==================== block 1
### Met4 routing, block 1

(2 px per um) Supply wires on this layer in gray.
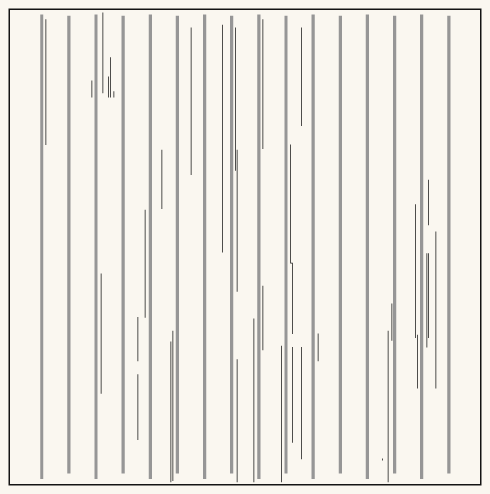

`config.mk`:
```
export PLATFORM = sky130hd
export DESIGN_NAME = regfile_read_port_flat
export DESIGN_NICKNAME = d
export VERILOG_FILES = /design/src/rtl/regfile_read_port_if.sv /design/src/rtl/regfile_read_port.sv /design/src/flat_wrapper.sv
export SDC_FILE = /design/constraint.sdc
export NUM_CORES = 1
export LEC_CHECK = 0
export CORE_AREA = 2 2 233 235
export CTS_BUF_LIST = sky130_fd_sc_hd__clkbuf_8
export DETAILED_ROUTE_END_ITERATION = 12
export DIE_AREA = 0 0 235 237
export PLACE_DENSITY_LB_ADDON = 0.05
export SETUP_SLACK_MARGIN = 0.4
export SLEW_MARGIN = 0
export SYNTH_ARGS = -nofsm -noshare
export SYNTH_HDL_FRONTEND = slang
export SYNTH_SLANG_ARGS = --single-unit
```
`constraint.sdc`:
```
create_clock -name clk -period 2.8 [get_ports clk]
set_clock_uncertainty 0.15 [all_clocks]
set_input_delay 0.42 -clock clk [delete_from_list [all_inputs] [get_ports clk]]
set_output_delay 0.42 -clock clk [all_outputs]
set_load 0.02 [all_outputs]
```
`src/rtl/regfile_read_port_if.sv`:
```
// Request/response handshake bundle for the register file read port.
// master = decode/issue side, slave = the read port itself.
interface regfile_read_port_if #(
  parameter int ADDR_WIDTH = 4,
  parameter int DATA_WIDTH = 32
);
  logic                  req_vld;
  logic                  req_rdy;
  logic [ADDR_WIDTH-1:0] addr0;
  logic [ADDR_WIDTH-1:0] addr1;
  logic                  rsp_vld;
  logic                  rsp_rdy;
  logic [DATA_WIDTH-1:0] data0;
  logic [DATA_WIDTH-1:0] data1;

  modport master (
    output req_vld, addr0, addr1, rsp_rdy,
    input  req_rdy, rsp_vld, data0, data1
  );

  modport slave (
    input  req_vld, addr0, addr1, rsp_rdy,
    output req_rdy, rsp_vld, data0, data1
  );
endinterface

```
`src/rtl/regfile_read_port.sv`:
```
// Dual operand read port with registered valid/ready output and skid entry.
// Define REGFILE_RD_BYPASS_EN to forward same-edge register file writes.
module regfile_read_port #(
  parameter int ADDR_WIDTH = 4,
  parameter int DATA_WIDTH = 32
) (
  input  logic                 clk,
  input  logic                 rstn,
  input  logic [2**ADDR_WIDTH-1:1][DATA_WIDTH-1:0] mem,
  input  logic                  wr_en,
  input  logic [ADDR_WIDTH-1:0] wr_addr,
  input  logic [DATA_WIDTH-1:0] wr_data,
  regfile_read_port_if.slave    rd
);

  typedef enum logic [1:0] {
    EMPTY = 2'b00,
    FULL1 = 2'b01,
    FULL2 = 2'b11
  } state_t;

  state_t                state;
  logic                  rdy;
  logic [DATA_WIDTH-1:0] main0;
  logic [DATA_WIDTH-1:0] main1;
  logic [DATA_WIDTH-1:0] skid0;
  logic [DATA_WIDTH-1:0] skid1;
  logic [DATA_WIDTH-1:0] op0;
  logic [DATA_WIDTH-1:0] op1;
  logic                  accept;
  logic                  deliver;

`ifndef REGFILE_RD_BYPASS_EN
  logic unused_wr;
  assign unused_wr = ^{wr_en, wr_addr, wr_data};
`endif

  function automatic logic [DATA_WIDTH-1:0] pick(
    input logic [ADDR_WIDTH-1:0] a
  );
    logic [DATA_WIDTH-1:0] v;
    v = '0;
    if (a == '0) begin
      v = '0;
`ifdef REGFILE_RD_BYPASS_EN
    end else if (wr_en && (wr_addr == a)) begin
      v = wr_data;
`endif
    end else begin
      v = mem[a];
    end
    return v;
  endfunction

  assign op0     = pick(rd.addr0);
  assign op1     = pick(rd.addr1);
  assign accept  = rd.req_vld & rdy;
  assign deliver = state[0] & rd.rsp_rdy;

  assign rd.req_rdy = rdy;
  assign rd.rsp_vld = state[0];
  assign rd.data0   = main0;
  assign rd.data1   = main1;

  // rdy mirrors ~skid valid but is its own flop, so no path from rsp_rdy
  always_ff @(posedge clk or negedge rstn) begin
    if (!rstn) begin
      state <= EMPTY;
      rdy   <= 1'b1;
      main0 <= '0;
      main1 <= '0;
      skid0 <= '0;
      skid1 <= '0;
    end else begin
      unique case (state)
        EMPTY: begin
          if (accept) begin
            main0 <= op0;
            main1 <= op1;
            state <= FULL1;
          end
        end
        FULL1: begin
          if (accept && !deliver) begin
            skid0 <= op0;
            skid1 <= op1;
            state <= FULL2;
            rdy   <= 1'b0;
          end else if (accept) begin
            main0 <= op0;
            main1 <= op1;
          end else if (deliver) begin
            state <= EMPTY;
          end
        end
        FULL2: begin
          if (deliver) begin
            main0 <= skid0;
            main1 <= skid1;
            skid0 <= '0;
            skid1 <= '0;
            state <= FULL1;
            rdy   <= 1'b1;
          end
        end
        default: begin
          state <= EMPTY;
          rdy   <= 1'b1;
        end
      endcase
    end
  end

endmodule
```
`src/flat_wrapper.sv`:
```
// flat-port wrapper written by rule: the top's interface ports become plain ports
module regfile_read_port_flat 
#(
  parameter int ADDR_WIDTH = 4,
  parameter int DATA_WIDTH = 32
)
  (clk, rstn, mem, wr_en, wr_addr, wr_data, rd_req_vld, rd_addr0, rd_addr1, rd_rsp_rdy, rd_req_rdy, rd_rsp_vld, rd_data0, rd_data1);
  regfile_read_port_if #(.ADDR_WIDTH(ADDR_WIDTH), .DATA_WIDTH(DATA_WIDTH)) rd_i ();
  input  logic clk;
  input  logic rstn;
  input  logic [2**ADDR_WIDTH-1:1][DATA_WIDTH-1:0] mem;
  input  logic wr_en;
  input  logic [ADDR_WIDTH-1:0] wr_addr;
  input  logic [DATA_WIDTH-1:0] wr_data;
  input wire logic [$bits(rd_i.req_vld)-1:0] rd_req_vld;
  input wire logic [$bits(rd_i.addr0)-1:0] rd_addr0;
  input wire logic [$bits(rd_i.addr1)-1:0] rd_addr1;
  input wire logic [$bits(rd_i.rsp_rdy)-1:0] rd_rsp_rdy;
  output wire logic [$bits(rd_i.req_rdy)-1:0] rd_req_rdy;
  output wire logic [$bits(rd_i.rsp_vld)-1:0] rd_rsp_vld;
  output wire logic [$bits(rd_i.data0)-1:0] rd_data0;
  output wire logic [$bits(rd_i.data1)-1:0] rd_data1;
  assign rd_i.req_vld = rd_req_vld;
  assign rd_i.addr0 = rd_addr0;
  assign rd_i.addr1 = rd_addr1;
  assign rd_i.rsp_rdy = rd_rsp_rdy;
  assign rd_req_rdy = rd_i.req_rdy;
  assign rd_rsp_vld = rd_i.rsp_vld;
  assign rd_data0 = rd_i.data0;
  assign rd_data1 = rd_i.data1;
  regfile_read_port #(.ADDR_WIDTH(ADDR_WIDTH), .DATA_WIDTH(DATA_WIDTH)) u_core (.clk(clk), .rstn(rstn), .mem(mem), .wr_en(wr_en), .wr_addr(wr_addr), .wr_data(wr_data), .rd(rd_i));
endmodule
```
==================== block 2
[src/rtl/pipe_word_serializer.sv]
// Pipe message serializer: buffers 96-bit {tag,meth,v} messages and emits them as 32-bit beats.
// Optional PIPE_SERIALIZER_HDR_EN adds a {beat count, sequence} header beat per message.
module pipe_word_serializer #(
    parameter int unsigned DEPTH = 4,
    parameter int unsigned AW    = 2
) (
    input  logic          CLK,
    input  logic          nRST,
    input  logic          pipe_enq_ena,
    input  logic [95:0]   pipe_enq_v,
    output logic          pipe_enq_rdy,
    output logic          word_enq_ena,
    output logic [31:0]   word_enq_v,
    input  logic          word_enq_rdy,
    output logic [AW:0]   count
);

    localparam int unsigned CW = AW + 1;
    localparam logic [CW-1:0] FULL = CW'(DEPTH);

    typedef enum logic [1:0] {
        ST_TAG  = 2'd0,
        ST_METH = 2'd1,
        ST_V    = 2'd2,
        ST_HDR  = 2'd3
    } beat_t;

`ifdef PIPE_SERIALIZER_HDR_EN
    localparam beat_t FIRST = ST_HDR;
`else
    localparam beat_t FIRST = ST_TAG;
`endif

    logic [95:0]   mem [DEPTH];
    logic [AW-1:0] wr_ptr;
    logic [AW-1:0] rd_ptr;
    beat_t         beat;
    beat_t         beat_nxt;
    logic          pop;
    logic          do_enq;
    logic          not_empty;
    logic [95:0]   head;
    logic [31:0]   beat_word;
`ifdef PIPE_SERIALIZER_HDR_EN
    logic [15:0]   seq;
`endif

    assign not_empty    = (count != '0);
    assign pipe_enq_rdy = (count != FULL);
    assign do_enq       = pipe_enq_ena & pipe_enq_rdy;
    assign word_enq_ena = not_empty & word_enq_rdy;
    assign head         = mem[rd_ptr];
    assign word_enq_v   = not_empty ? beat_word : 32'h0;

    // Message storage; contents are only observed while count is non-zero.
    always_ff @(posedge CLK) begin
        if (do_enq) begin
            mem[wr_ptr] <= pipe_enq_v;
        end
    end

    always_ff @(posedge CLK or negedge nRST) begin
        if (!nRST) begin
            wr_ptr <= '0;
            rd_ptr <= '0;
            count  <= '0;
            beat   <= FIRST;
        end else begin
            beat <= beat_nxt;
            if (do_enq) begin
                wr_ptr <= wr_ptr + AW'(1);
            end
            if (pop) begin
                rd_ptr <= rd_ptr + AW'(1);
            end
            case ({do_enq, pop})
                2'b10:   count <= count + CW'(1);
                2'b01:   count <= count - CW'(1);
                default: count <= count;
            endcase
        end
    end

`ifdef PIPE_SERIALIZER_HDR_EN
    always_ff @(posedge CLK or negedge nRST) begin
        if (!nRST) begin
            seq <= '0;
        end else if (pop) begin
            seq <= seq + 16'd1;
        end
    end
`endif

    // Beat sequencer: advances only on an accepted beat; the last beat pops the head.
    always_comb begin
        beat_nxt  = beat;
        pop       = 1'b0;
        beat_word = 32'h0;
        case (beat)
            ST_TAG: begin
                beat_word = head[95:64];
                if (word_enq_ena) beat_nxt = ST_METH;
            end
            ST_METH: begin
                beat_word = head[63:32];
                if (word_enq_ena) beat_nxt = ST_V;
            end
            ST_V: begin
                beat_word = head[31:0];
                if (word_enq_ena) begin
                    beat_nxt = FIRST;
                    pop      = 1'b1;
                end
            end
            ST_HDR: begin
`ifdef PIPE_SERIALIZER_HDR_EN
                beat_word = {16'd3, seq};
                if (word_enq_ena) beat_nxt = ST_TAG;
`else
                beat_nxt  = FIRST;
`endif
            end
            default: beat_nxt = FIRST;
        endcase
    end

endmodule

[config.mk]
export PLATFORM = sky130hd
export DESIGN_NAME = pipe_word_serializer
export DESIGN_NICKNAME = d
export VERILOG_FILES = /design/src/rtl/pipe_word_serializer.sv
export SDC_FILE = /design/constraint.sdc
export NUM_CORES = 1
export LEC_CHECK = 0
export ABC_AREA = 1
export CORE_MARGIN = 2
export CORE_UTILIZATION = 47
export CTS_BUF_LIST = sky130_fd_sc_hd__clkbuf_8
export CTS_CLUSTER_SIZE = 25
export DETAILED_ROUTE_END_ITERATION = 6
export MAX_ROUTING_LAYER = met4
export PLACE_DENSITY_LB_ADDON = 0.25
export SLEW_MARGIN = 0
export SYNTH_ARGS = -nofsm -noshare
export SYNTH_HDL_FRONTEND = slang
export SYNTH_SLANG_ARGS = --single-unit
[constraint.sdc]
create_clock -name CLK -period 7.4 [get_ports CLK]
set_input_delay 0.74 -clock CLK [delete_from_list [all_inputs] [get_ports CLK]]
set_output_delay 0.74 -clock CLK [all_outputs]
set_load 0.1 [all_outputs]
==================== block 3
[src/rtl/dmem_arbiter.sv]
// Two-port arbiter and access sequencer for the single-port 256x32 data memory.
// Port 0 is the MEM stage, port 1 the loader/debug port; port 1 is protected from starvation.
module dmem_arbiter #(
    parameter int unsigned ADDR_LIMIT = 1024,
    parameter int unsigned STARVE_MAX = 4
) (
    input  logic        clk,
    input  logic        rst,

    input  logic        p0_req,
    input  logic        p0_we,
    input  logic [31:0] p0_addr,
    input  logic [31:0] p0_wdata,
    output logic        p0_gnt,
    output logic        p0_rvalid,
    output logic [31:0] p0_rdata,
    output logic        p0_err,

    input  logic        p1_req,
    input  logic        p1_we,
    input  logic [31:0] p1_addr,
    input  logic [31:0] p1_wdata,
    output logic        p1_gnt,
    output logic        p1_rvalid,
    output logic [31:0] p1_rdata,
    output logic        p1_err,

    output logic        MemWrite,
    output logic        MemRead,
    output logic [31:0] Address,
    output logic [31:0] Write_data,
    input  logic [31:0] Read_data
);

    localparam logic [3:0]  STARVE_LIM = 4'(STARVE_MAX);
    localparam logic [31:0] ADDR_LIM   = 32'(ADDR_LIMIT);

    logic [3:0]  starve_cnt;
    logic        any_gnt;
    logic        sel_we;
    logic        fault;
    logic [31:0] sel_addr;
    logic [31:0] sel_wdata;

    // Port 1 wins when alone or once it has waited STARVE_MAX cycles in a row.
    always_comb begin
        // NOTE: every output of this block gets a default first so no latch is inferred.
        p0_gnt = 1'b0;
        p1_gnt = 1'b0;
        if (!rst) begin
            if (p1_req && (!p0_req || starve_cnt == STARVE_LIM))
                p1_gnt = 1'b1;
            else if (p0_req)
                p0_gnt = 1'b1;
        end
    end

    assign any_gnt   = p0_gnt | p1_gnt;
    assign sel_we    = p1_gnt ? p1_we    : p0_we;
    assign sel_addr  = p1_gnt ? p1_addr  : p0_addr;
    assign sel_wdata = p1_gnt ? p1_wdata : p0_wdata;
    assign fault     = (sel_addr[1:0] != 2'b00) || (sel_addr >= ADDR_LIM);

    // A faulted grant is consumed but never reaches the memory strobes.
    assign MemWrite   = any_gnt && !fault &&  sel_we;
    assign MemRead    = any_gnt && !fault && !sel_we;
    assign Address    = any_gnt ? sel_addr  : 32'd0;
    assign Write_data = any_gnt ? sel_wdata : 32'd0;

    // NOTE: sequential state uses non-blocking assignments so every register samples pre-edge values.
    always_ff @(posedge clk) begin
        if (rst) begin
            p0_rvalid  <= 1'b0;
            p0_err     <= 1'b0;
            p0_rdata   <= 32'd0;
            p1_rvalid  <= 1'b0;
            p1_err     <= 1'b0;
            p1_rdata   <= 32'd0;
            starve_cnt <= 4'd0;
        end else begin
            p0_rvalid <= p0_gnt && !p0_we;
            p0_err    <= p0_gnt && fault;
            if (p0_gnt && !p0_we)
                p0_rdata <= fault ? 32'd0 : Read_data;

            p1_rvalid <= p1_gnt && !p1_we;
            p1_err    <= p1_gnt && fault;
            if (p1_gnt && !p1_we)
                p1_rdata <= fault ? 32'd0 : Read_data;

            if (!p1_req || p1_gnt)
                starve_cnt <= 4'd0;
            else if (starve_cnt != STARVE_LIM)
                starve_cnt <= starve_cnt + 4'd1;
        end
    end

endmodule

[config.mk]
export PLATFORM = sky130hd
export DESIGN_NAME = dmem_arbiter
export DESIGN_NICKNAME = d
export VERILOG_FILES = /design/src/rtl/dmem_arbiter.sv
export SDC_FILE = /design/constraint.sdc
export NUM_CORES = 1
export LEC_CHECK = 0
export CELL_PAD_IN_SITES_DETAIL_PLACEMENT = 1
export CELL_PAD_IN_SITES_GLOBAL_PLACEMENT = 2
export CORE_MARGIN = 2
export CORE_UTILIZATION = 16
export CTS_BUF_LIST = sky130_fd_sc_hd__clkbuf_4 sky130_fd_sc_hd__clkbuf_8 sky130_fd_sc_hd__clkbuf_16
export DETAILED_ROUTE_END_ITERATION = 10
export PLACE_DENSITY_LB_ADDON = 0.12
export SLEW_MARGIN = 10
export SYNTH_ARGS = -nofsm -noshare
export SYNTH_HDL_FRONTEND = slang
export SYNTH_SLANG_ARGS = --single-unit
[constraint.sdc]
create_clock -name clk -period 2.5 [get_ports clk]
set_clock_uncertainty 0.1 [all_clocks]
set_input_delay 0.25 -clock clk [delete_from_list [all_inputs] [get_ports clk]]
set_output_delay 0.25 -clock clk [all_outputs]
set_load 0.05 [all_outputs]

==> screenshots <==
Layout detail.
panel A
Region (102, 56) to (132, 86) um. Cells in gray, sequential cells in the stronger gray; small squares are vias.
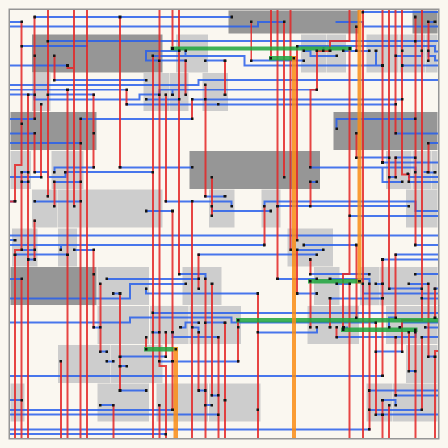
panel B
Region (84, 44) to (114, 74) um. Cells in gray, sequential cells in the stronger gray; small squares are vias.
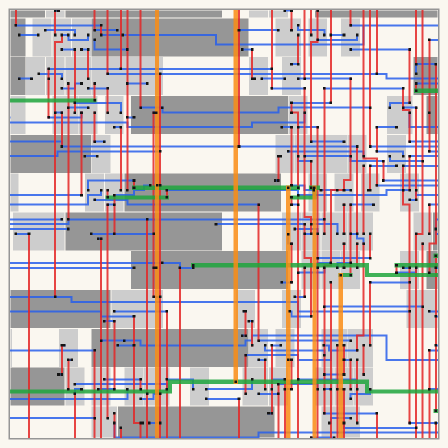
panel C
Region (66, 33) to (96, 63) um. Cells in gray, sequential cells in the stronger gray; small squares are vias.
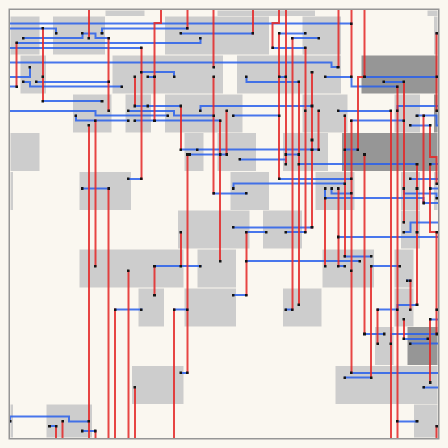
| from | picture |
|---|---|
| block 1 | panel A |
| block 3 | panel C |
| block 2 | panel B |

### Gate-type map, block 3

(4 px per um)
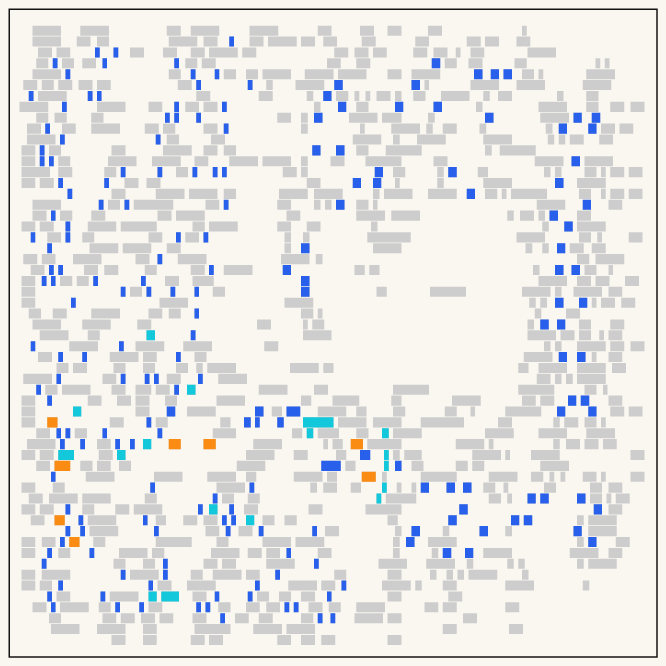
color	family	cells	most used
blue	NAND gates	201	nand2_1
orange	AND and OR gates	8	or4_1
cyan	NOR gates	17	nor4_1

==> run summary, block 3 <==
flow finished, numbers: outcome=finished, final reports clean, Tcrit/Tclk final=95.6%, drt initial violations=around 240, Slew Viols, Final=0, antenna violations before repair=1, GRT overflow=0, Cell Count, Final, Fillers Out=about 1,200, top sig layer=met5, die height=approximately 160 um, row cnt=57, min-delay src=rst, met2 Use GR=a little under a third, top_reg_cell synth=dfxtp_1, flop count=about 72, ys async rst share=0%, vias in the first global route=between 5,000 and 6,000, R2R Setup Slk=about 0.4 ns, filler cell count=around 2,800, # diodes=0, Pwr Density=slightly above 400 mW/mm^2, fp util=16.3%, H-Tree Depth=3, HP Class=in2reg, post-CTS setup buffers=1, slew margin rel.=approximately two fifths, logic area=roughly 0.0024 mm^2, Post-synth seq share=36.3%, Syn Inst Count=between 500 and 600, sequential cell area=~0.0014 mm^2, routability cong.=~0.81, maxcap violations=0, Die Wd=roughly 160 um, #MultiIn Comb=slightly below 400, Inverters=38, Unique cell types=34, VDD IR-drop max=around 0.35 mV
-- block 3: flip-flops by register name (all words and copies together), names as in the netlist --
| register | flops |
|---|---|
| p0_err | 1 |
| p0_rdata | 32 |
| starve_cnt | 4 |
| p1_err | 1 |
| p1_rdata | 32 |
| p0_rvalid | 1 |
| p1_rvalid | 1 |
-- block 3: report_power, final --
| group | internal [mW] | switching (mW) | leakage [nW] | total (mW) |
|---|---|---|---|---|
| sequential | 1.15 | 0.00165 | 0.582 | 1.15 |
| combinational | 0.585 | 0.577 | 2.37 | 1.16 |
| clock | 0.895 | 0.489 | 0.155 | 1.38 |
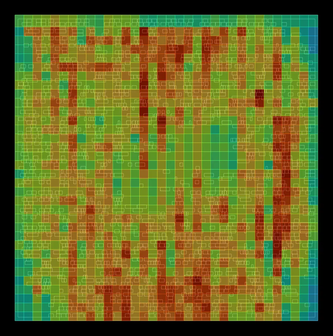
*Congestion heat map, block 1*
drt wl/cell: 28.7 um
met3 global-route usage: 5.12%
Overall Global Routing Usage: 26.8%
met2 Use GR: 45.6%

### Routed metal per tile, block 1

(1.5 px per um) 24 x 24 tiles, from white (low) to dark blue (high), scaled to the fullest tile. Values are wire area over tile area, all layers added.
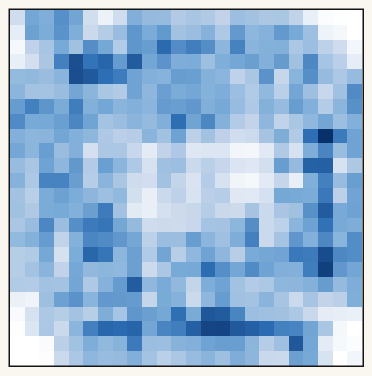
tiles over half the peak	32%
fullest tile	0.52
emptiest ninth of the die	center
nearly empty tiles	2.1%
WL final: 77.6 mm
Vias: 15,100

Notes on 'Met4 routing' of block 1 above:
longest straight run	114 um
nets with wire on the layer	28

==> run summary, block 1 <==
flow finished, numbers: Seq pwr share=between 20% and 30%, FF-to-FF path depth=4, Period minus WS final=~2.4 ns, antenna violations before repair=7, DRC violations left=0, Crit path largest cell delay=0.93 ns, FMAX=422 MHz, final net count=~2,500, Worst setup SP type=register, clk sinks=131, Post-Place Setup Slack=around 0.0013 ns, synthesized area per cell=between 9 and 10 um^2, Synth top area share=roughly a quarter, met3 WL=about 4.6 mm, CP Launch Point=u_core.state[0], worst hold margin=roughly 0.3 ns, Synth Net Count=2,040, first-pass GRT wire length=110 mm, final hold vios=0, Cell Area, Synth=~0.014 mm^2, die area=0.0557 mm^2, Max power group=combinational cells, largest net degree at the start of global routing=67, die height=237 um, ys flops=131, P_clk=1.73 mW, fp util=about a quarter, Yosys chip area=0.0139 mm^2, Clk Latency, worst-skew pair=just under 0.5 ns, outcome=finished, final reports clean, post-route cell area=0.0209 mm^2, routability cong.=between 0.8 and 0.9, filler cell count=around 5,400, R2R Setup Slk=around 0.43 ns, Pwr Density=slightly above 600 mW/mm^2, logic area=~0.0098 mm^2, top sig layer=met5, yosys aoi share=between 20% and 30%, VDD IR-drop max=0.543 mV
-- block 1: flip-flops by register name, indices dropped and copies added, names as in the netlist --
register,flops
u_core.skid1,32
u_core.skid0,32
u_core.rd.req_rdy,1
u_core.rd.data0,32
u_core.rd.data1,32
u_core.state,2
-- block 1: layout make-up --
type / instances / share of cell area (%)
clock buffers: 22 / 1.45
clock inverters: 9 / 0.491
multi-input cells: 1201 / 46.9
well taps: 696 / 4.17
inverters: 4 / 0.0718
flip-flops and latches: 131 / 15.7
diodes: 6 / 0.0718
repair buffers: 635 / 31.2
### Congestion heat map, block 2

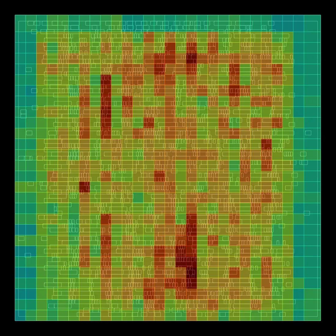
met2 Use GR: 33.5%
met1 usage: 28.4%
met3 global-route usage: 4.63%
drt wl/cell: 16.5 um
busiest layer in global routing: met2

==> run summary, block 2 <==
flow finished, numbers: outcome=finished, final reports clean, Tcrit/Tclk final=between 70% and 80%, final net count=2,013, FMAX=between 150 and 200 MHz, Int Pwr=~4.8 mW, CTS tree=built, ys flops=393, Vias=around 12,000, Synth area leader=edfxtp_1, sequential cell area=about 0.012 mm^2, Syn Inst Count=about 1,800, R2R Setup Slk=4.27 ns, Crit path top cell by count=nand2_1, Worst setup SP type=register, drt pass-1 iters=5, vias in the first global route=about 11,000, xor/xnor share=0.250%, Synth Net Count=around 1,900, final hold vios=0, hold-fix buffers at CTS=0, area delta synth->final=15.5%, Die Wd=197 um
-- block 2: worst register-to-register path, delay by kind of cell (launching register included) --
family        cells  cell delay, ns
buf+inv           3            1.46
flops             1            0.37
simple gates      3            0.87
-- block 2: flip-flops by register name, summed over array words and instances (netlist names) --
| signal | flops |
|---|---|
| beat | 2 |
| mem | 384 |
| wr_ptr | 2 |
| rd_ptr | 2 |
| count | 3 |
-- block 2: area by class of cell --
cell class	count	share of cell area [%]
tap	468	2.89
antenna	10	0.124
multi-input combinational	868	18.2
clock buffer	61	4.15
inverter	432	8.05
sequential	393	58.1
clock inverter	47	1.22
timing repair buffer	151	7.28

==================== block 4
### Layout detail, block 4

Region (15, 3) to (45, 33) um. Cells in gray, sequential cells in the stronger gray; small squares are vias.
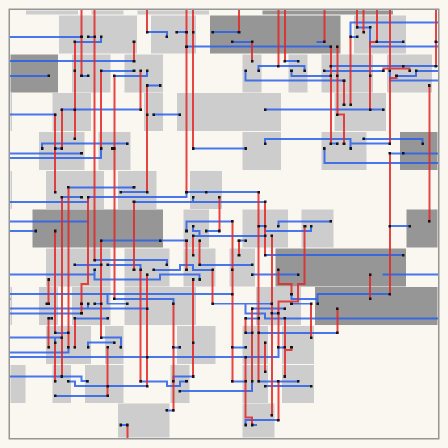

[config.mk]
export PLATFORM = sky130hd
export DESIGN_NAME = key_loader
export DESIGN_NICKNAME = d
export VERILOG_FILES = /design/src/rtl/lock_pkg.sv /design/src/rtl/key_shift_reg.sv /design/src/rtl/key_loader.sv
export SDC_FILE = /design/constraint.sdc
export NUM_CORES = 1
export LEC_CHECK = 0
export CELL_PAD_IN_SITES_DETAIL_PLACEMENT = 1
export CELL_PAD_IN_SITES_GLOBAL_PLACEMENT = 1
export CORE_MARGIN = 2
export CORE_UTILIZATION = 37
export DETAILED_ROUTE_END_ITERATION = 8
export GPL_ROUTABILITY_DRIVEN = 1
export PLACE_DENSITY_LB_ADDON = 0.3
export SETUP_SLACK_MARGIN = 0.1
export SYNTH_ARGS = -nofsm -noshare
export SYNTH_HDL_FRONTEND = slang
export SYNTH_HIERARCHICAL = 1
export SYNTH_SLANG_ARGS = --single-unit
[constraint.sdc]
create_clock -name clk -period 1.55 [get_ports clk]
set_input_delay 0.31 -clock clk [delete_from_list [all_inputs] [get_ports clk]]
set_output_delay 0.31 -clock clk [all_outputs]
set_load 0.03 [all_outputs]
[src/rtl/lock_pkg.sv]
// lock_pkg: shared types and constants for the key loader slice
// Contents: key_ld_state_t (loader FSM states), DECOY_BIT (fill bit of the
// default decoy key), cnt_w() (bit-count width for a given key width).
package lock_pkg;
    typedef enum logic [2:0] {IDLE, SHIFT, CHECK, ARMED, ERROR} key_ld_state_t;
    localparam logic DECOY_BIT = 1'b0;
    function automatic int cnt_w(input int key_w);
        return $clog2(key_w + 2);
    endfunction
endpackage

[src/rtl/key_shift_reg.sv]
// key_shift_reg: serial-in parallel-out shift register, MSB first
// Ports: clk, rst (async active-high), clr (sync clear, wins over en),
//        en (shift in din), din (serial bit), q (parallel contents).
module key_shift_reg #(
    parameter int W = 8
) (
    input  logic         clk,
    input  logic         rst,
    input  logic         clr,
    input  logic         en,
    input  logic         din,
    output logic [W-1:0] q
);
    logic [W-1:0] q_q, q_d;
    // Truncating cast also covers W=1, where the register is simply loaded.
    always_comb q_d = clr ? '0 : en ? W'({q_q, din}) : q_q;
    always_ff @(posedge clk or posedge rst)
        if (rst) q_q <= '0;
        else     q_q <= q_d;
    assign q = q_q;
endmodule

[src/rtl/key_loader.sv]
// key_loader: serially loads an unlock key and presents it as a stable parallel bus
// Ports: clk, rst (async active-high), load_start_i (begin/restart a load),
//        key_valid_i / key_bit_i (serial key, MSB first), key_ready_o (bit accepted
//        this cycle), key_o (parallel key, DECOY_KEY unless armed), key_armed_o,
//        key_err_o (sticky parity error).
// Build option: KEY_PARITY_CHECK_EN appends an even-parity bit to the serial stream
// and routes a failed check to ERROR; without it key_err_o is tied low.
module key_loader
    import lock_pkg::*;
#(
    parameter int              KEY_W     = 8,
    parameter logic [KEY_W-1:0] DECOY_KEY = {KEY_W{DECOY_BIT}}
) (
    input  logic             clk,
    input  logic             rst,
    input  logic             load_start_i,
    input  logic             key_valid_i,
    input  logic             key_bit_i,
    output logic             key_ready_o,
    output logic [KEY_W-1:0] key_o,
    output logic             key_armed_o,
    output logic             key_err_o
);
    localparam int CW = cnt_w(KEY_W);
`ifdef KEY_PARITY_CHECK_EN
    localparam int N = KEY_W + 1;
`else
    localparam int N = KEY_W;
`endif
    localparam logic [CW-1:0] LAST = CW'(N - 1);

    key_ld_state_t    state_q, state_d;
    logic [CW-1:0]    cnt_q, cnt_d;
    logic [KEY_W-1:0] key_q, key_d;
    logic             armed_q, armed_d;
    logic             err_q, err_d;
    logic [KEY_W-1:0] sreg;
    logic             clr, sh_en, xfer, pass;

    assign xfer = key_valid_i && (state_q == SHIFT);

`ifdef KEY_PARITY_CHECK_EN
    logic par_q, par_d;
    // The parity bit lands in its own flop so the key register holds key bits only.
    always_comb begin
        sh_en = xfer && !load_start_i && (cnt_q != CW'(KEY_W));
        par_d = clr ? 1'b0 : (xfer && !load_start_i && cnt_q == CW'(KEY_W)) ? key_bit_i : par_q;
        pass  = ~(^sreg ^ par_q);
    end
    always_ff @(posedge clk or posedge rst)
        if (rst) par_q <= 1'b0;
        else     par_q <= par_d;
    assign key_err_o = err_q;
`else
    always_comb begin
        sh_en = xfer && !load_start_i;
        pass  = 1'b1;
    end
    assign key_err_o = 1'b0;
`endif

    key_shift_reg #(.W(KEY_W)) u_sreg (
        .clk (clk),
        .rst (rst),
        .clr (clr),
        .en  (sh_en),
        .din (key_bit_i),
        .q   (sreg)
    );

    always_comb begin
        state_d = state_q;
        cnt_d   = cnt_q;
        key_d   = key_q;
        armed_d = armed_q;
        err_d   = err_q;
        clr     = 1'b0;
        case (state_q)
            IDLE: if (load_start_i) begin
                state_d = SHIFT;
                cnt_d   = '0;
                clr     = 1'b1;
            end
            SHIFT: if (load_start_i) begin
                cnt_d = '0;
                clr   = 1'b1;
            end else if (key_valid_i) begin
                cnt_d   = cnt_q + 1'b1;
                state_d = (cnt_q == LAST) ? CHECK : SHIFT;
            end
            CHECK: begin
                state_d = pass ? ARMED : ERROR;
                key_d   = pass ? sreg : DECOY_KEY;
                armed_d = pass;
                err_d   = !pass;
            end
            ARMED: if (load_start_i) begin
                state_d = SHIFT;
                cnt_d   = '0;
                clr     = 1'b1;
                key_d   = DECOY_KEY;
                armed_d = 1'b0;
            end
            ERROR: if (load_start_i) begin
                state_d = SHIFT;
                cnt_d   = '0;
                clr     = 1'b1;
                err_d   = 1'b0;
            end
            default: state_d = IDLE;
        endcase
    end

    always_ff @(posedge clk or posedge rst)
        if (rst) begin
            state_q <= IDLE;
            cnt_q   <= '0;
            key_q   <= DECOY_KEY;
            armed_q <= 1'b0;
            err_q   <= 1'b0;
        end else begin
            state_q <= state_d;
            cnt_q   <= cnt_d;
            key_q   <= key_d;
            armed_q <= armed_d;
            err_q   <= err_d;
        end

    assign key_ready_o = (state_q == SHIFT);
    assign key_o       = key_q;
    assign key_armed_o = armed_q;
endmodule

==================== block 5
<file path="src/rtl/dmem_lsu_pkg.sv">
// -----------------------------------------------------------------------------
// dmem_lsu_pkg
// Shared definitions for the data-memory load/store unit:
//   - RV32I load/store funct3 codes
//   - LSU state encoding
//   - request classification helpers (legality, alignment, access width)
// -----------------------------------------------------------------------------
package dmem_lsu_pkg;

    localparam logic [2:0] F3_B  = 3'd0;
    localparam logic [2:0] F3_H  = 3'd1;
    localparam logic [2:0] F3_W  = 3'd2;
    localparam logic [2:0] F3_BU = 3'd4;
    localparam logic [2:0] F3_HU = 3'd5;

    typedef enum logic [2:0] {
        S_INIT    = 3'd0,
        S_IDLE    = 3'd1,
        S_ISSUE   = 3'd2,
        S_RD_WAIT = 3'd3,
        S_WRITE   = 3'd4,
        S_RESP    = 3'd5
    } lsu_state_t;

    // Byte access (B or BU): the low two funct3 bits carry the width.
    function automatic logic is_byte(input logic [2:0] f3);
        return (f3[1:0] == 2'b00);
    endfunction

    // Halfword access (H or HU).
    function automatic logic is_half(input logic [2:0] f3);
        return (f3[1:0] == 2'b01);
    endfunction

    // Loads accept B/H/W/BU/HU; stores only B/H/W (no unsigned store forms).
    function automatic logic f3_legal(input logic we, input logic [2:0] f3);
        if (we) begin
            return (f3 == F3_B) || (f3 == F3_H) || (f3 == F3_W);
        end
        return (f3 == F3_B) || (f3 == F3_H) || (f3 == F3_W) ||
               (f3 == F3_BU) || (f3 == F3_HU);
    endfunction

    // Natural alignment: halfwords on even bytes, words on multiples of four.
    function automatic logic f3_misaligned(input logic [2:0] f3, input logic [1:0] lo);
        if (is_half(f3)) begin
            return lo[0];
        end
        if (f3 == F3_W) begin
            return (lo != 2'b00);
        end
        return 1'b0;
    endfunction

endpackage

</file>
<file path="src/rtl/dmem_lsu_align.sv">
// -----------------------------------------------------------------------------
// dmem_lsu_align
// Combinational lane logic for sub-word accesses on a little-endian 32-bit word.
// Ports:
//   i_word       word read from dmem
//   i_wdata      store data (rs2); low byte/half used for SB/SH
//   i_addr_lo    byte offset within the word (addr[1:0])
//   i_funct3     RV32I width/sign code
//   o_load_data  selected lane, sign- or zero-extended (full word for LW)
//   o_merge_data i_word with the store lane(s) replaced by i_wdata
// -----------------------------------------------------------------------------
module dmem_lsu_align
    import dmem_lsu_pkg::*;
(
    input  logic [31:0] i_word,
    input  logic [31:0] i_wdata,
    input  logic [1:0]  i_addr_lo,
    input  logic [2:0]  i_funct3,
    output logic [31:0] o_load_data,
    output logic [31:0] o_merge_data
);

    logic [7:0]  w_byte;
    logic [15:0] w_half;
    logic [3:0]  w_lane_en;
    logic [31:0] w_rep_data;

    // ---------------- extract ----------------
    always_comb begin
        w_byte = i_word[7:0];
        case (i_addr_lo)
            2'd0:    w_byte = i_word[7:0];
            2'd1:    w_byte = i_word[15:8];
            2'd2:    w_byte = i_word[23:16];
            default: w_byte = i_word[31:24];
        endcase
    end

    assign w_half = i_addr_lo[1] ? i_word[31:16] : i_word[15:0];

    always_comb begin
        o_load_data = i_word;
        case (i_funct3)
            F3_B:    o_load_data = {{24{w_byte[7]}}, w_byte};
            F3_BU:   o_load_data = {24'd0, w_byte};
            F3_H:    o_load_data = {{16{w_half[15]}}, w_half};
            F3_HU:   o_load_data = {16'd0, w_half};
            default: o_load_data = i_word;
        endcase
    end

    // ---------------- merge ----------------
    // The store data is replicated across the word so every lane that is
    // enabled simply takes its own slice of the replicated value.
    always_comb begin
        w_lane_en  = 4'b1111;
        w_rep_data = i_wdata;
        if (is_byte(i_funct3)) begin
            w_lane_en  = 4'b0001 << i_addr_lo;
            w_rep_data = {4{i_wdata[7:0]}};
        end else if (is_half(i_funct3)) begin
            w_lane_en  = i_addr_lo[1] ? 4'b1100 : 4'b0011;
            w_rep_data = {2{i_wdata[15:0]}};
        end
    end

    for (genvar gi = 0; gi < 4; gi++) begin : g_lane
        assign o_merge_data[gi*8 +: 8] = w_lane_en[gi] ? w_rep_data[gi*8 +: 8]
                                                       : i_word[gi*8 +: 8];
    end

endmodule

</file>
<file path="src/rtl/dmem_lsu.sv">
// -----------------------------------------------------------------------------
// dmem_lsu
// Core-side load/store initiator for the word-addressed, variable-latency dmem.
// Takes one RV32I load/store from the MEM stage, drives dmem, waits for read
// data, extracts sub-word loads and performs read-modify-write for SB/SH.
// Ports:
//   clk, rst                 clock, synchronous active-high reset
//   i_valid/i_we/i_funct3    request strobe, store flag, width/sign code
//   i_addr/i_wdata           byte address, store data
//   o_busy                   high whenever not IDLE (stalls the core)
//   o_done/o_rdata/o_err     one-cycle completion pulse with result/error
//   o_mem_ren/o_mem_wen      one-cycle dmem read/write strobes
//   o_mem_addr/o_mem_wdata   word-aligned dmem address, full write word
//   i_mem_rvd/i_mem_rdata    dmem read-data-valid pulse and read word
// -----------------------------------------------------------------------------
module dmem_lsu
    import dmem_lsu_pkg::*;
#(
    parameter int TIMEOUT = 64
) (
    input  logic        clk,
    input  logic        rst,
    input  logic        i_valid,
    input  logic        i_we,
    input  logic [2:0]  i_funct3,
    input  logic [31:0] i_addr,
    input  logic [31:0] i_wdata,
    output logic        o_busy,
    output logic        o_done,
    output logic [31:0] o_rdata,
    output logic        o_err,
    output logic        o_mem_ren,
    output logic        o_mem_wen,
    output logic [31:0] o_mem_addr,
    output logic [31:0] o_mem_wdata,
    input  logic        i_mem_rvd,
    input  logic [31:0] i_mem_rdata
);

    localparam int CNT_W = $clog2(TIMEOUT + 1);

    lsu_state_t       r_state;
    lsu_state_t       w_state_next;
    logic [CNT_W-1:0] r_cnt;

    // Latched request
    logic        r_we;
    logic [2:0]  r_funct3;
    logic [1:0]  r_addr_lo;
    logic [31:0] r_wdata;

    // Registered outputs and their next values
    logic        r_mem_ren,   w_mem_ren_next;
    logic        r_mem_wen,   w_mem_wen_next;
    logic        r_done,      w_done_next;
    logic        r_err,       w_err_next;
    logic [31:0] r_rdata,     w_rdata_next;
    logic [31:0] r_mem_addr,  w_mem_addr_next;
    logic [31:0] r_mem_wdata, w_mem_wdata_next;

    logic        w_accept;
    logic        w_req_bad;
    logic        w_timeout;
    logic [31:0] w_load_data;
    logic [31:0] w_merge_data;

    assign w_accept  = (r_state == S_IDLE) && i_valid;
    assign w_req_bad = !f3_legal(i_we, i_funct3) || f3_misaligned(i_funct3, i_addr[1:0]);
    // Last RD_WAIT cycle: r_cnt counts cycles already spent waiting.
    assign w_timeout = (r_cnt == CNT_W'(TIMEOUT - 1));

    dmem_lsu_align u_align (
        .i_word       (i_mem_rdata),
        .i_wdata      (r_wdata),
        .i_addr_lo    (r_addr_lo),
        .i_funct3     (r_funct3),
        .o_load_data  (w_load_data),
        .o_merge_data (w_merge_data)
    );

    // ---------------- state register ----------------
    always_ff @(posedge clk) begin
        if (rst) begin
            r_state     <= S_INIT;
            r_cnt       <= '0;
            r_we        <= 1'b0;
            r_funct3    <= 3'd0;
            r_addr_lo   <= 2'd0;
            r_wdata     <= 32'd0;
            r_mem_ren   <= 1'b0;
            r_mem_wen   <= 1'b0;
            r_done      <= 1'b0;
            r_err       <= 1'b0;
            r_rdata     <= 32'd0;
            r_mem_addr  <= 32'd0;
            r_mem_wdata <= 32'd0;
        end else begin
            r_state     <= w_state_next;
            r_mem_ren   <= w_mem_ren_next;
            r_mem_wen   <= w_mem_wen_next;
            r_done      <= w_done_next;
            r_err       <= w_err_next;
            r_rdata     <= w_rdata_next;
            r_mem_addr  <= w_mem_addr_next;
            r_mem_wdata <= w_mem_wdata_next;
            r_cnt       <= (r_state == S_RD_WAIT) ? r_cnt + 1'b1 : '0;
            if (w_accept) begin
                r_we      <= i_we;
                r_funct3  <= i_funct3;
                r_addr_lo <= i_addr[1:0];
                r_wdata   <= i_wdata;
            end
        end
    end

    // ---------------- next state ----------------
    always_comb begin
        w_state_next = r_state;
        case (r_state)
            S_INIT:  w_state_next = S_IDLE;
            S_IDLE: begin
                if (i_valid) begin
                    if (w_req_bad)                      w_state_next = S_RESP;
                    else if (i_we && i_funct3 == F3_W)  w_state_next = S_WRITE;
                    else                                w_state_next = S_ISSUE;
                end
            end
            S_ISSUE: w_state_next = S_RD_WAIT;
            S_RD_WAIT: begin
                // A read that arrives on the final wait cycle still wins.
                if (i_mem_rvd)      w_state_next = r_we ? S_WRITE : S_RESP;
                else if (w_timeout) w_state_next = S_RESP;
            end
            S_WRITE: w_state_next = S_RESP;
            S_RESP:  w_state_next = S_IDLE;
            default: w_state_next = S_INIT;
        endcase
    end

    // ---------------- outputs ----------------
    // Computes the value every registered output takes in the next state, so
    // each strobe is high for exactly the cycle spent in its state.
    always_comb begin
        w_mem_ren_next   = 1'b0;
        w_mem_wen_next   = 1'b0;
        w_done_next      = 1'b0;
        w_err_next       = 1'b0;
        w_rdata_next     = 32'd0;
        w_mem_addr_next  = r_mem_addr;
        w_mem_wdata_next = 32'd0;
        case (r_state)
            S_IDLE: begin
                if (i_valid) begin
                    w_mem_addr_next = {i_addr[31:2], 2'b00};
                    if (w_req_bad) begin
                        w_done_next = 1'b1;
                        w_err_next  = 1'b1;
                    end else if (i_we && i_funct3 == F3_W) begin
                        w_mem_wen_next   = 1'b1;
                        w_mem_wdata_next = i_wdata;
                    end else begin
                        w_mem_ren_next = 1'b1;
                    end
                end
            end
            S_RD_WAIT: begin
                if (i_mem_rvd) begin
                    if (r_we) begin
                        w_mem_wen_next   = 1'b1;
                        w_mem_wdata_next = w_merge_data;
                    end else begin
                        w_done_next  = 1'b1;
                        w_rdata_next = w_load_data;
                    end
                end else if (w_timeout) begin
                    w_done_next = 1'b1;
                    w_err_next  = 1'b1;
                end
            end
            S_WRITE: w_done_next = 1'b1;
            default: ;
        endcase
    end

    assign o_busy      = (r_state != S_IDLE);
    assign o_done      = r_done;
    assign o_rdata     = r_rdata;
    assign o_err       = r_err;
    assign o_mem_ren   = r_mem_ren;
    assign o_mem_wen   = r_mem_wen;
    assign o_mem_addr  = r_mem_addr;
    assign o_mem_wdata = r_mem_wdata;

endmodule

</file>
<file path="config.mk">
export PLATFORM = sky130hd
export DESIGN_NAME = dmem_lsu
export DESIGN_NICKNAME = d
export VERILOG_FILES = /design/src/rtl/dmem_lsu_pkg.sv /design/src/rtl/dmem_lsu_align.sv /design/src/rtl/dmem_lsu.sv
export SDC_FILE = /design/constraint.sdc
export NUM_CORES = 1
export LEC_CHECK = 0
export ABC_AREA = 1
export CORE_ASPECT_RATIO = 1.4
export CORE_MARGIN = 2
export CORE_UTILIZATION = 42
export CTS_CLUSTER_SIZE = 16
export DETAILED_ROUTE_END_ITERATION = 10
export PLACE_DENSITY = 0.74
export SLEW_MARGIN = 10
export SYNTH_ARGS = -nofsm -noshare
export SYNTH_HDL_FRONTEND = slang
export SYNTH_SLANG_ARGS = --single-unit
export TNS_END_PERCENT = 100
</file>
<file path="constraint.sdc">
create_clock -name clk -period 1.5 [get_ports clk]
set_clock_uncertainty 0.1 [all_clocks]
set_input_delay 0.3 -clock clk [delete_from_list [all_inputs] [get_ports clk]]
set_output_delay 0.3 -clock clk [all_outputs]
set_load 0.02 [all_outputs]
</file>
==================== block 6
**config.mk**
```make
export PLATFORM = sky130hd
export DESIGN_NAME = bin_to_xs3_seq
export DESIGN_NICKNAME = d
export VERILOG_FILES = /design/src/rtl/bin_to_xs3_seq.sv
export SDC_FILE = /design/constraint.sdc
export NUM_CORES = 1
export LEC_CHECK = 0
export CORE_MARGIN = 4
export CORE_UTILIZATION = 45
export CTS_CLUSTER_DIAMETER = 30
export DETAILED_ROUTE_END_ITERATION = 7
export HOLD_SLACK_MARGIN = 0.03
export MAX_ROUTING_LAYER = met4
export PLACE_DENSITY = 0.71
export SLEW_MARGIN = 15
export SYNTH_ARGS = -nofsm -noshare
export SYNTH_HDL_FRONTEND = slang
export SYNTH_SLANG_ARGS = --single-unit
```
**constraint.sdc**
```tcl
create_clock -name clk -period 2.1 [get_ports clk]
set_input_delay 0.315 -clock clk [delete_from_list [all_inputs] [get_ports clk]]
set_output_delay 0.315 -clock clk [all_outputs]
set_load 0.03 [all_outputs]
```
**src/rtl/bin_to_xs3_seq.sv**
```systemverilog
// Sequential binary-to-decimal converter (double dabble, one bit per clock).
// Produces packed BCD or excess-3 digits, with start/busy/done handshake and overflow.
module bin_to_xs3_seq #(
   parameter int WIDTH  = 8,
   parameter int DIGITS = 3
) (
   input  logic                  clk,
   input  logic                  rst_n,
   input  logic                  start,
   input  logic [WIDTH-1:0]      din,
   input  logic                  mode,
   output logic                  busy,
   output logic                  done,
   output logic [4*DIGITS-1:0]   dout,
   output logic                  ovf
);

   localparam int BW = 4*DIGITS;
   localparam int CW = $clog2(WIDTH+1);

   typedef enum logic {IDLE, SHIFT} state_t;

   state_t            state, state_n;
   logic [WIDTH-1:0]  bin, bin_n;
   logic [BW-1:0]     bcd, bcd_n, adj, xs3, dout_n;
   logic [CW-1:0]     cnt, cnt_n;
   logic              mode_q, mode_q_n, sticky, sticky_n;
   logic              busy_n, done_n, ovf_n, carry;
   logic [BW+WIDTH:0] cat;

   always_ff @(posedge clk or negedge rst_n) begin
      if (!rst_n) begin
         state  <= IDLE;
         bin    <= '0;
         bcd    <= '0;
         cnt    <= '0;
         mode_q <= 1'b0;
         sticky <= 1'b0;
         busy   <= 1'b0;
         done   <= 1'b0;
         dout   <= '0;
         ovf    <= 1'b0;
      end else begin
         state  <= state_n;
         bin    <= bin_n;
         bcd    <= bcd_n;
         cnt    <= cnt_n;
         mode_q <= mode_q_n;
         sticky <= sticky_n;
         busy   <= busy_n;
         done   <= done_n;
         dout   <= dout_n;
         ovf    <= ovf_n;
      end
   end

   always_comb begin
      adj = '0;
      xs3 = '0;
      for (int i = 0; i < DIGITS; i++)
         adj[4*i +: 4] = (bcd[4*i +: 4] >= 4'd5) ? bcd[4*i +: 4] + 4'd3 : bcd[4*i +: 4];
      // Extra low zero keeps the shift well-formed even when WIDTH is 1.
      cat   = {adj, bin, 1'b0};
      carry = cat[BW+WIDTH];
      for (int i = 0; i < DIGITS; i++)
         xs3[4*i +: 4] = cat[WIDTH+4*i +: 4] + 4'd3;

      state_n  = state;
      bin_n    = bin;
      bcd_n    = bcd;
      cnt_n    = cnt;
      mode_q_n = mode_q;
      sticky_n = sticky;
      busy_n   = busy;
      done_n   = 1'b0;
      dout_n   = dout;
      ovf_n    = ovf;

      case (state)
         IDLE: begin
            if (start) begin
               bin_n    = din;
               bcd_n    = '0;
               mode_q_n = mode;
               sticky_n = 1'b0;
               cnt_n    = CW'(WIDTH);
               busy_n   = 1'b1;
               state_n  = SHIFT;
            end
         end
         SHIFT: begin
            bin_n    = cat[WIDTH-1:0];
            bcd_n    = cat[BW+WIDTH-1:WIDTH];
            sticky_n = sticky | carry;
            cnt_n    = cnt - 1'b1;
            if (cnt == CW'(1)) begin
               dout_n  = mode_q ? xs3 : cat[BW+WIDTH-1:WIDTH];
               ovf_n   = sticky | carry;
               done_n  = 1'b1;
               busy_n  = 1'b0;
               state_n = IDLE;
            end
         end
         default: state_n = IDLE;
      endcase
   end

endmodule
```
==================== block 7
==> src/rtl/phoneme_sequencer.sv <==
// phoneme_sequencer: queues phoneme codes, fetches each code's start/end
//   addresses from the flash index table, and starts playback once per
//   phoneme. It also shares the single flash read port with the playback FSM.
// Latency: a code accepted into an empty queue is popped 1 cycle later, and
//   word 0 is requested 2 cycles later. Playback reads are issued the cycle
//   after pb_rd_req if the port is free. pb_rd_done is combinational.
// Backpressure: ph_ready drops when the queue is full, during flush and during
//   reset. Only one flash read is outstanding at a time. Playback reads win
//   over table reads.
// Ports: clk/reset (sync, active high); ph_valid/ph_code/ph_ready (code
//   input); flush; rd_start/rd_addr/rd_done/rd_data (flash reader);
//   pb_rd_req/pb_rd_addr/pb_rd_done/pb_rd_data (playback read path);
//   pb_start/pb_start_addr/pb_finish_addr/pb_done (playback control);
//   seq_idle; entry_err.
// Option: PHONEME_PREFETCH_EN fetches the next table entry during playback.
module phoneme_sequencer #(
   parameter int          FIFO_DEPTH = 8,
   parameter int          CODE_W     = 6,
   parameter logic [23:0] TABLE_BASE = 24'h000000
) (
   input  logic              clk,
   input  logic              reset,
   input  logic              ph_valid,
   input  logic [CODE_W-1:0] ph_code,
   output logic              ph_ready,
   input  logic              flush,
   output logic              rd_start,
   output logic [23:0]       rd_addr,
   input  logic              rd_done,
   input  logic [31:0]       rd_data,
   input  logic              pb_rd_req,
   input  logic [23:0]       pb_rd_addr,
   output logic              pb_rd_done,
   output logic [31:0]       pb_rd_data,
   output logic              pb_start,
   output logic [23:0]       pb_start_addr,
   output logic [23:0]       pb_finish_addr,
   input  logic              pb_done,
   output logic              seq_idle,
   output logic              entry_err
);
   localparam int PTR_W = $clog2(FIFO_DEPTH);
   localparam int CNT_W = PTR_W + 1;

   typedef enum logic [2:0] {S_IDLE, S_FETCH_S, S_FETCH_E, S_CHECK, S_PLAYING} state_t;
   typedef enum logic [1:0] {OWN_NONE, OWN_SEQ, OWN_PB} owner_t;

   function automatic logic [23:0] entry_addr(input logic [CODE_W-1:0] code, input logic word1);
      logic [23:0] off;
      off = {{(24-CODE_W-3){1'b0}}, code, word1, 2'b00};
      return TABLE_BASE + off;
   endfunction

   state_t              state_q, state_d;
   owner_t              owner_q, owner_d;
   logic                pend_q, pend_d;
   logic [23:0]         pend_addr_q, pend_addr_d;
   logic [CODE_W-1:0]   cur_code_q, cur_code_d;
   logic [23:0]         start_q, start_d, end_q, end_d;
   logic [PTR_W-1:0]    wr_ptr_q, wr_ptr_d, rd_ptr_q, rd_ptr_d;
   logic [CNT_W-1:0]    cnt_q, cnt_d;
   logic [CODE_W-1:0]   fifo_mem_q [FIFO_DEPTH];

   logic fifo_empty, push, pop, port_free, pb_issue, tbl_want, tbl_issue, seq_done;
   logic [23:0] tbl_addr;
   logic [CODE_W-1:0] head_code;
   logic unused_rd_hi;

   assign unused_rd_hi = &{1'b0, rd_data[31:24]};
   assign fifo_empty   = (cnt_q == '0);
   assign ph_ready     = (cnt_q != CNT_W'(FIFO_DEPTH)) && !flush && !reset;
   assign push         = ph_valid && ph_ready;
   assign head_code    = fifo_mem_q[rd_ptr_q];
   assign port_free    = (owner_q == OWN_NONE);
   // A fresh pb_rd_req also blocks table reads so playback wins a same-cycle tie.
   assign pb_issue     = port_free && pend_q;
   assign tbl_issue    = port_free && !pend_q && !pb_rd_req && tbl_want;
   assign seq_done     = rd_done && (owner_q == OWN_SEQ);
   assign pb_rd_done   = rd_done && (owner_q == OWN_PB);
   assign pb_rd_data   = pb_rd_done ? rd_data : 32'h0;
   assign rd_start     = pb_issue || tbl_issue;
   assign rd_addr      = pb_issue ? pend_addr_q : (tbl_issue ? tbl_addr : 24'h0);
   assign pb_start_addr  = start_q;
   assign pb_finish_addr = end_q;

`ifdef PHONEME_PREFETCH_EN
   typedef enum logic [1:0] {PF_IDLE, PF_S, PF_E} pf_t;
   pf_t               pf_q, pf_d;
   logic [CODE_W-1:0] pf_code_q, pf_code_d;
   logic [23:0]       pf_start_q, pf_start_d, hold_start_q, hold_start_d, hold_end_q, hold_end_d;
   logic              hold_vld_q, hold_vld_d;
   assign seq_idle = fifo_empty && (state_q == S_IDLE) && port_free && !pend_q
                     && (pf_q == PF_IDLE) && !hold_vld_q;
`else
   assign seq_idle = fifo_empty && (state_q == S_IDLE) && port_free && !pend_q;
`endif

   always_comb begin
      state_d     = state_q;
      owner_d     = owner_q;
      pend_d      = pend_q;
      pend_addr_d = pend_addr_q;
      cur_code_d  = cur_code_q;
      start_d     = start_q;
      end_d       = end_q;
      pop         = 1'b0;
      pb_start    = 1'b0;
      entry_err   = 1'b0;
      tbl_want    = (state_q == S_FETCH_S) || (state_q == S_FETCH_E);
      tbl_addr    = entry_addr(cur_code_q, state_q == S_FETCH_E);
`ifdef PHONEME_PREFETCH_EN
      pf_d         = pf_q;
      pf_code_d    = pf_code_q;
      pf_start_d   = pf_start_q;
      hold_start_d = hold_start_q;
      hold_end_d   = hold_end_q;
      hold_vld_d   = hold_vld_q;
      // The main FSM and the prefetcher never fetch at the same time.
      if (!tbl_want && pf_q != PF_IDLE) begin
         tbl_want = 1'b1;
         tbl_addr = entry_addr(pf_code_q, pf_q == PF_E);
      end
      if (seq_done && !(state_q == S_FETCH_S || state_q == S_FETCH_E)) begin
         if (pf_q == PF_S) begin
            pf_start_d = rd_data[23:0];
            pf_d       = PF_E;
         end else if (pf_q == PF_E) begin
            hold_start_d = pf_start_q;
            hold_end_d   = rd_data[23:0];
            hold_vld_d   = 1'b1;
            pf_d         = PF_IDLE;
         end
      end
      if (state_q == S_PLAYING && pf_q == PF_IDLE && !hold_vld_q && !fifo_empty && !flush) begin
         pop       = 1'b1;
         pf_code_d = head_code;
         pf_d      = PF_S;
      end
`endif

      unique case (state_q)
         S_IDLE: begin
`ifdef PHONEME_PREFETCH_EN
            if (hold_vld_q) begin
               start_d    = hold_start_q;
               end_d      = hold_end_q;
               hold_vld_d = 1'b0;
               state_d    = S_CHECK;
            end else if (pf_q == PF_IDLE && !fifo_empty && !flush) begin
`else
            if (!fifo_empty && !flush) begin
`endif
               pop        = 1'b1;
               cur_code_d = head_code;
               state_d    = S_FETCH_S;
            end
         end
         S_FETCH_S: if (seq_done) begin
            start_d = rd_data[23:0];
            state_d = S_FETCH_E;
         end
         S_FETCH_E: if (seq_done) begin
            end_d   = rd_data[23:0];
            state_d = S_CHECK;
         end
         S_CHECK: begin
            if (start_q < end_q) begin
               pb_start = 1'b1;
               state_d  = S_PLAYING;
            end else begin
               entry_err = 1'b1;
               state_d   = S_IDLE;
            end
         end
         S_PLAYING: if (pb_done) begin
`ifdef PHONEME_PREFETCH_EN
            if (hold_vld_q) begin
               start_d    = hold_start_q;
               end_d      = hold_end_q;
               hold_vld_d = 1'b0;
               state_d    = S_CHECK;
            end else begin
               state_d = S_IDLE;
            end
`else
            state_d = S_IDLE;
`endif
         end
         default: state_d = S_IDLE;
      endcase

      // A stray rd_done with no owner is dropped; issue only happens when free.
      if (rd_done && owner_q != OWN_NONE) owner_d = OWN_NONE;
      else if (pb_issue)                  owner_d = OWN_PB;
      else if (tbl_issue)                 owner_d = OWN_SEQ;

      if (pb_issue) pend_d = 1'b0;
      if (pb_rd_req) begin
         pend_d      = 1'b1;
         pend_addr_d = pb_rd_addr;
      end
   end

   always_comb begin
      wr_ptr_d = wr_ptr_q;
      rd_ptr_d = rd_ptr_q;
      cnt_d    = cnt_q;
      if (flush) begin
         wr_ptr_d = '0;
         rd_ptr_d = '0;
         cnt_d    = '0;
      end else begin
         if (push) wr_ptr_d = wr_ptr_q + 1'b1;
         if (pop)  rd_ptr_d = rd_ptr_q + 1'b1;
         if (push && !pop)      cnt_d = cnt_q + 1'b1;
         else if (pop && !push) cnt_d = cnt_q - 1'b1;
      end
   end

   always_ff @(posedge clk) begin
      if (push) fifo_mem_q[wr_ptr_q] <= ph_code;
   end

   always_ff @(posedge clk) begin
      if (reset) begin
         state_q     <= S_IDLE;
         owner_q     <= OWN_NONE;
         pend_q      <= 1'b0;
         pend_addr_q <= '0;
         cur_code_q  <= '0;
         start_q     <= '0;
         end_q       <= '0;
         wr_ptr_q    <= '0;
         rd_ptr_q    <= '0;
         cnt_q       <= '0;
`ifdef PHONEME_PREFETCH_EN
         pf_q         <= PF_IDLE;
         pf_code_q    <= '0;
         pf_start_q   <= '0;
         hold_start_q <= '0;
         hold_end_q   <= '0;
         hold_vld_q   <= 1'b0;
`endif
      end else begin
         state_q     <= state_d;
         owner_q     <= owner_d;
         pend_q      <= pend_d;
         pend_addr_q <= pend_addr_d;
         cur_code_q  <= cur_code_d;
         start_q     <= start_d;
         end_q       <= end_d;
         wr_ptr_q    <= wr_ptr_d;
         rd_ptr_q    <= rd_ptr_d;
         cnt_q       <= cnt_d;
`ifdef PHONEME_PREFETCH_EN
         pf_q         <= pf_d;
         pf_code_q    <= pf_code_d;
         pf_start_q   <= pf_start_d;
         hold_start_q <= hold_start_d;
         hold_end_q   <= hold_end_d;
         hold_vld_q   <= hold_vld_d;
`endif
      end
   end
endmodule

==> config.mk <==
export PLATFORM = sky130hd
export DESIGN_NAME = phoneme_sequencer
export DESIGN_NICKNAME = d
export VERILOG_FILES = /design/src/rtl/phoneme_sequencer.sv
export SDC_FILE = /design/constraint.sdc
export NUM_CORES = 1
export LEC_CHECK = 0
export ABC_CLOCK_PERIOD_IN_PS = 3450
export CAP_MARGIN = 20
export CORE_MARGIN = 5
export CORE_UTILIZATION = 48
export DETAILED_ROUTE_END_ITERATION = 7
export PLACE_DENSITY_LB_ADDON = 0.12
export SLEW_MARGIN = 20
export SYNTH_ARGS = -nofsm -noshare
export SYNTH_HDL_FRONTEND = slang
export SYNTH_SLANG_ARGS = --single-unit
==> constraint.sdc <==
create_clock -name clk -period 3.45 [get_ports clk]
set_clock_uncertainty 0.05 [all_clocks]
set_input_delay 0.345 -clock clk [delete_from_list [all_inputs] [get_ports clk]]
set_output_delay 0.345 -clock clk [all_outputs]
set_load 0.01 [all_outputs]
### Gate-type map, block 4

(10 px per um)
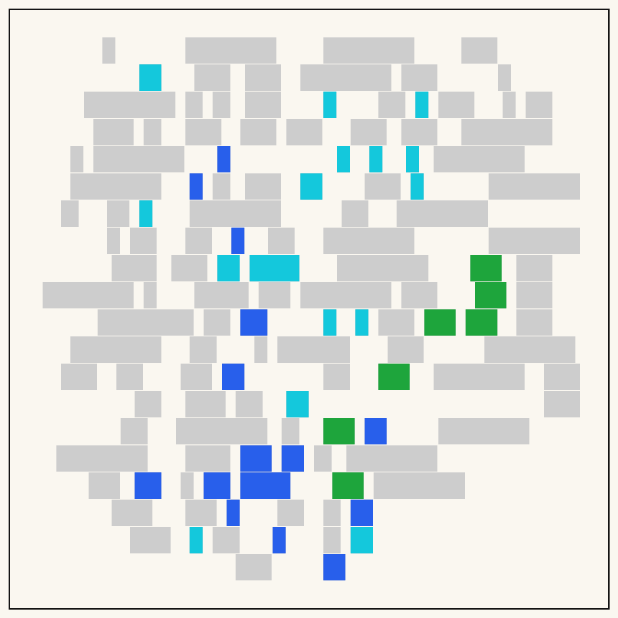
color	family	cells	most used
green	AND-OR and OR-AND gates	7	a22o_1
blue	NAND gates	15	nand2_1
cyan	NOR gates	16	nor2_1

Notes on 'Layout detail' of block 4 above:
color	layer
blue	met1
red	met2
netlist names of flops here include	`cnt_q` (3), `u_sreg/q` (1)
most frequent	buf_4 (6), nand2b_1 (4), dfrtp_1 (4)
cells with their middle in the window	47
sequential cells in the window	4

==> run summary, block 4 <==
flow finished, numbers: CP Capture Point=key_ready_o, most frequent cells in the layout=dfrtp_1, mux2i_1, buf_4, FMAX=approximately 670 MHz, Synth area leader=dfrtp_1, HPWL reported at the end of detailed placement=1.73 mm, post-route cell area=approximately 0.0015 mm^2, DRC violations left=0, die area=around 0.0036 mm^2, Cell Area, Synth=roughly 0.0012 mm^2, Top cells by area=dfrtp_1, mux2i_1, ha_1, a22o_1, nor2_1, final net count=approximately 140, cells along the critical path=ha_4 > buf_6 > buf_6, Top cell excl fill/tap=dfrtp_1, FF-to-FF path depth=5, outcome=finished, final reports clean, largest net degree at the start of global routing=16, drt pass-1 iters=4, clock-cell share of area=1.86%, P_clk=0.277 mW, WL final=around 2.3 mm, yosys aoi share=11.9%, tool warnings=31, CP endpoint kind=output port, maxcap violations=0, worst reg2reg path startpoint=state_q[1], Comb area share=a little under two fifths, ys async rst share=100%, routability cong.=roughly 0.7, Setup Viol. Count Final=0, Synth top cell by count=dfrtp_1, Levels on crit path=3, Slew Viols, Final=0, Inverters=7, flop share of the area=between 30% and 40%, largest class=registers
[block 4: sequential cells by signal (all words and copies together) (netlist names)]
name and cells:
key_o 8, u_sreg/q 8, state_q 2, cnt_q 4, key_armed_o 1
[block 4: metal layers]
layer  track usage [%]  share of wire [%]  vias up  wire length, um
met2              23.0                 48       11             1100
met3              3.90                2.8        4               64
met1              20.1                 48      399             1090
li1                  -                  -      409                -
met4              3.81                1.1        0               24
met5                 0                  0        -                0
[block 4: timing repair]
action,4_1_cts,5_1_grt
setup endpoints to repair,11,32
resized,16,14
cloned,0,0
setup buffers,3,2
pin swaps,1,1
### Met4 routing, block 5

(3 px per um) Supply wires on this layer in gray.
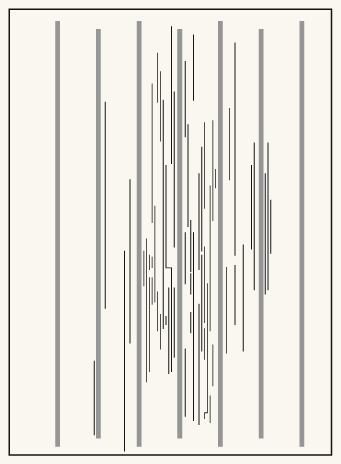
main direction	vertical
longest straight run	76.2 um
nets with wire on the layer	46
share of all routed wire	6.8%
wire length on this layer	1,700 um

### Congestion heat map, block 5

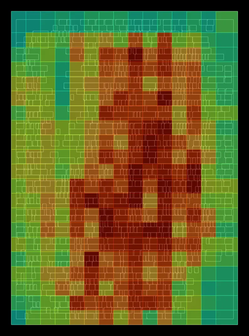
Final Util: 75.1%
met3 global-route usage: 7.23%
busiest layer in global routing: met2

==> run summary, block 5 <==
flow finished, numbers: outcome=finished with violations, failing checks=setup timing, Setup Viol. Count Final=between 50 and 60, Cell Area, Synth=just over 0.006 mm^2, VDD IR-drop max=0.887 mV, Reg clk slew, reported paths=0.06 ns, Core Area=between 0.01 and 0.015 mm^2, Yosys chip area=just over 0.006 mm^2, Int Pwr=approximately 8.5 mW, tool warnings=28, RSZ-0062 raised after global routing=true, fp util=between 40% and 50%, slew margin rel.=around a third, Net Sw Power=~3.7 mW, post-route cell area=around 0.011 mm^2, area delta synth->final=75.1%, IO Pins=205, worst setup margin=-0.149 ns
## block 5: per-layer routing
layer | up-vias | part of all wire [%] | global-route usage [%]
li1 | 3442 | - | -
met4 | 0 | 6.8 | 16.4
met5 | - | 0 | 0
met3 | 130 | 8.2 | 7.23
met2 | 434 | 51 | 49.1
met1 | 3399 | 34 | 28.2
## block 5: worst paths after layout
check	from	slack, ns	to	depth (start not counted)
max	r_state[0]	-0.15	o_mem_wdata[27]	8
min	rst	0.24	r_cnt[1]	5
max reg2reg	r_state[0]	-0.15	o_mem_wdata[27]	8
min reg2reg	r_wdata[20]	0.37	r_wdata[20]	2
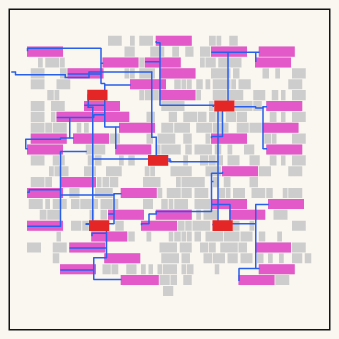
*Clock distribution, block 6*
(4 px per um)
[blue] clock wires | length: 556 um
[magenta] flip-flops | count: 42
[red] cells driving clock nets | count: 5
flops lie	spread over the die
routed clock nets	6

==> run summary, block 6 <==
flow finished, numbers: drt pass-1 iters=4, dpl cells=roughly 330, filler cell count=444, Core Area=between 0.004 and 0.005 mm^2, CP endpoint kind=register, met1 usage=20.8%, Comb pwr share=a little under three fifths, cells along the critical path=inv_1 > ha_2 > nand2b_4 > a21oi_4 > xnor2_2 > ha_1 > mux2_1 > o21ai_1, CP Capture Point=dout[5], outcome=finished, final reports clean, drt initial violations=~84, Synth top area share=around 45%, Slew Viols, Final=0, layout cells sized above 1=13.0%, Int Pwr=2.69 mW, Worst setup SP type=register, Yosys chip area=0.00232 mm^2, Clk Latency, worst-skew pair=0.30 ns, row cnt=25, Pwr Density=between 1500 and 2000 mW/mm^2, H-Tree Depth=2, mux frac, synth=a little under 10%, Synth Net Count=approximately 260, IO Pins=27, met3 global-route usage=~3.5%, HP Class=in2async, top sig layer=met4, ANT nets after route=0, drt wl/cell=around 13 um, skew final=approximately 0.0059 ns, WS Path Type=reg2reg, area delta synth->final=20.4%, HPWL reported at the end of detailed placement=between 2 and 3 mm, worst hold margin=between 0.08 and 0.09 ns, Worst R2R End=dout[5], CP Launch Point=bcd[4], synthesized area per cell=9.78 um^2, top_reg_cell synth=dfrtp_1, Setup Viol. Count Final=0, Required @ worst endpoint=2.32 ns, WL final=4.38 mm, simple share=roughly 17%, P_clk=about 0.54 mW, largest net degree at the start of global routing=approximately 46, slew margin rel.=between 60% and 70%
block 6: cell usage after synthesis, types with 3 or more instances:
| cell type | number |
|---|---|
| xnor2_1 | 6 |
| nor2b_1 | 4 |
| o21ai_1 | 9 |
| nand2_1 | 37 |
| mux2_2 | 5 |
| inv_1 | 10 |
| nand2b_1 | 11 |
| nor3_1 | 4 |
| a21oi_1 | 6 |
| xor2_1 | 3 |
| mux2i_1 | 16 |
| nor2_1 | 8 |
| buf_2 | 3 |
| o21ai_0 | 23 |
| dfrtp_1 | 42 |
| nand3_1 | 4 |
| clkbuf_1 | 7 |
| ha_1 | 11 |
| o31ai_1 | 3 |
### Gate-type map, block 7

(4 px per um)
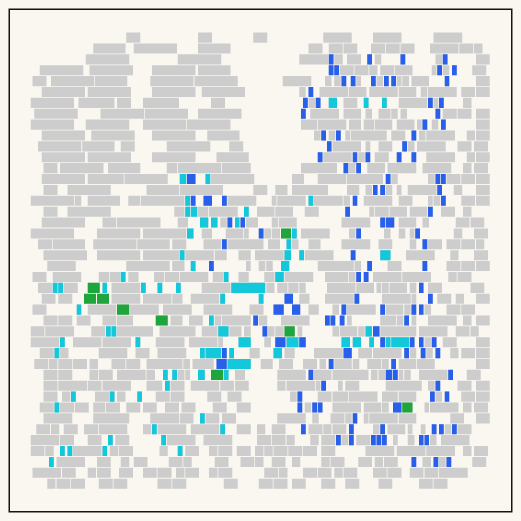
color	family	cells	most used
blue	NAND gates	125	nand2_1
cyan	NOR gates	74	nor2_1
green	AND-OR and OR-AND gates	9	a22o_1

### Congestion heat map, block 7

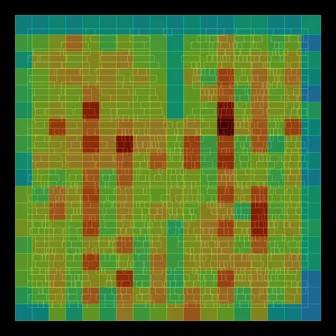
Overall Global Routing Usage: 20.3%
Final Util: 68.0%

==> run summary, block 7 <==
flow finished, numbers: VDD IR-drop max=roughly 0.43 mV, Synth area leader=dfxtp_1, mux frac, synth=between 9 and 10%, area delta synth->final=40.2%, CP endpoint kind=output port, simple share=a little under a fifth, Vias=5,223, outcome=finished, final reports clean, placed cell area=between 0.008 and 0.009 mm^2, clock share of power=a little under half, busiest layer in global routing=met2, ys flops=142, number of enable flip-flop cells=48, Syn. warnings=0, ANT nets after route=0, largest net degree at the start of global routing=between 80 and 90, Syn Inst Count=639, tool warnings=27, post_cts resized=0, clock-cell share of area=under 10%, Met2 Wirelength=slightly above 8 mm, # Taps=176, synth cell count leaders=nand2_1, dfxtp_1, a21oi_1, nor2_1, edfxtp_1, Top Family by Delay on Critical Path=buffers and inverters, hold-fix buffers at CTS=0, yosys aoi share=~8.6%, layout cells sized above 1=approximately 8.5%, CP Launch Point=pb_finish_addr[2], first-pass GRT wire length=roughly 26 mm, top sig layer=met4, synthesized area per cell=~10 um^2, Worst Hold Depth=4, worst hold margin=~0.34 ns, met2 Use GR=35.3%, Adder Area Share=about 5.8%, FF-to-FF path depth=12, final net count=911
block 7: worst min-delay path: cells and delay by family:
| kind | cells | cell delay (ns) |
|---|---|---|
| AOI/OAI and AO/OA | 1 | 0.05 |
| buffers and inverters | 2 | 0.26 |
| and+or+nand+nor | 1 | 0.11 |
block 7: registers in the layout (all words and copies together), names as in the netlist:
signal	flops
rd_ptr_q	3
pb_start_addr	24
cnt_q	4
pend_addr_q	24
owner_q	2
wr_ptr_q	3
state_q	3
pend_q	1
fifo_mem_q	48
cur_code_q	6
pb_finish_addr	24

==================== block 8
--- src/rtl/gate_test_pkg.sv ---
// Shared types and sizing helpers for the gate test sequencer.
package gate_test_pkg;

  typedef enum logic [1:0] {
    ST_IDLE   = 2'd0,
    ST_SETTLE = 2'd1,
    ST_SAMPLE = 2'd2,
    ST_DONE   = 2'd3
  } state_t;

  function automatic int nvec(input int n_in);
    return 1 << n_in;
  endfunction

  // One extra bit so an all-vectors-failed sweep still fits.
  function automatic int err_w(input int n_in);
    return n_in + 1;
  endfunction

  function automatic int timer_w(input int settle);
    return (settle > 1) ? $clog2(settle) : 1;
  endfunction

endpackage

--- src/rtl/gate_test_sequencer_settle_timer.sv ---
// Loadable down-counter timing how long each stimulus vector is held before sampling.
module settle_timer #(
  parameter int            W        = 1,
  parameter logic [W-1:0]  LOAD_VAL = '0
) (
  input  logic clk,
  input  logic rst,
  input  logic load,
  input  logic dec,
  output logic zero
);

  logic [W-1:0] cnt;

  always_ff @(posedge clk) begin
    if (rst) begin
      cnt <= '0;
    end else if (load) begin
      cnt <= LOAD_VAL;
    end else if (dec && (cnt != '0)) begin
      cnt <= cnt - W'(1);
    end
  end

  assign zero = (cnt == '0);

endmodule

--- src/rtl/gate_test_sequencer.sv ---
// Sweeps every input vector of a small gate, samples its output after a settle
// interval and accumulates mismatches against an expected truth table.
module gate_test_sequencer
  import gate_test_pkg::*;
#(
  parameter int                   N_IN   = 2,
  parameter logic [(1<<N_IN)-1:0] TRUTH  = 4'b1000,
  parameter int                   SETTLE = 2,
  localparam int                  NVEC   = nvec(N_IN),
  localparam int                  EW     = err_w(N_IN)
) (
  input  logic            clk,
  input  logic            rst,
  input  logic            start,
  input  logic            gate_out,
  output logic [N_IN-1:0] gate_in,
  output logic            busy,
  output logic            done,
  output logic            pass,
  output logic [EW-1:0]   err_count,
  output logic [NVEC-1:0] fail_vec,
  output state_t          dbg_state
);

  // start is a level, not a handshake: it is looked at only while IDLE and is
  // otherwise ignored; holding it high re-arms a sweep right after done.

  localparam int              TW       = timer_w(SETTLE);
  localparam logic [N_IN-1:0] LAST_VEC = N_IN'(NVEC - 1);

  state_t          state, state_d;
  logic [N_IN-1:0] vec, vec_d;
  logic [EW-1:0]   err_d;
  logic [NVEC-1:0] fail_d;
  logic            pass_d;
  logic            timer_load, timer_dec, timer_zero;
  logic            mismatch;
  logic            busy_d;

  settle_timer #(
    .W        (TW),
    .LOAD_VAL (TW'(SETTLE - 1))
  ) u_settle_timer (
    .clk  (clk),
    .rst  (rst),
    .load (timer_load),
    .dec  (timer_dec),
    .zero (timer_zero)
  );

  assign mismatch = (gate_out != TRUTH[vec]);

  always_comb begin
    state_d    = state;
    vec_d      = vec;
    err_d      = err_count;
    fail_d     = fail_vec;
    pass_d     = pass;
    timer_load = 1'b0;
    timer_dec  = 1'b0;
    case (state)
      ST_IDLE: begin
        if (start) begin
          state_d    = ST_SETTLE;
          vec_d      = '0;
          err_d      = '0;
          fail_d     = '0;
          pass_d     = 1'b0;
          timer_load = 1'b1;
        end
      end
      ST_SETTLE: begin
        if (timer_zero) begin
          state_d = ST_SAMPLE;
        end else begin
          timer_dec = 1'b1;
        end
      end
      ST_SAMPLE: begin
        if (mismatch) begin
          err_d       = err_count + EW'(1);
          fail_d[vec] = 1'b1;
        end
        // Explicit last-vector compare; the counter is never allowed to wrap.
        if (vec == LAST_VEC) begin
          state_d = ST_DONE;
          pass_d  = (err_d == '0);
        end else begin
          state_d    = ST_SETTLE;
          vec_d      = vec + N_IN'(1);
          timer_load = 1'b1;
        end
      end
      ST_DONE: begin
        state_d = ST_IDLE;
      end
      default: begin
        state_d = ST_IDLE;
      end
    endcase
  end

  assign busy_d = (state_d == ST_SETTLE) || (state_d == ST_SAMPLE);

  // Outputs are registered from next-state values so they line up with the state.
  always_ff @(posedge clk) begin
    if (rst) begin
      state     <= ST_IDLE;
      vec       <= '0;
      gate_in   <= '0;
      busy      <= 1'b0;
      done      <= 1'b0;
      pass      <= 1'b0;
      err_count <= '0;
      fail_vec  <= '0;
    end else begin
      state     <= state_d;
      vec       <= vec_d;
      gate_in   <= busy_d ? vec_d : '0;
      busy      <= busy_d;
      done      <= (state_d == ST_DONE);
      pass      <= pass_d;
      err_count <= err_d;
      fail_vec  <= fail_d;
    end
  end

  assign dbg_state = state;

endmodule

--- config.mk ---
export PLATFORM = sky130hd
export DESIGN_NAME = gate_test_sequencer
export DESIGN_NICKNAME = d
export VERILOG_FILES = /design/src/rtl/gate_test_pkg.sv /design/src/rtl/gate_test_sequencer_settle_timer.sv /design/src/rtl/gate_test_sequencer.sv
export SDC_FILE = /design/constraint.sdc
export NUM_CORES = 1
export LEC_CHECK = 0
export CELL_PAD_IN_SITES_DETAIL_PLACEMENT = 1
export CELL_PAD_IN_SITES_GLOBAL_PLACEMENT = 1
export CORE_ASPECT_RATIO = 1.4
export CORE_MARGIN = 3
export CORE_UTILIZATION = 36
export DETAILED_ROUTE_END_ITERATION = 10
export PLACE_DENSITY_LB_ADDON = 0.1
export REMOVE_ABC_BUFFERS = 1
export SLEW_MARGIN = 10
export SYNTH_ARGS = -nofsm -noshare
export SYNTH_HDL_FRONTEND = slang
export SYNTH_HIERARCHICAL = 1
export SYNTH_SLANG_ARGS = --single-unit
--- constraint.sdc ---
create_clock -name clk -period 2 [get_ports clk]
set_input_delay 0.4 -clock clk [delete_from_list [all_inputs] [get_ports clk]]
set_output_delay 0.4 -clock clk [all_outputs]
set_load 0.01 [all_outputs]
==================== block 9
### config.mk
export PLATFORM = sky130hd
export DESIGN_NAME = cordic_pipe_ctrl_flat
export DESIGN_NICKNAME = d
export VERILOG_FILES = /design/src/rtl/cordic_pipe_ctrl_if.sv /design/src/rtl/cordic_pipe_ctrl.sv /design/src/flat_wrapper.sv
export SDC_FILE = /design/constraint.sdc
export NUM_CORES = 1
export LEC_CHECK = 0
export CORE_AREA = 3 3 105 107
export CTS_BUF_LIST = sky130_fd_sc_hd__clkbuf_2
export CTS_CLUSTER_SIZE = 20
export DETAILED_ROUTE_END_ITERATION = 7
export DIE_AREA = 0 0 108 110
export PLACE_DENSITY = 0.86
export SLEW_MARGIN = 20
export SYNTH_ARGS = -nofsm -noshare
export SYNTH_HDL_FRONTEND = slang
export SYNTH_SLANG_ARGS = --single-unit
### constraint.sdc
create_clock -name clk -period 6.75 [get_ports clk]
set_input_delay 1.35 -clock clk [delete_from_list [all_inputs] [get_ports clk]]
set_output_delay 1.35 -clock clk [all_outputs]
set_load 0.05 [all_outputs]
### src/rtl/cordic_pipe_ctrl_if.sv
// Request, datapath and result signals of the CORDIC pipeline controller.
// master: controller side; slave: requesters, datapath and result consumer.
interface cordic_pipe_ctrl_if #(
    parameter int SEQW = 4
);
    logic            flush;

    logic            req0_valid;
    logic            req0_ready;
    logic [15:0]     req0_x;
    logic [15:0]     req0_y;
    logic [15:0]     req0_angle;
    logic [3:0]      req0_sel;

    logic            req1_valid;
    logic            req1_ready;
    logic [15:0]     req1_x;
    logic [15:0]     req1_y;
    logic [15:0]     req1_angle;
    logic [3:0]      req1_sel;

    logic [15:0]     dp_x_init;
    logic [15:0]     dp_y_init;
    logic [15:0]     dp_target_angle;
    logic [3:0]      dp_select;
    logic            dp_reg_en;
    logic [15:0]     dp_x_out;
    logic [15:0]     dp_y_out;
    logic [15:0]     dp_angle_out;

    logic            res_valid;
    logic            res_ready;
    logic [15:0]     res_x;
    logic [15:0]     res_y;
    logic [15:0]     res_angle;
    logic            res_src;
    logic [SEQW-1:0] res_seq;
    logic [2:0]      inflight;

    modport master (
        input  flush,
        input  req0_valid, req0_x, req0_y, req0_angle, req0_sel,
        output req0_ready,
        input  req1_valid, req1_x, req1_y, req1_angle, req1_sel,
        output req1_ready,
        output dp_x_init, dp_y_init, dp_target_angle, dp_select,
        output dp_reg_en,
        input  dp_x_out, dp_y_out, dp_angle_out,
        output res_valid, res_x, res_y, res_angle, res_src, res_seq,
        input  res_ready,
        output inflight
    );

    modport slave (
        output flush,
        output req0_valid, req0_x, req0_y, req0_angle, req0_sel,
        input  req0_ready,
        output req1_valid, req1_x, req1_y, req1_angle, req1_sel,
        input  req1_ready,
        input  dp_x_init, dp_y_init, dp_target_angle, dp_select,
        input  dp_reg_en,
        output dp_x_out, dp_y_out, dp_angle_out,
        input  res_valid, res_x, res_y, res_angle, res_src, res_seq,
        output res_ready,
        input  inflight
    );
endinterface

### src/rtl/cordic_pipe_ctrl.sv
// Issue arbitration and tag tracking for a STAGES-deep CORDIC pipeline.
// Tracking slots shift in lockstep with the datapath registers.
module cordic_pipe_ctrl #(
    parameter int STAGES = 5,
    parameter int SEQW   = 4
) (
    input  logic         clk,
    input  logic         rst_n,
    cordic_pipe_ctrl_if.master bus
);

    logic [STAGES-1:0] vld_q;
    logic [STAGES-1:0] vld_d;
    logic [STAGES-1:0] src_q;
    logic [STAGES-1:0] src_d;
    logic [SEQW-1:0]   seq_q [STAGES];
    logic [SEQW-1:0]   seq_d [STAGES];
    logic [SEQW-1:0]   seq_cnt_q;
    logic [SEQW-1:0]   seq_cnt_d;
    logic              last_q;
    logic              last_d;

    logic              en;
    logic              gnt0;
    logic              gnt1;
    logic              gnt;
    logic [2:0]        cnt;

    // The pipe stalls only when a finished result is not taken.
    always_comb begin
        en = !(vld_q[STAGES-1] && !bus.res_ready);
    end

    // last_q holds the most recently granted id; 1 after reset so 0 wins.
    always_comb begin
        gnt0 = 1'b0;
        gnt1 = 1'b0;
        if (rst_n && en && !bus.flush) begin
            if (bus.req0_valid && bus.req1_valid) begin
                gnt0 = last_q;
                gnt1 = !last_q;
            end else begin
                gnt0 = bus.req0_valid;
                gnt1 = bus.req1_valid;
            end
        end
        gnt = gnt0 | gnt1;
    end

    always_comb begin
        bus.dp_x_init       = '0;
        bus.dp_y_init       = '0;
        bus.dp_target_angle = '0;
        bus.dp_select       = '0;
        if (gnt0) begin
            bus.dp_x_init       = bus.req0_x;
            bus.dp_y_init       = bus.req0_y;
            bus.dp_target_angle = bus.req0_angle;
            bus.dp_select       = bus.req0_sel;
        end else if (gnt1) begin
            bus.dp_x_init       = bus.req1_x;
            bus.dp_y_init       = bus.req1_y;
            bus.dp_target_angle = bus.req1_angle;
            bus.dp_select       = bus.req1_sel;
        end
    end

    always_comb begin
        vld_d     = vld_q;
        src_d     = src_q;
        seq_d     = seq_q;
        seq_cnt_d = seq_cnt_q;
        last_d    = last_q;
        if (bus.flush) begin
            vld_d = '0;
        end else if (en) begin
            for (int k = STAGES - 1; k > 0; k--) begin
                vld_d[k] = vld_q[k-1];
                src_d[k] = src_q[k-1];
                seq_d[k] = seq_q[k-1];
            end
            vld_d[0] = gnt;
            src_d[0] = gnt1;
            seq_d[0] = seq_cnt_q;
        end
        if (gnt) begin
            seq_cnt_d = seq_cnt_q + 1'b1;
            last_d    = gnt1;
        end
    end

    always_ff @(posedge clk or negedge rst_n) begin
        if (!rst_n) begin
            vld_q     <= '0;
            src_q     <= '0;
            seq_cnt_q <= '0;
            last_q    <= 1'b1;
            for (int k = 0; k < STAGES; k++) begin
                seq_q[k] <= '0;
            end
        end else begin
            vld_q     <= vld_d;
            src_q     <= src_d;
            seq_cnt_q <= seq_cnt_d;
            last_q    <= last_d;
            for (int k = 0; k < STAGES; k++) begin
                seq_q[k] <= seq_d[k];
            end
        end
    end

    always_comb begin
        cnt = '0;
        for (int k = 0; k < STAGES; k++) begin
            cnt = cnt + 3'(vld_q[k]);
        end
    end

    assign bus.dp_reg_en  = en;
    assign bus.req0_ready = gnt0;
    assign bus.req1_ready = gnt1;
    assign bus.res_valid  = vld_q[STAGES-1];
    assign bus.res_src    = src_q[STAGES-1];
    assign bus.res_seq    = seq_q[STAGES-1];
    assign bus.res_x      = bus.dp_x_out;
    assign bus.res_y      = bus.dp_y_out;
    assign bus.res_angle  = bus.dp_angle_out;
    assign bus.inflight   = cnt;

endmodule

### src/flat_wrapper.sv
// flat-port wrapper written by rule: the top's interface ports become plain ports
module cordic_pipe_ctrl_flat 
#(
    parameter int STAGES = 5,
    parameter int SEQW   = 4
)
  (clk, rst_n, bus_flush, bus_req0_valid, bus_req0_x, bus_req0_y, bus_req0_angle, bus_req0_sel, bus_req0_ready, bus_req1_valid, bus_req1_x, bus_req1_y, bus_req1_angle, bus_req1_sel, bus_req1_ready, bus_dp_x_init, bus_dp_y_init, bus_dp_target_angle, bus_dp_select, bus_dp_reg_en, bus_dp_x_out, bus_dp_y_out, bus_dp_angle_out, bus_res_valid, bus_res_x, bus_res_y, bus_res_angle, bus_res_src, bus_res_seq, bus_res_ready, bus_inflight);
  cordic_pipe_ctrl_if #(.SEQW(SEQW)) bus_i ();
  input  logic clk;
  input  logic rst_n;
  input wire logic [$bits(bus_i.flush)-1:0] bus_flush;
  input wire logic [$bits(bus_i.req0_valid)-1:0] bus_req0_valid;
  input wire logic [$bits(bus_i.req0_x)-1:0] bus_req0_x;
  input wire logic [$bits(bus_i.req0_y)-1:0] bus_req0_y;
  input wire logic [$bits(bus_i.req0_angle)-1:0] bus_req0_angle;
  input wire logic [$bits(bus_i.req0_sel)-1:0] bus_req0_sel;
  output wire logic [$bits(bus_i.req0_ready)-1:0] bus_req0_ready;
  input wire logic [$bits(bus_i.req1_valid)-1:0] bus_req1_valid;
  input wire logic [$bits(bus_i.req1_x)-1:0] bus_req1_x;
  input wire logic [$bits(bus_i.req1_y)-1:0] bus_req1_y;
  input wire logic [$bits(bus_i.req1_angle)-1:0] bus_req1_angle;
  input wire logic [$bits(bus_i.req1_sel)-1:0] bus_req1_sel;
  output wire logic [$bits(bus_i.req1_ready)-1:0] bus_req1_ready;
  output wire logic [$bits(bus_i.dp_x_init)-1:0] bus_dp_x_init;
  output wire logic [$bits(bus_i.dp_y_init)-1:0] bus_dp_y_init;
  output wire logic [$bits(bus_i.dp_target_angle)-1:0] bus_dp_target_angle;
  output wire logic [$bits(bus_i.dp_select)-1:0] bus_dp_select;
  output wire logic [$bits(bus_i.dp_reg_en)-1:0] bus_dp_reg_en;
  input wire logic [$bits(bus_i.dp_x_out)-1:0] bus_dp_x_out;
  input wire logic [$bits(bus_i.dp_y_out)-1:0] bus_dp_y_out;
  input wire logic [$bits(bus_i.dp_angle_out)-1:0] bus_dp_angle_out;
  output wire logic [$bits(bus_i.res_valid)-1:0] bus_res_valid;
  output wire logic [$bits(bus_i.res_x)-1:0] bus_res_x;
  output wire logic [$bits(bus_i.res_y)-1:0] bus_res_y;
  output wire logic [$bits(bus_i.res_angle)-1:0] bus_res_angle;
  output wire logic [$bits(bus_i.res_src)-1:0] bus_res_src;
  output wire logic [$bits(bus_i.res_seq)-1:0] bus_res_seq;
  input wire logic [$bits(bus_i.res_ready)-1:0] bus_res_ready;
  output wire logic [$bits(bus_i.inflight)-1:0] bus_inflight;
  assign bus_i.flush = bus_flush;
  assign bus_i.req0_valid = bus_req0_valid;
  assign bus_i.req0_x = bus_req0_x;
  assign bus_i.req0_y = bus_req0_y;
  assign bus_i.req0_angle = bus_req0_angle;
  assign bus_i.req0_sel = bus_req0_sel;
  assign bus_req0_ready = bus_i.req0_ready;
  assign bus_i.req1_valid = bus_req1_valid;
  assign bus_i.req1_x = bus_req1_x;
  assign bus_i.req1_y = bus_req1_y;
  assign bus_i.req1_angle = bus_req1_angle;
  assign bus_i.req1_sel = bus_req1_sel;
  assign bus_req1_ready = bus_i.req1_ready;
  assign bus_dp_x_init = bus_i.dp_x_init;
  assign bus_dp_y_init = bus_i.dp_y_init;
  assign bus_dp_target_angle = bus_i.dp_target_angle;
  assign bus_dp_select = bus_i.dp_select;
  assign bus_dp_reg_en = bus_i.dp_reg_en;
  assign bus_i.dp_x_out = bus_dp_x_out;
  assign bus_i.dp_y_out = bus_dp_y_out;
  assign bus_i.dp_angle_out = bus_dp_angle_out;
  assign bus_res_valid = bus_i.res_valid;
  assign bus_res_x = bus_i.res_x;
  assign bus_res_y = bus_i.res_y;
  assign bus_res_angle = bus_i.res_angle;
  assign bus_res_src = bus_i.res_src;
  assign bus_res_seq = bus_i.res_seq;
  assign bus_i.res_ready = bus_res_ready;
  assign bus_inflight = bus_i.inflight;
  cordic_pipe_ctrl #(.STAGES(STAGES), .SEQW(SEQW)) u_core (.clk(clk), .rst_n(rst_n), .bus(bus_i));
endmodule
==================== block 10
`config.mk`:
```
export PLATFORM = sky130hd
export DESIGN_NAME = engine_read_response_kernel
export DESIGN_NICKNAME = d
export VERILOG_FILES = /design/src/rtl/engine_read_response_kernel_pkg.sv /design/src/rtl/engine_read_response_slot_array.sv /design/src/rtl/engine_read_response_kernel.sv
export SDC_FILE = /design/constraint.sdc
export NUM_CORES = 2
export LEC_CHECK = 0
export CAP_MARGIN = 40
export CORE_MARGIN = 4
export CORE_UTILIZATION = 59
export DETAILED_ROUTE_END_ITERATION = 12
export GPL_ROUTABILITY_DRIVEN = 0
export GPL_TIMING_DRIVEN = 0
export MAX_ROUTING_LAYER = met4
export PLACE_DENSITY = 0.79
export SLEW_MARGIN = 25
export SYNTH_ARGS = -nofsm -noshare
export SYNTH_HDL_FRONTEND = slang
export SYNTH_SLANG_ARGS = --single-unit
export TNS_END_PERCENT = 5
```
`constraint.sdc`:
```
create_clock -name ap_clk -period 3.8 [get_ports ap_clk]
set_input_delay 0.38 -clock ap_clk [delete_from_list [all_inputs] [get_ports ap_clk]]
set_output_delay 0.38 -clock ap_clk [all_outputs]
set_load 0.01 [all_outputs]
```
`src/rtl/engine_read_response_kernel_pkg.sv`:
```
// Shared types for the engine read-response kernel: packet payload, memory
// read response, per-slot state and the kernel control state.
package engine_read_response_kernel_pkg;

    localparam int FIELD_CNT = 4;
    localparam int FIELD_W   = 32;
    // Response tag is sized for the largest supported reorder depth (32).
    localparam int RSP_TAG_W = 5;

    typedef enum logic [1:0] {
        SEQUENCE_INVALID = 2'd0,
        SEQUENCE_RUNNING = 2'd1,
        SEQUENCE_DONE    = 2'd2,
        SEQUENCE_ERROR   = 2'd3
    } sequence_state_t;

    typedef struct packed {
        logic [FIELD_CNT-1:0][1:0]         field_state;
        logic [FIELD_CNT-1:0][FIELD_W-1:0] field;
    } EnginePacketData;

    typedef struct packed {
        logic [RSP_TAG_W-1:0] tag;
        logic [FIELD_W-1:0]   data;
    } EngineReadResponse;

    typedef enum logic [1:0] {
        SLOT_FREE    = 2'd0,
        SLOT_PENDING = 2'd1,
        SLOT_DONE    = 2'd2
    } slot_state_t;

    typedef enum logic [1:0] {
        CTRL_RUN     = 2'd0,
        CTRL_DRAIN   = 2'd1,
        CTRL_DRAINED = 2'd2
    } ctrl_state_t;

endpackage

```
`src/rtl/engine_read_response_slot_array.sv`:
```
// Reorder slot storage: one allocate write port, one response write port,
// one free port and a combinational read port at the retire pointer.
// Held in flops rather than RAM because three ports touch a slot per cycle.
module engine_read_response_slot_array
    import engine_read_response_kernel_pkg::*;
#(
    parameter int ROB_DEPTH = 8,
    parameter int TAG_W     = $clog2(ROB_DEPTH)
) (
    input  logic               ap_clk,
    input  logic               areset,
    input  logic               alloc_en,
    input  logic [TAG_W-1:0]   alloc_idx,
    input  EnginePacketData    alloc_data,
    input  logic               rsp_en,
    input  logic [TAG_W-1:0]   rsp_idx,
    input  logic [FIELD_W-1:0] rsp_data,
    output logic               rsp_pending,
    input  logic               free_en,
    input  logic [TAG_W-1:0]   free_idx,
    input  logic [TAG_W-1:0]   rd_idx,
    output slot_state_t        rd_state,
    output EnginePacketData    rd_data
);

    slot_state_t     state_vec [ROB_DEPTH];
    EnginePacketData data_vec  [ROB_DEPTH];

    generate
        for (genvar gi = 0; gi < ROB_DEPTH; gi++) begin : g_slot
            slot_state_t     state_reg;
            EnginePacketData data_reg;
            logic            alloc_hit;
            logic            rsp_hit;
            logic            free_hit;

            assign alloc_hit = alloc_en && (alloc_idx == TAG_W'(gi));
            assign rsp_hit   = rsp_en && (rsp_idx == TAG_W'(gi)) && (state_reg == SLOT_PENDING);
            assign free_hit  = free_en && (free_idx == TAG_W'(gi));

            // Slot lifecycle: FREE -> PENDING on allocate, DONE on response, FREE on retire.
            always_ff @(posedge ap_clk) begin
                if (areset) begin
                    state_reg <= SLOT_FREE;
                end else if (alloc_hit) begin
                    state_reg <= SLOT_PENDING;
                end else if (rsp_hit) begin
                    state_reg <= SLOT_DONE;
                end else if (free_hit) begin
                    state_reg <= SLOT_FREE;
                end
            end

            // Payload capture on allocate; response fills only field 0.
            always_ff @(posedge ap_clk) begin
                if (alloc_hit) begin
                    data_reg <= alloc_data;
                end else if (rsp_hit) begin
                    data_reg.field[0]       <= rsp_data;
                    data_reg.field_state[0] <= SEQUENCE_RUNNING;
                end
            end

            assign state_vec[gi] = state_reg;
            assign data_vec[gi]  = data_reg;
        end
    endgenerate

    assign rsp_pending = rsp_en && (state_vec[rsp_idx] == SLOT_PENDING);
    assign rd_state    = state_vec[rd_idx];
    assign rd_data     = data_vec[rd_idx];

endmodule

```
`src/rtl/engine_read_response_kernel.sv`:
```
// Read-response reorder kernel: tags outgoing reads, fills field 0 from
// out-of-order memory responses and releases packets in request order.
module engine_read_response_kernel
    import engine_read_response_kernel_pkg::*;
#(
    parameter int ROB_DEPTH = 8,
    parameter int TAG_W     = $clog2(ROB_DEPTH)
) (
    input  logic              ap_clk,
    input  logic              areset,
    input  logic              req_in_valid,
    input  EnginePacketData   req_in,
    output logic              req_in_ready,
    output logic [TAG_W-1:0]  req_tag_out,
    input  logic              rsp_in_valid,
    input  EngineReadResponse rsp_in,
    output logic              result_out_valid,
    output EnginePacketData   result_out,
    input  logic              result_out_ready,
    input  logic              drain_in,
    output logic              drained_out,
    output logic              tag_error_out
);

    localparam int CNT_W = TAG_W + 1;

    logic [TAG_W-1:0] wr_ptr_reg;
    logic [TAG_W-1:0] rd_ptr_reg;
    logic [CNT_W-1:0] count_reg;
    logic [CNT_W-1:0] count_next;
    ctrl_state_t      ctrl_reg;
    logic             result_valid_reg;
    EnginePacketData  result_reg;
    logic             tag_error_reg;

    logic             accept;
    logic             retire;
    logic             tag_in_range;
    logic             rsp_en;
    logic             rsp_pending;
    slot_state_t      head_state;
    EnginePacketData  head_data;

    // Tags beyond the configured depth can never name a live slot.
    assign tag_in_range = ({1'b0, rsp_in.tag} < (RSP_TAG_W + 1)'(ROB_DEPTH));
    assign rsp_en       = rsp_in_valid && tag_in_range;

    assign req_in_ready = !areset && (count_reg < CNT_W'(ROB_DEPTH)) && (ctrl_reg == CTRL_RUN);
    assign req_tag_out  = wr_ptr_reg;
    assign accept       = req_in_valid && req_in_ready;
    assign retire       = (head_state == SLOT_DONE) && (!result_valid_reg || result_out_ready);

    engine_read_response_slot_array #(
        .ROB_DEPTH (ROB_DEPTH),
        .TAG_W     (TAG_W)
    ) u_slots (
        .ap_clk      (ap_clk),
        .areset      (areset),
        .alloc_en    (accept),
        .alloc_idx   (wr_ptr_reg),
        .alloc_data  (req_in),
        .rsp_en      (rsp_en),
        .rsp_idx     (rsp_in.tag[TAG_W-1:0]),
        .rsp_data    (rsp_in.data),
        .rsp_pending (rsp_pending),
        .free_en     (retire),
        .free_idx    (rd_ptr_reg),
        .rd_idx      (rd_ptr_reg),
        .rd_state    (head_state),
        .rd_data     (head_data)
    );

    // Occupancy: allocate and retire in the same cycle cancel out.
    always_comb begin
        count_next = count_reg;
        case ({accept, retire})
            2'b10:   count_next = count_reg + 1'b1;
            2'b01:   count_next = count_reg - 1'b1;
            default: count_next = count_reg;
        endcase
    end

    // Pointers, occupancy, in-order output register and sticky tag error.
    always_ff @(posedge ap_clk) begin
        if (areset) begin
            wr_ptr_reg       <= '0;
            rd_ptr_reg       <= '0;
            count_reg        <= '0;
            result_valid_reg <= 1'b0;
            result_reg       <= '0;
            tag_error_reg    <= 1'b0;
        end else begin
            count_reg <= count_next;
            if (accept) begin
                wr_ptr_reg <= wr_ptr_reg + 1'b1;
            end
            if (retire) begin
                rd_ptr_reg       <= rd_ptr_reg + 1'b1;
                result_reg       <= head_data;
                result_valid_reg <= 1'b1;
            end else if (result_out_ready) begin
                result_valid_reg <= 1'b0;
            end
            if (rsp_in_valid && !rsp_pending) begin
                tag_error_reg <= 1'b1;
            end
        end
    end

    // Control FSM: drain blocks new requests until every slot has left the output.
    always_ff @(posedge ap_clk) begin
        if (areset) begin
            ctrl_reg <= CTRL_RUN;
        end else begin
            case (ctrl_reg)
                CTRL_RUN: begin
                    if (drain_in) ctrl_reg <= CTRL_DRAIN;
                end
                CTRL_DRAIN: begin
                    if (count_reg == '0 && !result_valid_reg) ctrl_reg <= CTRL_DRAINED;
                end
                CTRL_DRAINED: begin
                    if (!drain_in) ctrl_reg <= CTRL_RUN;
                end
                default: ctrl_reg <= CTRL_RUN;
            endcase
        end
    end

    assign result_out_valid = result_valid_reg;
    assign result_out       = result_reg;
    assign drained_out      = (ctrl_reg == CTRL_DRAINED);
    assign tag_error_out    = tag_error_reg;

endmodule

```
==================== block 11
$ cat config.mk
export PLATFORM = sky130hd
export DESIGN_NAME = fetch_stage
export DESIGN_NICKNAME = d
export VERILOG_FILES = /design/src/rtl/common_pkg.sv /design/src/rtl/fetch_stage_if_id.sv /design/src/rtl/fetch_stage.sv
export SDC_FILE = /design/constraint.sdc
export NUM_CORES = 1
export LEC_CHECK = 0
export CAP_MARGIN = 10
export CORE_MARGIN = 2
export CORE_UTILIZATION = 40
export CTS_CLUSTER_DIAMETER = 40
export CTS_CLUSTER_SIZE = 25
export DETAILED_ROUTE_END_ITERATION = 10
export GPL_TIMING_DRIVEN = 0
export PLACE_DENSITY = 0.67
export SKIP_CTS_REPAIR_TIMING = 1
export SYNTH_ARGS = -nofsm -noshare
export SYNTH_HDL_FRONTEND = slang
export SYNTH_SLANG_ARGS = --single-unit
export TNS_END_PERCENT = 20
$ cat constraint.sdc
create_clock -name clk -period 3.25 [get_ports clk]
set_input_delay 0.65 -clock clk [delete_from_list [all_inputs] [get_ports clk]]
set_output_delay 0.65 -clock clk [all_outputs]
set_load 0.05 [all_outputs]
$ cat src/rtl/common_pkg.sv
// Shared types and constants for the front end.
// Imported by the fetch stage and its IF/ID register.
package common;

  typedef logic [31:0] instruction_type;

  localparam instruction_type NOP_INSTRUCTION = 32'h0000_0013;
  localparam logic [31:0] RESET_PC_DEFAULT = 32'h0000_0000;

  typedef enum logic [1:0] {
    FETCH,
    WAIT,
    HOLD,
    DISCARD
  } fetch_state_type;

  typedef struct packed {
    logic            valid;
    logic [31:0]     pc;
    instruction_type instr;
  } if_id_t;

endpackage

$ cat src/rtl/fetch_stage_if_id.sv
// IF/ID pipeline register: holds valid, pc and instruction.
// Clear wins over load; a cleared slot carries a NOP.
module if_id_register
  import common::*;
(
  input  logic   clk,
  input  logic   rst,
  input  logic   load,
  input  logic   clear,
  input  if_id_t d,
  output if_id_t q
);

  // Capture a new instruction or squash the slot
  always_ff @(posedge clk or negedge rst) begin
    if (!rst) begin
      q.valid <= 1'b0;
      q.pc    <= 32'h0;
      q.instr <= NOP_INSTRUCTION;
    end else if (clear) begin
      q.valid <= 1'b0;
      q.pc    <= 32'h0;
      q.instr <= NOP_INSTRUCTION;
    end else if (load) begin
      q <= d;
    end
  end

endmodule

$ cat src/rtl/fetch_stage.sv
// Instruction fetch: one outstanding request, stall buffer,
// redirect handling and the IF/ID register.
module fetch_stage
  import common::*;
#(
  parameter logic [31:0] RESET_PC = RESET_PC_DEFAULT
) (
  input  logic            clk,
  input  logic            rst,
  input  logic            stall,
  input  logic            flush,
  input  logic            branch_taken,
  input  logic [31:0]     branch_target,
  output logic            imem_req,
  output logic [31:0]     imem_addr,
  input  logic            imem_rvalid,
  input  logic [31:0]     imem_rdata,
  output logic            valid_out,
  output logic [31:0]     pc_out,
  output instruction_type instruction_out
);

  fetch_state_type state;
  logic [31:0]     pc;
  instruction_type buf_q;

  logic   redirect;
  logic   if_load;
  logic   if_clear;
  if_id_t if_d;
  if_id_t if_q;

  assign redirect  = branch_taken | flush;
  assign imem_req  = rst & (state == FETCH);
  assign imem_addr = pc;

  // Decide when the IF/ID slot takes a word and from where
  always_comb begin
    if_clear  = redirect;
    if_load   = 1'b0;
    if_d.valid = 1'b1;
    if_d.pc    = pc;
    if_d.instr = imem_rdata;
    if (!redirect && !stall) begin
      unique case (1'b1)
        (state == WAIT): if_load = imem_rvalid;
        (state == HOLD): begin
          if_load    = 1'b1;
          if_d.instr = buf_q;
        end
        default: if_load = 1'b0;
      endcase
    end
  end

  // Fetch FSM, program counter and one-entry stall buffer
  always_ff @(posedge clk or negedge rst) begin
    if (!rst) begin
      state <= FETCH;
      pc    <= RESET_PC;
      buf_q <= NOP_INSTRUCTION;
    end else begin
      unique case (state)
        FETCH: begin
          state <= redirect ? DISCARD : WAIT;
        end
        WAIT: begin
          if (redirect) begin
            state <= imem_rvalid ? FETCH : DISCARD;
          end else if (imem_rvalid) begin
            if (stall) begin
              buf_q <= imem_rdata;
              state <= HOLD;
            end else begin
              pc    <= pc + 32'd4;
              state <= FETCH;
            end
          end
        end
        HOLD: begin
          if (redirect) begin
            state <= FETCH;
          end else if (!stall) begin
            pc    <= pc + 32'd4;
            state <= FETCH;
          end
        end
        DISCARD: begin
          if (imem_rvalid) state <= FETCH;
        end
        default: state <= FETCH;
      endcase
      if (redirect) begin
        buf_q <= NOP_INSTRUCTION;
        if (branch_taken) pc <= branch_target & ~32'h3;
      end
    end
  end

  if_id_register u_if_id (
    .clk   (clk),
    .rst   (rst),
    .load  (if_load),
    .clear (if_clear),
    .d     (if_d),
    .q     (if_q)
  );

  assign valid_out       = if_q.valid;
  assign pc_out          = if_q.pc;
  assign instruction_out = if_q.instr;

endmodule


==> gallery <==
Routed metal per tile.
image #1
(3 px per um) 22 x 22 tiles, from white (low) to dark blue (high), scaled to the fullest tile. Values are wire area over tile area, all layers added.
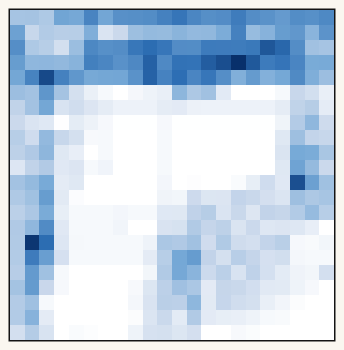
image #2
(1 px per um) 30 x 30 tiles, from white (low) to dark blue (high), scaled to the fullest tile. Values are wire area over tile area, all layers added.
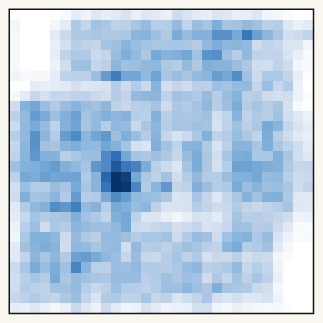
image #3
(6 px per um) 9 x 13 tiles, from white (low) to dark blue (high), scaled to the fullest tile. Values are wire area over tile area, all layers added.
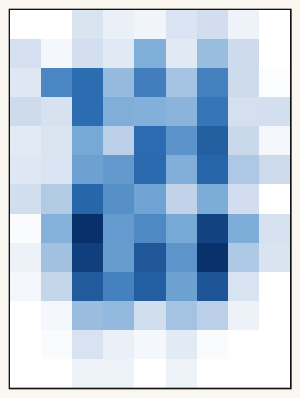
image #4
(3 px per um) 27 x 27 tiles, from white (low) to dark blue (high), scaled to the fullest tile. Values are wire area over tile area, all layers added.
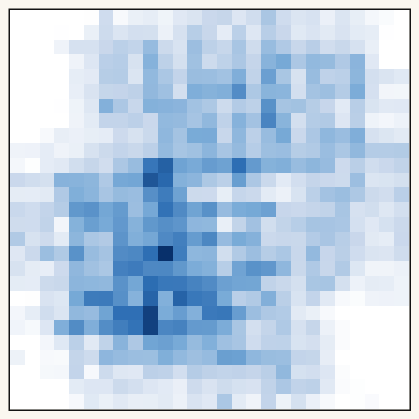
| picture | from |
|---|---|
| image #1 | block 9 |
| image #4 | block 11 |
| image #3 | block 8 |
| image #2 | block 10 |

Key to image #4:
tiles over half the peak	13%
mean over tiles	0.21
fullest tile	0.78
densest ninth of the die	center

### Layout detail, block 11

Region (52, 25) to (82, 55) um. Cells in gray, sequential cells in the stronger gray; small squares are vias.
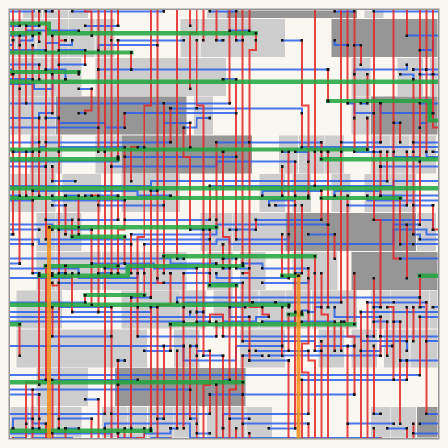
color	layer
orange	met4
red	met2
green	met3
blue	met1
cells with their middle in the window	76
sequential cells in the window	7
netlist names of flops here include	`imem_addr` (5), `u_if_id.q` (2)
most frequent	nand2_1 (10), o21ai_0 (9), dfrtp_1 (7)

==> run summary, block 11 <==
flow finished, numbers: HP Class=in2async, # diodes=0, Post-Place Setup Slack=-0.133 ns, drt pass-1 iters=5, FMAX=around 330 MHz, clk sinks=about 130, slew margin rel.=45.8%, Crit path largest cell delay=0.53 ns, outcome=finished, final reports clean, leakage power=between 4 and 5 nW, first-pass GRT wire length=36.8 mm, largest net degree at the start of global routing=approximately 97, most frequent cells in the layout=nand2_1, clkdlybuf4s50_1, dfrtp_1, setup tns final=0 ns, Comb pwr share=approximately 40%, vias in the first global route=6,508, Reg clk slew, reported paths=approximately 0.060 ns, Int Pwr=approximately 4.0 mW, CTS Buffer Depth=2, routability cong.=about 0.96, sequential cell area=0.00319 mm^2, Levels on crit path=10, RSZ-0062 raised after global routing=false, ys flops=approximately 130, GRT overflow=0, Max power group=combinational cells, maxcap violations=0, Tcrit/Tclk final=93.0%, Pwr Density=756 mW/mm^2, synthesized area per cell=8.36 um^2, Arr. time, crit path=~3.4 ns, area delta synth->final=38.4%, Synth area leader=dfrtp_1, Cell Area, Synth=between 0.006 and 0.007 mm^2, Top Family by Delay on Critical Path=buffers and inverters, Slew Viols, Final=0, antenna violations before repair=0, Crit path top cell by count=clkbuf_1, Seq pwr share=29.8%, Final Util=between 50 and 60%, DRC violations left=0
-- block 11: layer usage --
metal,track usage [%],wire [um],vias to the layer above
met5,0,0,-
met4,7.74,466,0
met3,6.05,1880,34
met2,40.8,10700,306
met1,38.2,10300,3301
li1,-,-,3166
-- block 11: area by class of cell --
type / instances / area share [%]
plain buffers: 64 / 2.85
clock buffers: 20 / 4.95
clock inverters: 12 / 1.96
inverters: 12 / 0.488
multi-input cells: 598 / 34.6
flip-flops and latches: 127 / 34.5
well taps: 220 / 2.98
repair buffers: 161 / 17.7
### Gate-type map, block 9

(4 px per um)
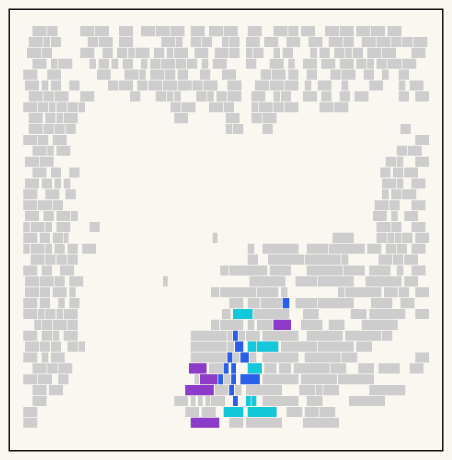
color	family	cells	where
blue	NAND gates	12	south
cyan	NOR gates	8	south
purple	adder and majority cells	5	south
Comb area share: 36.9%
Cell Count, Final, Fillers Out: 584
Top cell excl fill/tap: clkdlybuf4s50_1

### Congestion heat map, block 9

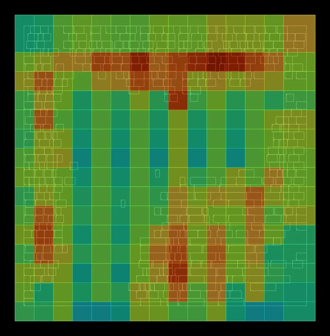
met1 usage: 20.4%
Final Util: 44.6%
drt wl/cell: 20.3 um

==> run summary, block 9 <==
flow finished, numbers: outcome=finished, final reports clean, ys flops=35, routability cong.=about 0.78, flop count=35, Slew @ Worst Pin=1.10 ns, Crit path largest cell delay=between 0.8 and 0.9 ns, clock-cell share of area=0.932%, worst setup margin=between 1 and 1.5 ns, buffering overhead=38.2%, worst hold margin=roughly 0.48 ns, Required @ worst endpoint=around 5.4 ns, min-delay src=u_core.seq_cnt_q[3], die area=between 0.01 and 0.015 mm^2, Core Area=about 0.010 mm^2, yosys aoi share=between 30 and 40%, leakage power=around 1.6 nW, xor/xnor share=less than 1%, crit path buf inv count=2, top sig layer=met4, skew final=between 0.02 and 0.03 ns, dpl cells=between 500 and 600, Overall Global Routing Usage=between 15 and 20%, Power Total=0.900 mW, vias in the first global route=between 3,000 and 4,000, drt pass-1 iters=4, DRC violations left=0, Net Sw Power=approximately 0.37 mW, Reg clk slew, reported paths=between 0.1 and 0.15 ns, CP endpoint kind=output port, GRT overflow=0, Synth top cell by count=o211ai_1, number of port buffers=between 150 and 200, largest net degree at the start of global routing=58, Metal-1 WL=between 4 and 5 mm, placed cell area=0.00452 mm^2, FF-to-FF path depth=2, most frequent cells in the layout=clkdlybuf4s50_1, o211ai_1, a21oi_1, largest class=non-clock buffers, Synth area leader=dfrtp_1, post-CTS setup buffers=0, sw frac=about two fifths, Levels on crit path=5, filler cell count=roughly 980
## block 9: power by group through the flow
stage / logic [mW] / registers [mW] / clock network [mW]
after global routing: 0.473 / 0.376 / 0.108
after global placement: 0.434 / 0.360 / 0
final: 0.445 / 0.364 / 0.0916
after detailed placement: 0.445 / 0.369 / 0
after CTS: 0.448 / 0.364 / 0.0957
after floorplan: 0.409 / 0.331 / 0
## block 9: flip-flops by register name (all words and copies together), names as in the netlist
register	count
u_core.src_q	5
u_core.bus.res_seq	4
u_core.last_q	1
u_core.vld_q	5
u_core.seq_q	16
u_core.seq_cnt_q	4
### Clock distribution, block 8

(6 px per um)
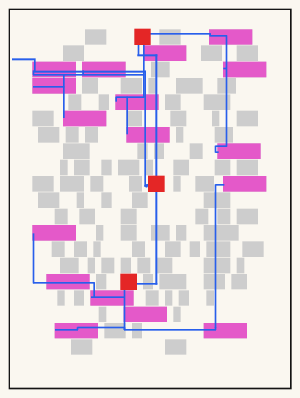
[blue] clock wires | length: 273 um
[red] cells driving clock nets | count: 3
[magenta] flip-flops | count: 17
flops lie	spread over the die
routed clock nets	4

### Congestion heat map, block 8

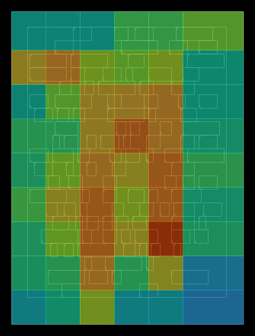
busiest layer in global routing: met2
met3 global-route usage: 3.46%
Overall Global Routing Usage: 17.0%
Final Util: 49.2%
drt wl/cell: 15.3 um

==> run summary, block 8 <==
flow finished, numbers: row cnt=20, outcome=finished, final reports clean, Vias=730, post-CTS setup buffers=0, min-delay src=fail_vec[3], flop share of the area=approximately a third, buffering overhead=between 20% and 30%, worst setup margin=approximately 0.26 ns, sw frac=a little over a quarter, Worst R2R End=gate_in[1], ANT nets after route=0, slew margin rel.=between 70 and 80%, drt initial violations=4, vias per cell=5.45, Slew @ Worst Pin=around 0.3 ns, cells along the critical path=clkdlybuf4s50_1
block 8: kinds of logic (layout without fill, tap and decap cells):
| group | after synthesis | count (layout) | synth area share [%] |
|---|---|---|---|
| flip-flops | 17 | 17 | 40.8 |
| adder cells (fa/ha/maj) | 2 | 2 | 3.00 |
| AND/OR/NAND/NOR | 32 | 32 | 24.6 |
| buffers and inverters | 11 | 34 | 7.20 |
| AND-OR/OR-AND | 27 | 27 | 24.4 |
block 8: flip-flops by register name, summed over array words and instances (netlist names):
register / flops
done: 1
dbg_state: 2
fail_vec: 4
busy: 1
u_settle_timer/cnt: 1
vec: 2
err_count: 3
gate_in: 2
pass: 1
### Layout detail, block 10

Region (136, 76) to (166, 106) um. Cells in gray, sequential cells in the stronger gray; small squares are vias.
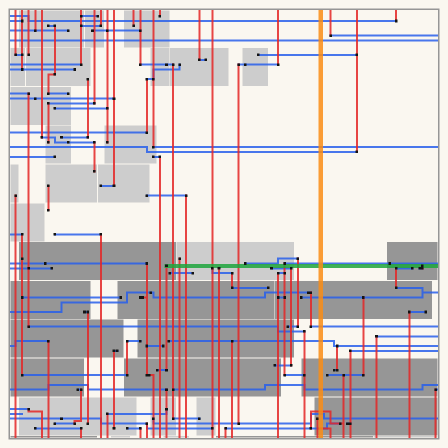
color	layer
green	met3
orange	met4
blue	met1
red	met2
sequential cells in the window	9
most frequent	edfxtp_1 (9), ha_1 (3), clkdlybuf4s50_1 (3)
cells with their middle in the window	25
netlist names of flops here include	`u_slots.data_vec` (9)

==> run summary, block 10 <==
flow finished, numbers: die height=roughly 300 um, WHS Endpoint=ctrl_reg[1], leakage power=~20 nW, Dominant combinational family=multiplexers, HPWL reported at the end of detailed placement=~80 mm, count of non-CTS buffers in the layout=about 510, Unique cell types=47, CTS tree=built, crit path buf inv count=4, outcome=finished, final reports clean, sequential cell area=~0.036 mm^2, WS Path Type=reg2reg, min-delay src=drain_in, FMAX=290 MHz, met1 usage=38.2%, final hold vios=0, filler cell count=between 5,000 and 6,000, top_reg_cell synth=edfxtp_1, final net count=around 3,500
block 10: report_power, final:
part           switching, mW  total (mW)  internal [mW]
clock network           5.18        12.2           7.00
registers             0.0547        15.2           15.1
logic                  0.645        1.13          0.485
block 10: stage by stage:
stage | util [%] | setup slack (ns) | setup TNS, ns | hold WS (ns)
after floorplan | - | 0.511 | 0 | 0.457
after global placement | 65.3 | -1.63 | -733.64 | 0.469
after detailed placement | 65.9 | -0.211 | -1.98 | 0.498
after CTS | 70.6 | 0.320 | 0 | 0.229
after global routing | 70.8 | 0.205 | 0 | 0.298
final | 70.8 | 0.349 | 0 | 0.280

==================== block 12
### Met4 routing, block 12

(4 px per um) Supply wires on this layer in gray.
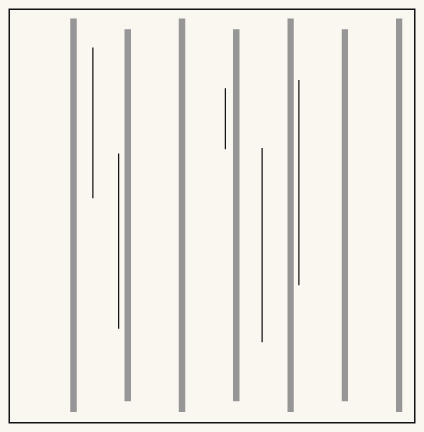
## src/rtl/uart_pkg.sv

```systemverilog
// Shared UART constants: default widths, oversampling ratio and
// integer/fraction divisor presets for a 50 MHz system clock.
package uart_pkg;

  localparam int UART_DIV_W      = 16;
  localparam int UART_FRAC_W     = 4;
  localparam int UART_OVERSAMPLE = 16;

  typedef struct packed {
    logic [15:0] div_int;
    logic [3:0]  div_frac;
  } baud_preset_t;

  typedef enum logic [1:0] {
    BAUD_SEL_9600   = 2'd0,
    BAUD_SEL_19200  = 2'd1,
    BAUD_SEL_115200 = 2'd2
  } baud_sel_e;

  localparam baud_preset_t BAUD_9600   = '{div_int: 16'd325, div_frac: 4'd8};
  localparam baud_preset_t BAUD_19200  = '{div_int: 16'd162, div_frac: 4'd12};
  localparam baud_preset_t BAUD_115200 = '{div_int: 16'd27,  div_frac: 4'd2};

  function automatic baud_preset_t baud_preset(input baud_sel_e sel);
    baud_preset_t p;
    case (sel)
      BAUD_SEL_9600:   p = BAUD_9600;
      BAUD_SEL_19200:  p = BAUD_19200;
      BAUD_SEL_115200: p = BAUD_115200;
      default:         p = BAUD_115200;
    endcase
    return p;
  endfunction

endpackage

```

## src/rtl/os_counter.sv

```systemverilog
// Mod-OVERSAMPLE phase counter; wrap marks the last phase so the
// caller can turn the matching oversample tick into a bit tick.
module os_counter #(
  parameter int OVERSAMPLE = 16,
  parameter int CNT_W      = $clog2(OVERSAMPLE)
) (
  input  logic clk,
  input  logic reset,
  input  logic en,
  input  logic clr,
  output logic wrap
);

  localparam logic [CNT_W-1:0] LAST = CNT_W'(OVERSAMPLE - 1);

  logic [CNT_W-1:0] cnt_r;

  // Phase register: clear wins over advance.
  always_ff @(posedge clk or negedge reset) begin
    if (!reset) begin
      cnt_r <= '0;
    end else if (clr) begin
      cnt_r <= '0;
    end else if (en) begin
      cnt_r <= (cnt_r == LAST) ? '0 : cnt_r + CNT_W'(1);
    end
  end

  assign wrap = (cnt_r == LAST);

endmodule

```

## src/rtl/baud_frac_gen.sv

```systemverilog
// Fractional baud-rate generator: oversample tick from an integer+fraction
// divisor, bit tick every OVERSAMPLE ticks, divisor swaps only at boundaries.
module baud_frac_gen
  import uart_pkg::*;
#(
  parameter int DIV_W        = UART_DIV_W,
  parameter int FRAC_W       = UART_FRAC_W,
  parameter int OVERSAMPLE   = UART_OVERSAMPLE,
  parameter int DEFAULT_DIV  = int'(BAUD_115200.div_int),
  parameter int DEFAULT_FRAC = int'(BAUD_115200.div_frac)
) (
  input  logic              clk,
  input  logic              reset,
  input  logic              en,
  input  logic              restart,
  input  logic [DIV_W-1:0]  div_int,
  input  logic [FRAC_W-1:0] div_frac,
  input  logic              div_load,
  output logic              pend,
  output logic              tick_os,
  output logic              tick_bit,
  output logic [DIV_W-1:0]  q
);

  localparam logic [DIV_W-1:0]  DIV_RST  = DIV_W'(DEFAULT_DIV);
  localparam logic [FRAC_W-1:0] FRAC_RST = FRAC_W'(DEFAULT_FRAC);

  logic [DIV_W-1:0]  cnt_r;
  logic [DIV_W-1:0]  div_r;
  logic [DIV_W-1:0]  pdiv_r;
  logic [FRAC_W-1:0] acc_r;
  logic [FRAC_W-1:0] frac_r;
  logic [FRAC_W-1:0] pfrac_r;
  logic              c_r;
  logic              pend_r;

  logic [DIV_W:0]    len_s;
  logic [DIV_W:0]    last_s;
  logic [FRAC_W:0]   sum_s;
  logic [DIV_W-1:0]  load_div_s;
  logic              tick_os_s;
  logic              apply_s;
  logic              wrap_s;

  // Period is one cycle longer whenever the fraction accumulator carried.
  assign len_s     = {1'b0, div_r} + {{DIV_W{1'b0}}, c_r};
  assign last_s    = len_s - (DIV_W + 1)'(1);
  assign sum_s     = {1'b0, acc_r} + {1'b0, frac_r};
  assign tick_os_s = en & ~restart & ({1'b0, cnt_r} == last_s);
  assign apply_s   = pend_r & (tick_os_s | ~en);

  // A zero divisor would never reach a boundary, so clamp it to one.
  always_comb begin
    load_div_s = div_int;
    if (div_int == '0) begin
      load_div_s = DIV_W'(1);
    end else begin
      load_div_s = div_int;
    end
  end

  // Period counter and fractional accumulator; restart overrides enable.
  always_ff @(posedge clk or negedge reset) begin
    if (!reset) begin
      cnt_r <= '0;
      acc_r <= '0;
      c_r   <= 1'b0;
    end else if (restart) begin
      cnt_r <= '0;
      acc_r <= '0;
      c_r   <= 1'b0;
    end else if (en) begin
      if (tick_os_s) begin
        cnt_r        <= '0;
        {c_r, acc_r} <= sum_s;
      end else begin
        cnt_r <= cnt_r + DIV_W'(1);
      end
    end
  end

  // Active/pending divisors: a same-cycle load re-arms pend after an apply.
  always_ff @(posedge clk or negedge reset) begin
    if (!reset) begin
      div_r   <= DIV_RST;
      frac_r  <= FRAC_RST;
      pdiv_r  <= DIV_RST;
      pfrac_r <= FRAC_RST;
      pend_r  <= 1'b0;
    end else begin
      if (apply_s) begin
        div_r  <= pdiv_r;
        frac_r <= pfrac_r;
      end
      if (div_load) begin
        pdiv_r  <= load_div_s;
        pfrac_r <= div_frac;
        pend_r  <= 1'b1;
      end else if (apply_s) begin
        pend_r <= 1'b0;
      end
    end
  end

  os_counter #(
    .OVERSAMPLE (OVERSAMPLE)
  ) u_os_counter (
    .clk   (clk),
    .reset (reset),
    .en    (tick_os_s),
    .clr   (restart),
    .wrap  (wrap_s)
  );

  assign tick_os  = tick_os_s;
  assign tick_bit = tick_os_s & wrap_s;
  assign q        = cnt_r;
  assign pend     = pend_r;

endmodule

```

## config.mk

```make
export PLATFORM = sky130hd
export DESIGN_NAME = baud_frac_gen
export DESIGN_NICKNAME = d
export VERILOG_FILES = /design/src/rtl/uart_pkg.sv /design/src/rtl/os_counter.sv /design/src/rtl/baud_frac_gen.sv
export SDC_FILE = /design/constraint.sdc
export NUM_CORES = 1
export LEC_CHECK = 0
export ABC_AREA = 1
export CAP_MARGIN = 20
export CELL_PAD_IN_SITES_DETAIL_PLACEMENT = 1
export CELL_PAD_IN_SITES_GLOBAL_PLACEMENT = 1
export CORE_AREA = 2 2 99 101
export DETAILED_ROUTE_END_ITERATION = 8
export DIE_AREA = 0 0 101 103
export PLACE_DENSITY = 0.75
export SLEW_MARGIN = 30
export SYNTH_ARGS = -nofsm -noshare
export SYNTH_HDL_FRONTEND = slang
export SYNTH_SLANG_ARGS = --single-unit
```

## constraint.sdc

```tcl
create_clock -name clk -period 4.95 [get_ports clk]
set_input_delay 0.7425 -clock clk [delete_from_list [all_inputs] [get_ports clk]]
set_output_delay 0.7425 -clock clk [all_outputs]
set_load 0.02 [all_outputs]
```

==> run summary <==
flow finished, numbers: Synth area leader=dfrtp_1, post-CTS setup buffers=0, FMAX=between 200 and 250 MHz, post_cts resized=0, number of enable flip-flop cells=0, Syn. warnings=0, post-route cell area=0.00437 mm^2, yosys cell count=roughly 500, leakage power=between 2 and 2.5 nW, Slew @ Worst Pin=between 0.7 and 0.8 ns, worst reg2reg path startpoint=div_r[0], vias in the first global route=~3,300, P_clk=roughly 0.45 mW, Cell Count, Final, Fillers Out=651, Synth Net Count=roughly 520, comb pwr=approximately 0.24 mW, CTS tree=built, GRT overflow=0, outcome=finished, final reports clean, Max power group=sequential cells, Levels on crit path=16
About 'Met4 routing' of block 12:
nets with wire on the layer	3
main direction	vertical
longest straight run	51.0 um

## final cells by class
| type | count | area (um^2) | share of cell area, % |
|---|---|---|---|
| multi-input combinational | 368 | 1770 | 40.6 |
| sequential | 66 | 1660 | 38.1 |
| timing repair buffer | 45 | 440 | 10.1 |
| inverter | 42 | 158 | 3.61 |
| clock buffer | 11 | 151 | 3.47 |
| tap | 114 | 143 | 3.27 |
| clock inverter | 5 | 37.5 | 0.859 |
## per-layer routing
metal,up-vias,global-route usage [%],share of wire [%]
li1,1629,-,-
met1,1533,25.0,47
met2,51,33.4,48
met3,16,4.00,3.0
met4,0,7.90,2.1
met5,-,0,0


==> screenshots <==
Routed metal per tile.
picture 1
(2 px per um) 32 x 32 tiles, from white (low) to dark blue (high), scaled to the fullest tile. Values are wire area over tile area, all layers added.
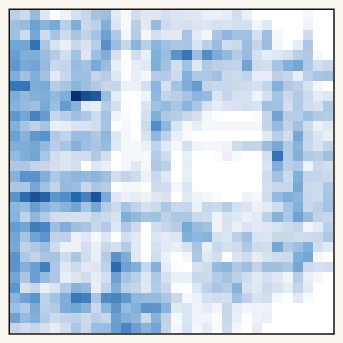
picture 2
(4 px per um) 16 x 16 tiles, from white (low) to dark blue (high), scaled to the fullest tile. Values are wire area over tile area, all layers added.
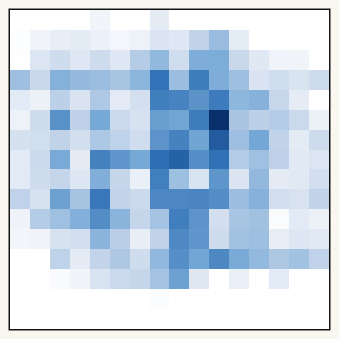
picture 3
(6 px per um) 12 x 12 tiles, from white (low) to dark blue (high), scaled to the fullest tile. Values are wire area over tile area, all layers added.
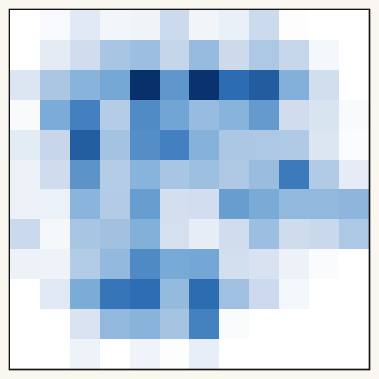
picture 4
(4 px per um) 20 x 21 tiles, from white (low) to dark blue (high), scaled to the fullest tile. Values are wire area over tile area, all layers added.
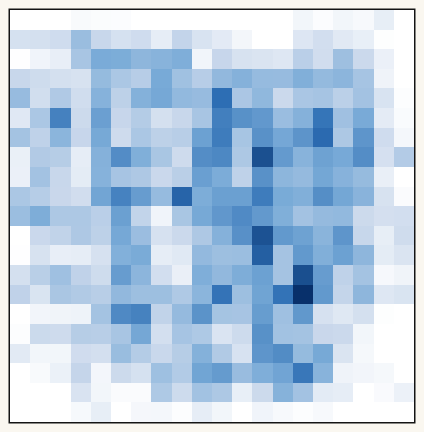
picture 5
(2 px per um) 39 x 39 tiles, from white (low) to dark blue (high), scaled to the fullest tile. Values are wire area over tile area, all layers added.
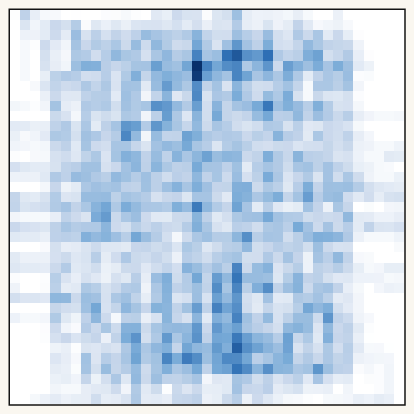
picture 6
(2 px per um) 21 x 30 tiles, from white (low) to dark blue (high), scaled to the fullest tile. Values are wire area over tile area, all layers added.
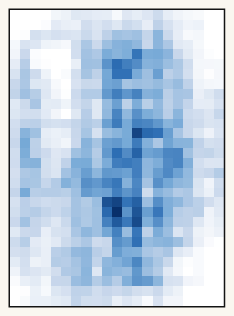
- largest die: picture 5
- smallest die: picture 3
For block 6, see picture 2.
For block 3, see picture 1.
For block 12, see picture 4.
For block 2, see picture 5.
For block 5, see picture 6.
For block 4, see picture 3.

Key to picture 1:
mean over tiles	0.14
tiles over half the peak	9.3%
fullest tile	0.55
emptiest ninth of the die	center


## Gallery

Congestion heat map.
(a)
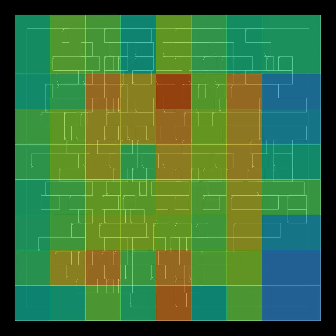
(b)
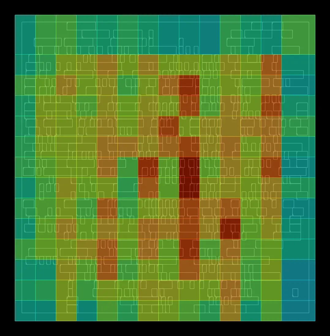
(c)
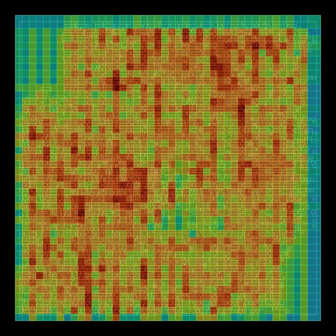
(d)
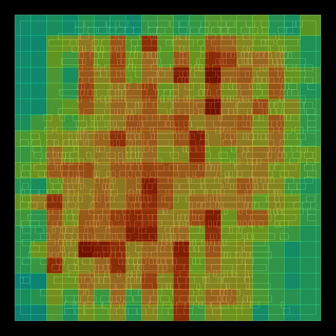
(e)
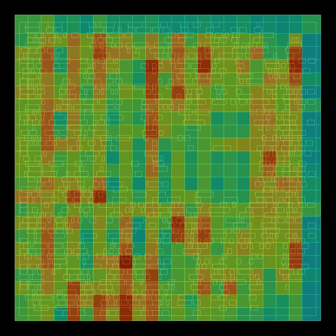
| from | picture |
|---|---|
| block 12 | (b) |
| block 11 | (d) |
| block 4 | (a) |
| block 3 | (e) |
| block 10 | (c) |
Of these, most wire per cell: (c)
Of these, highest utilization: (c)

Power is estimated from default activity; no workload was simulated.
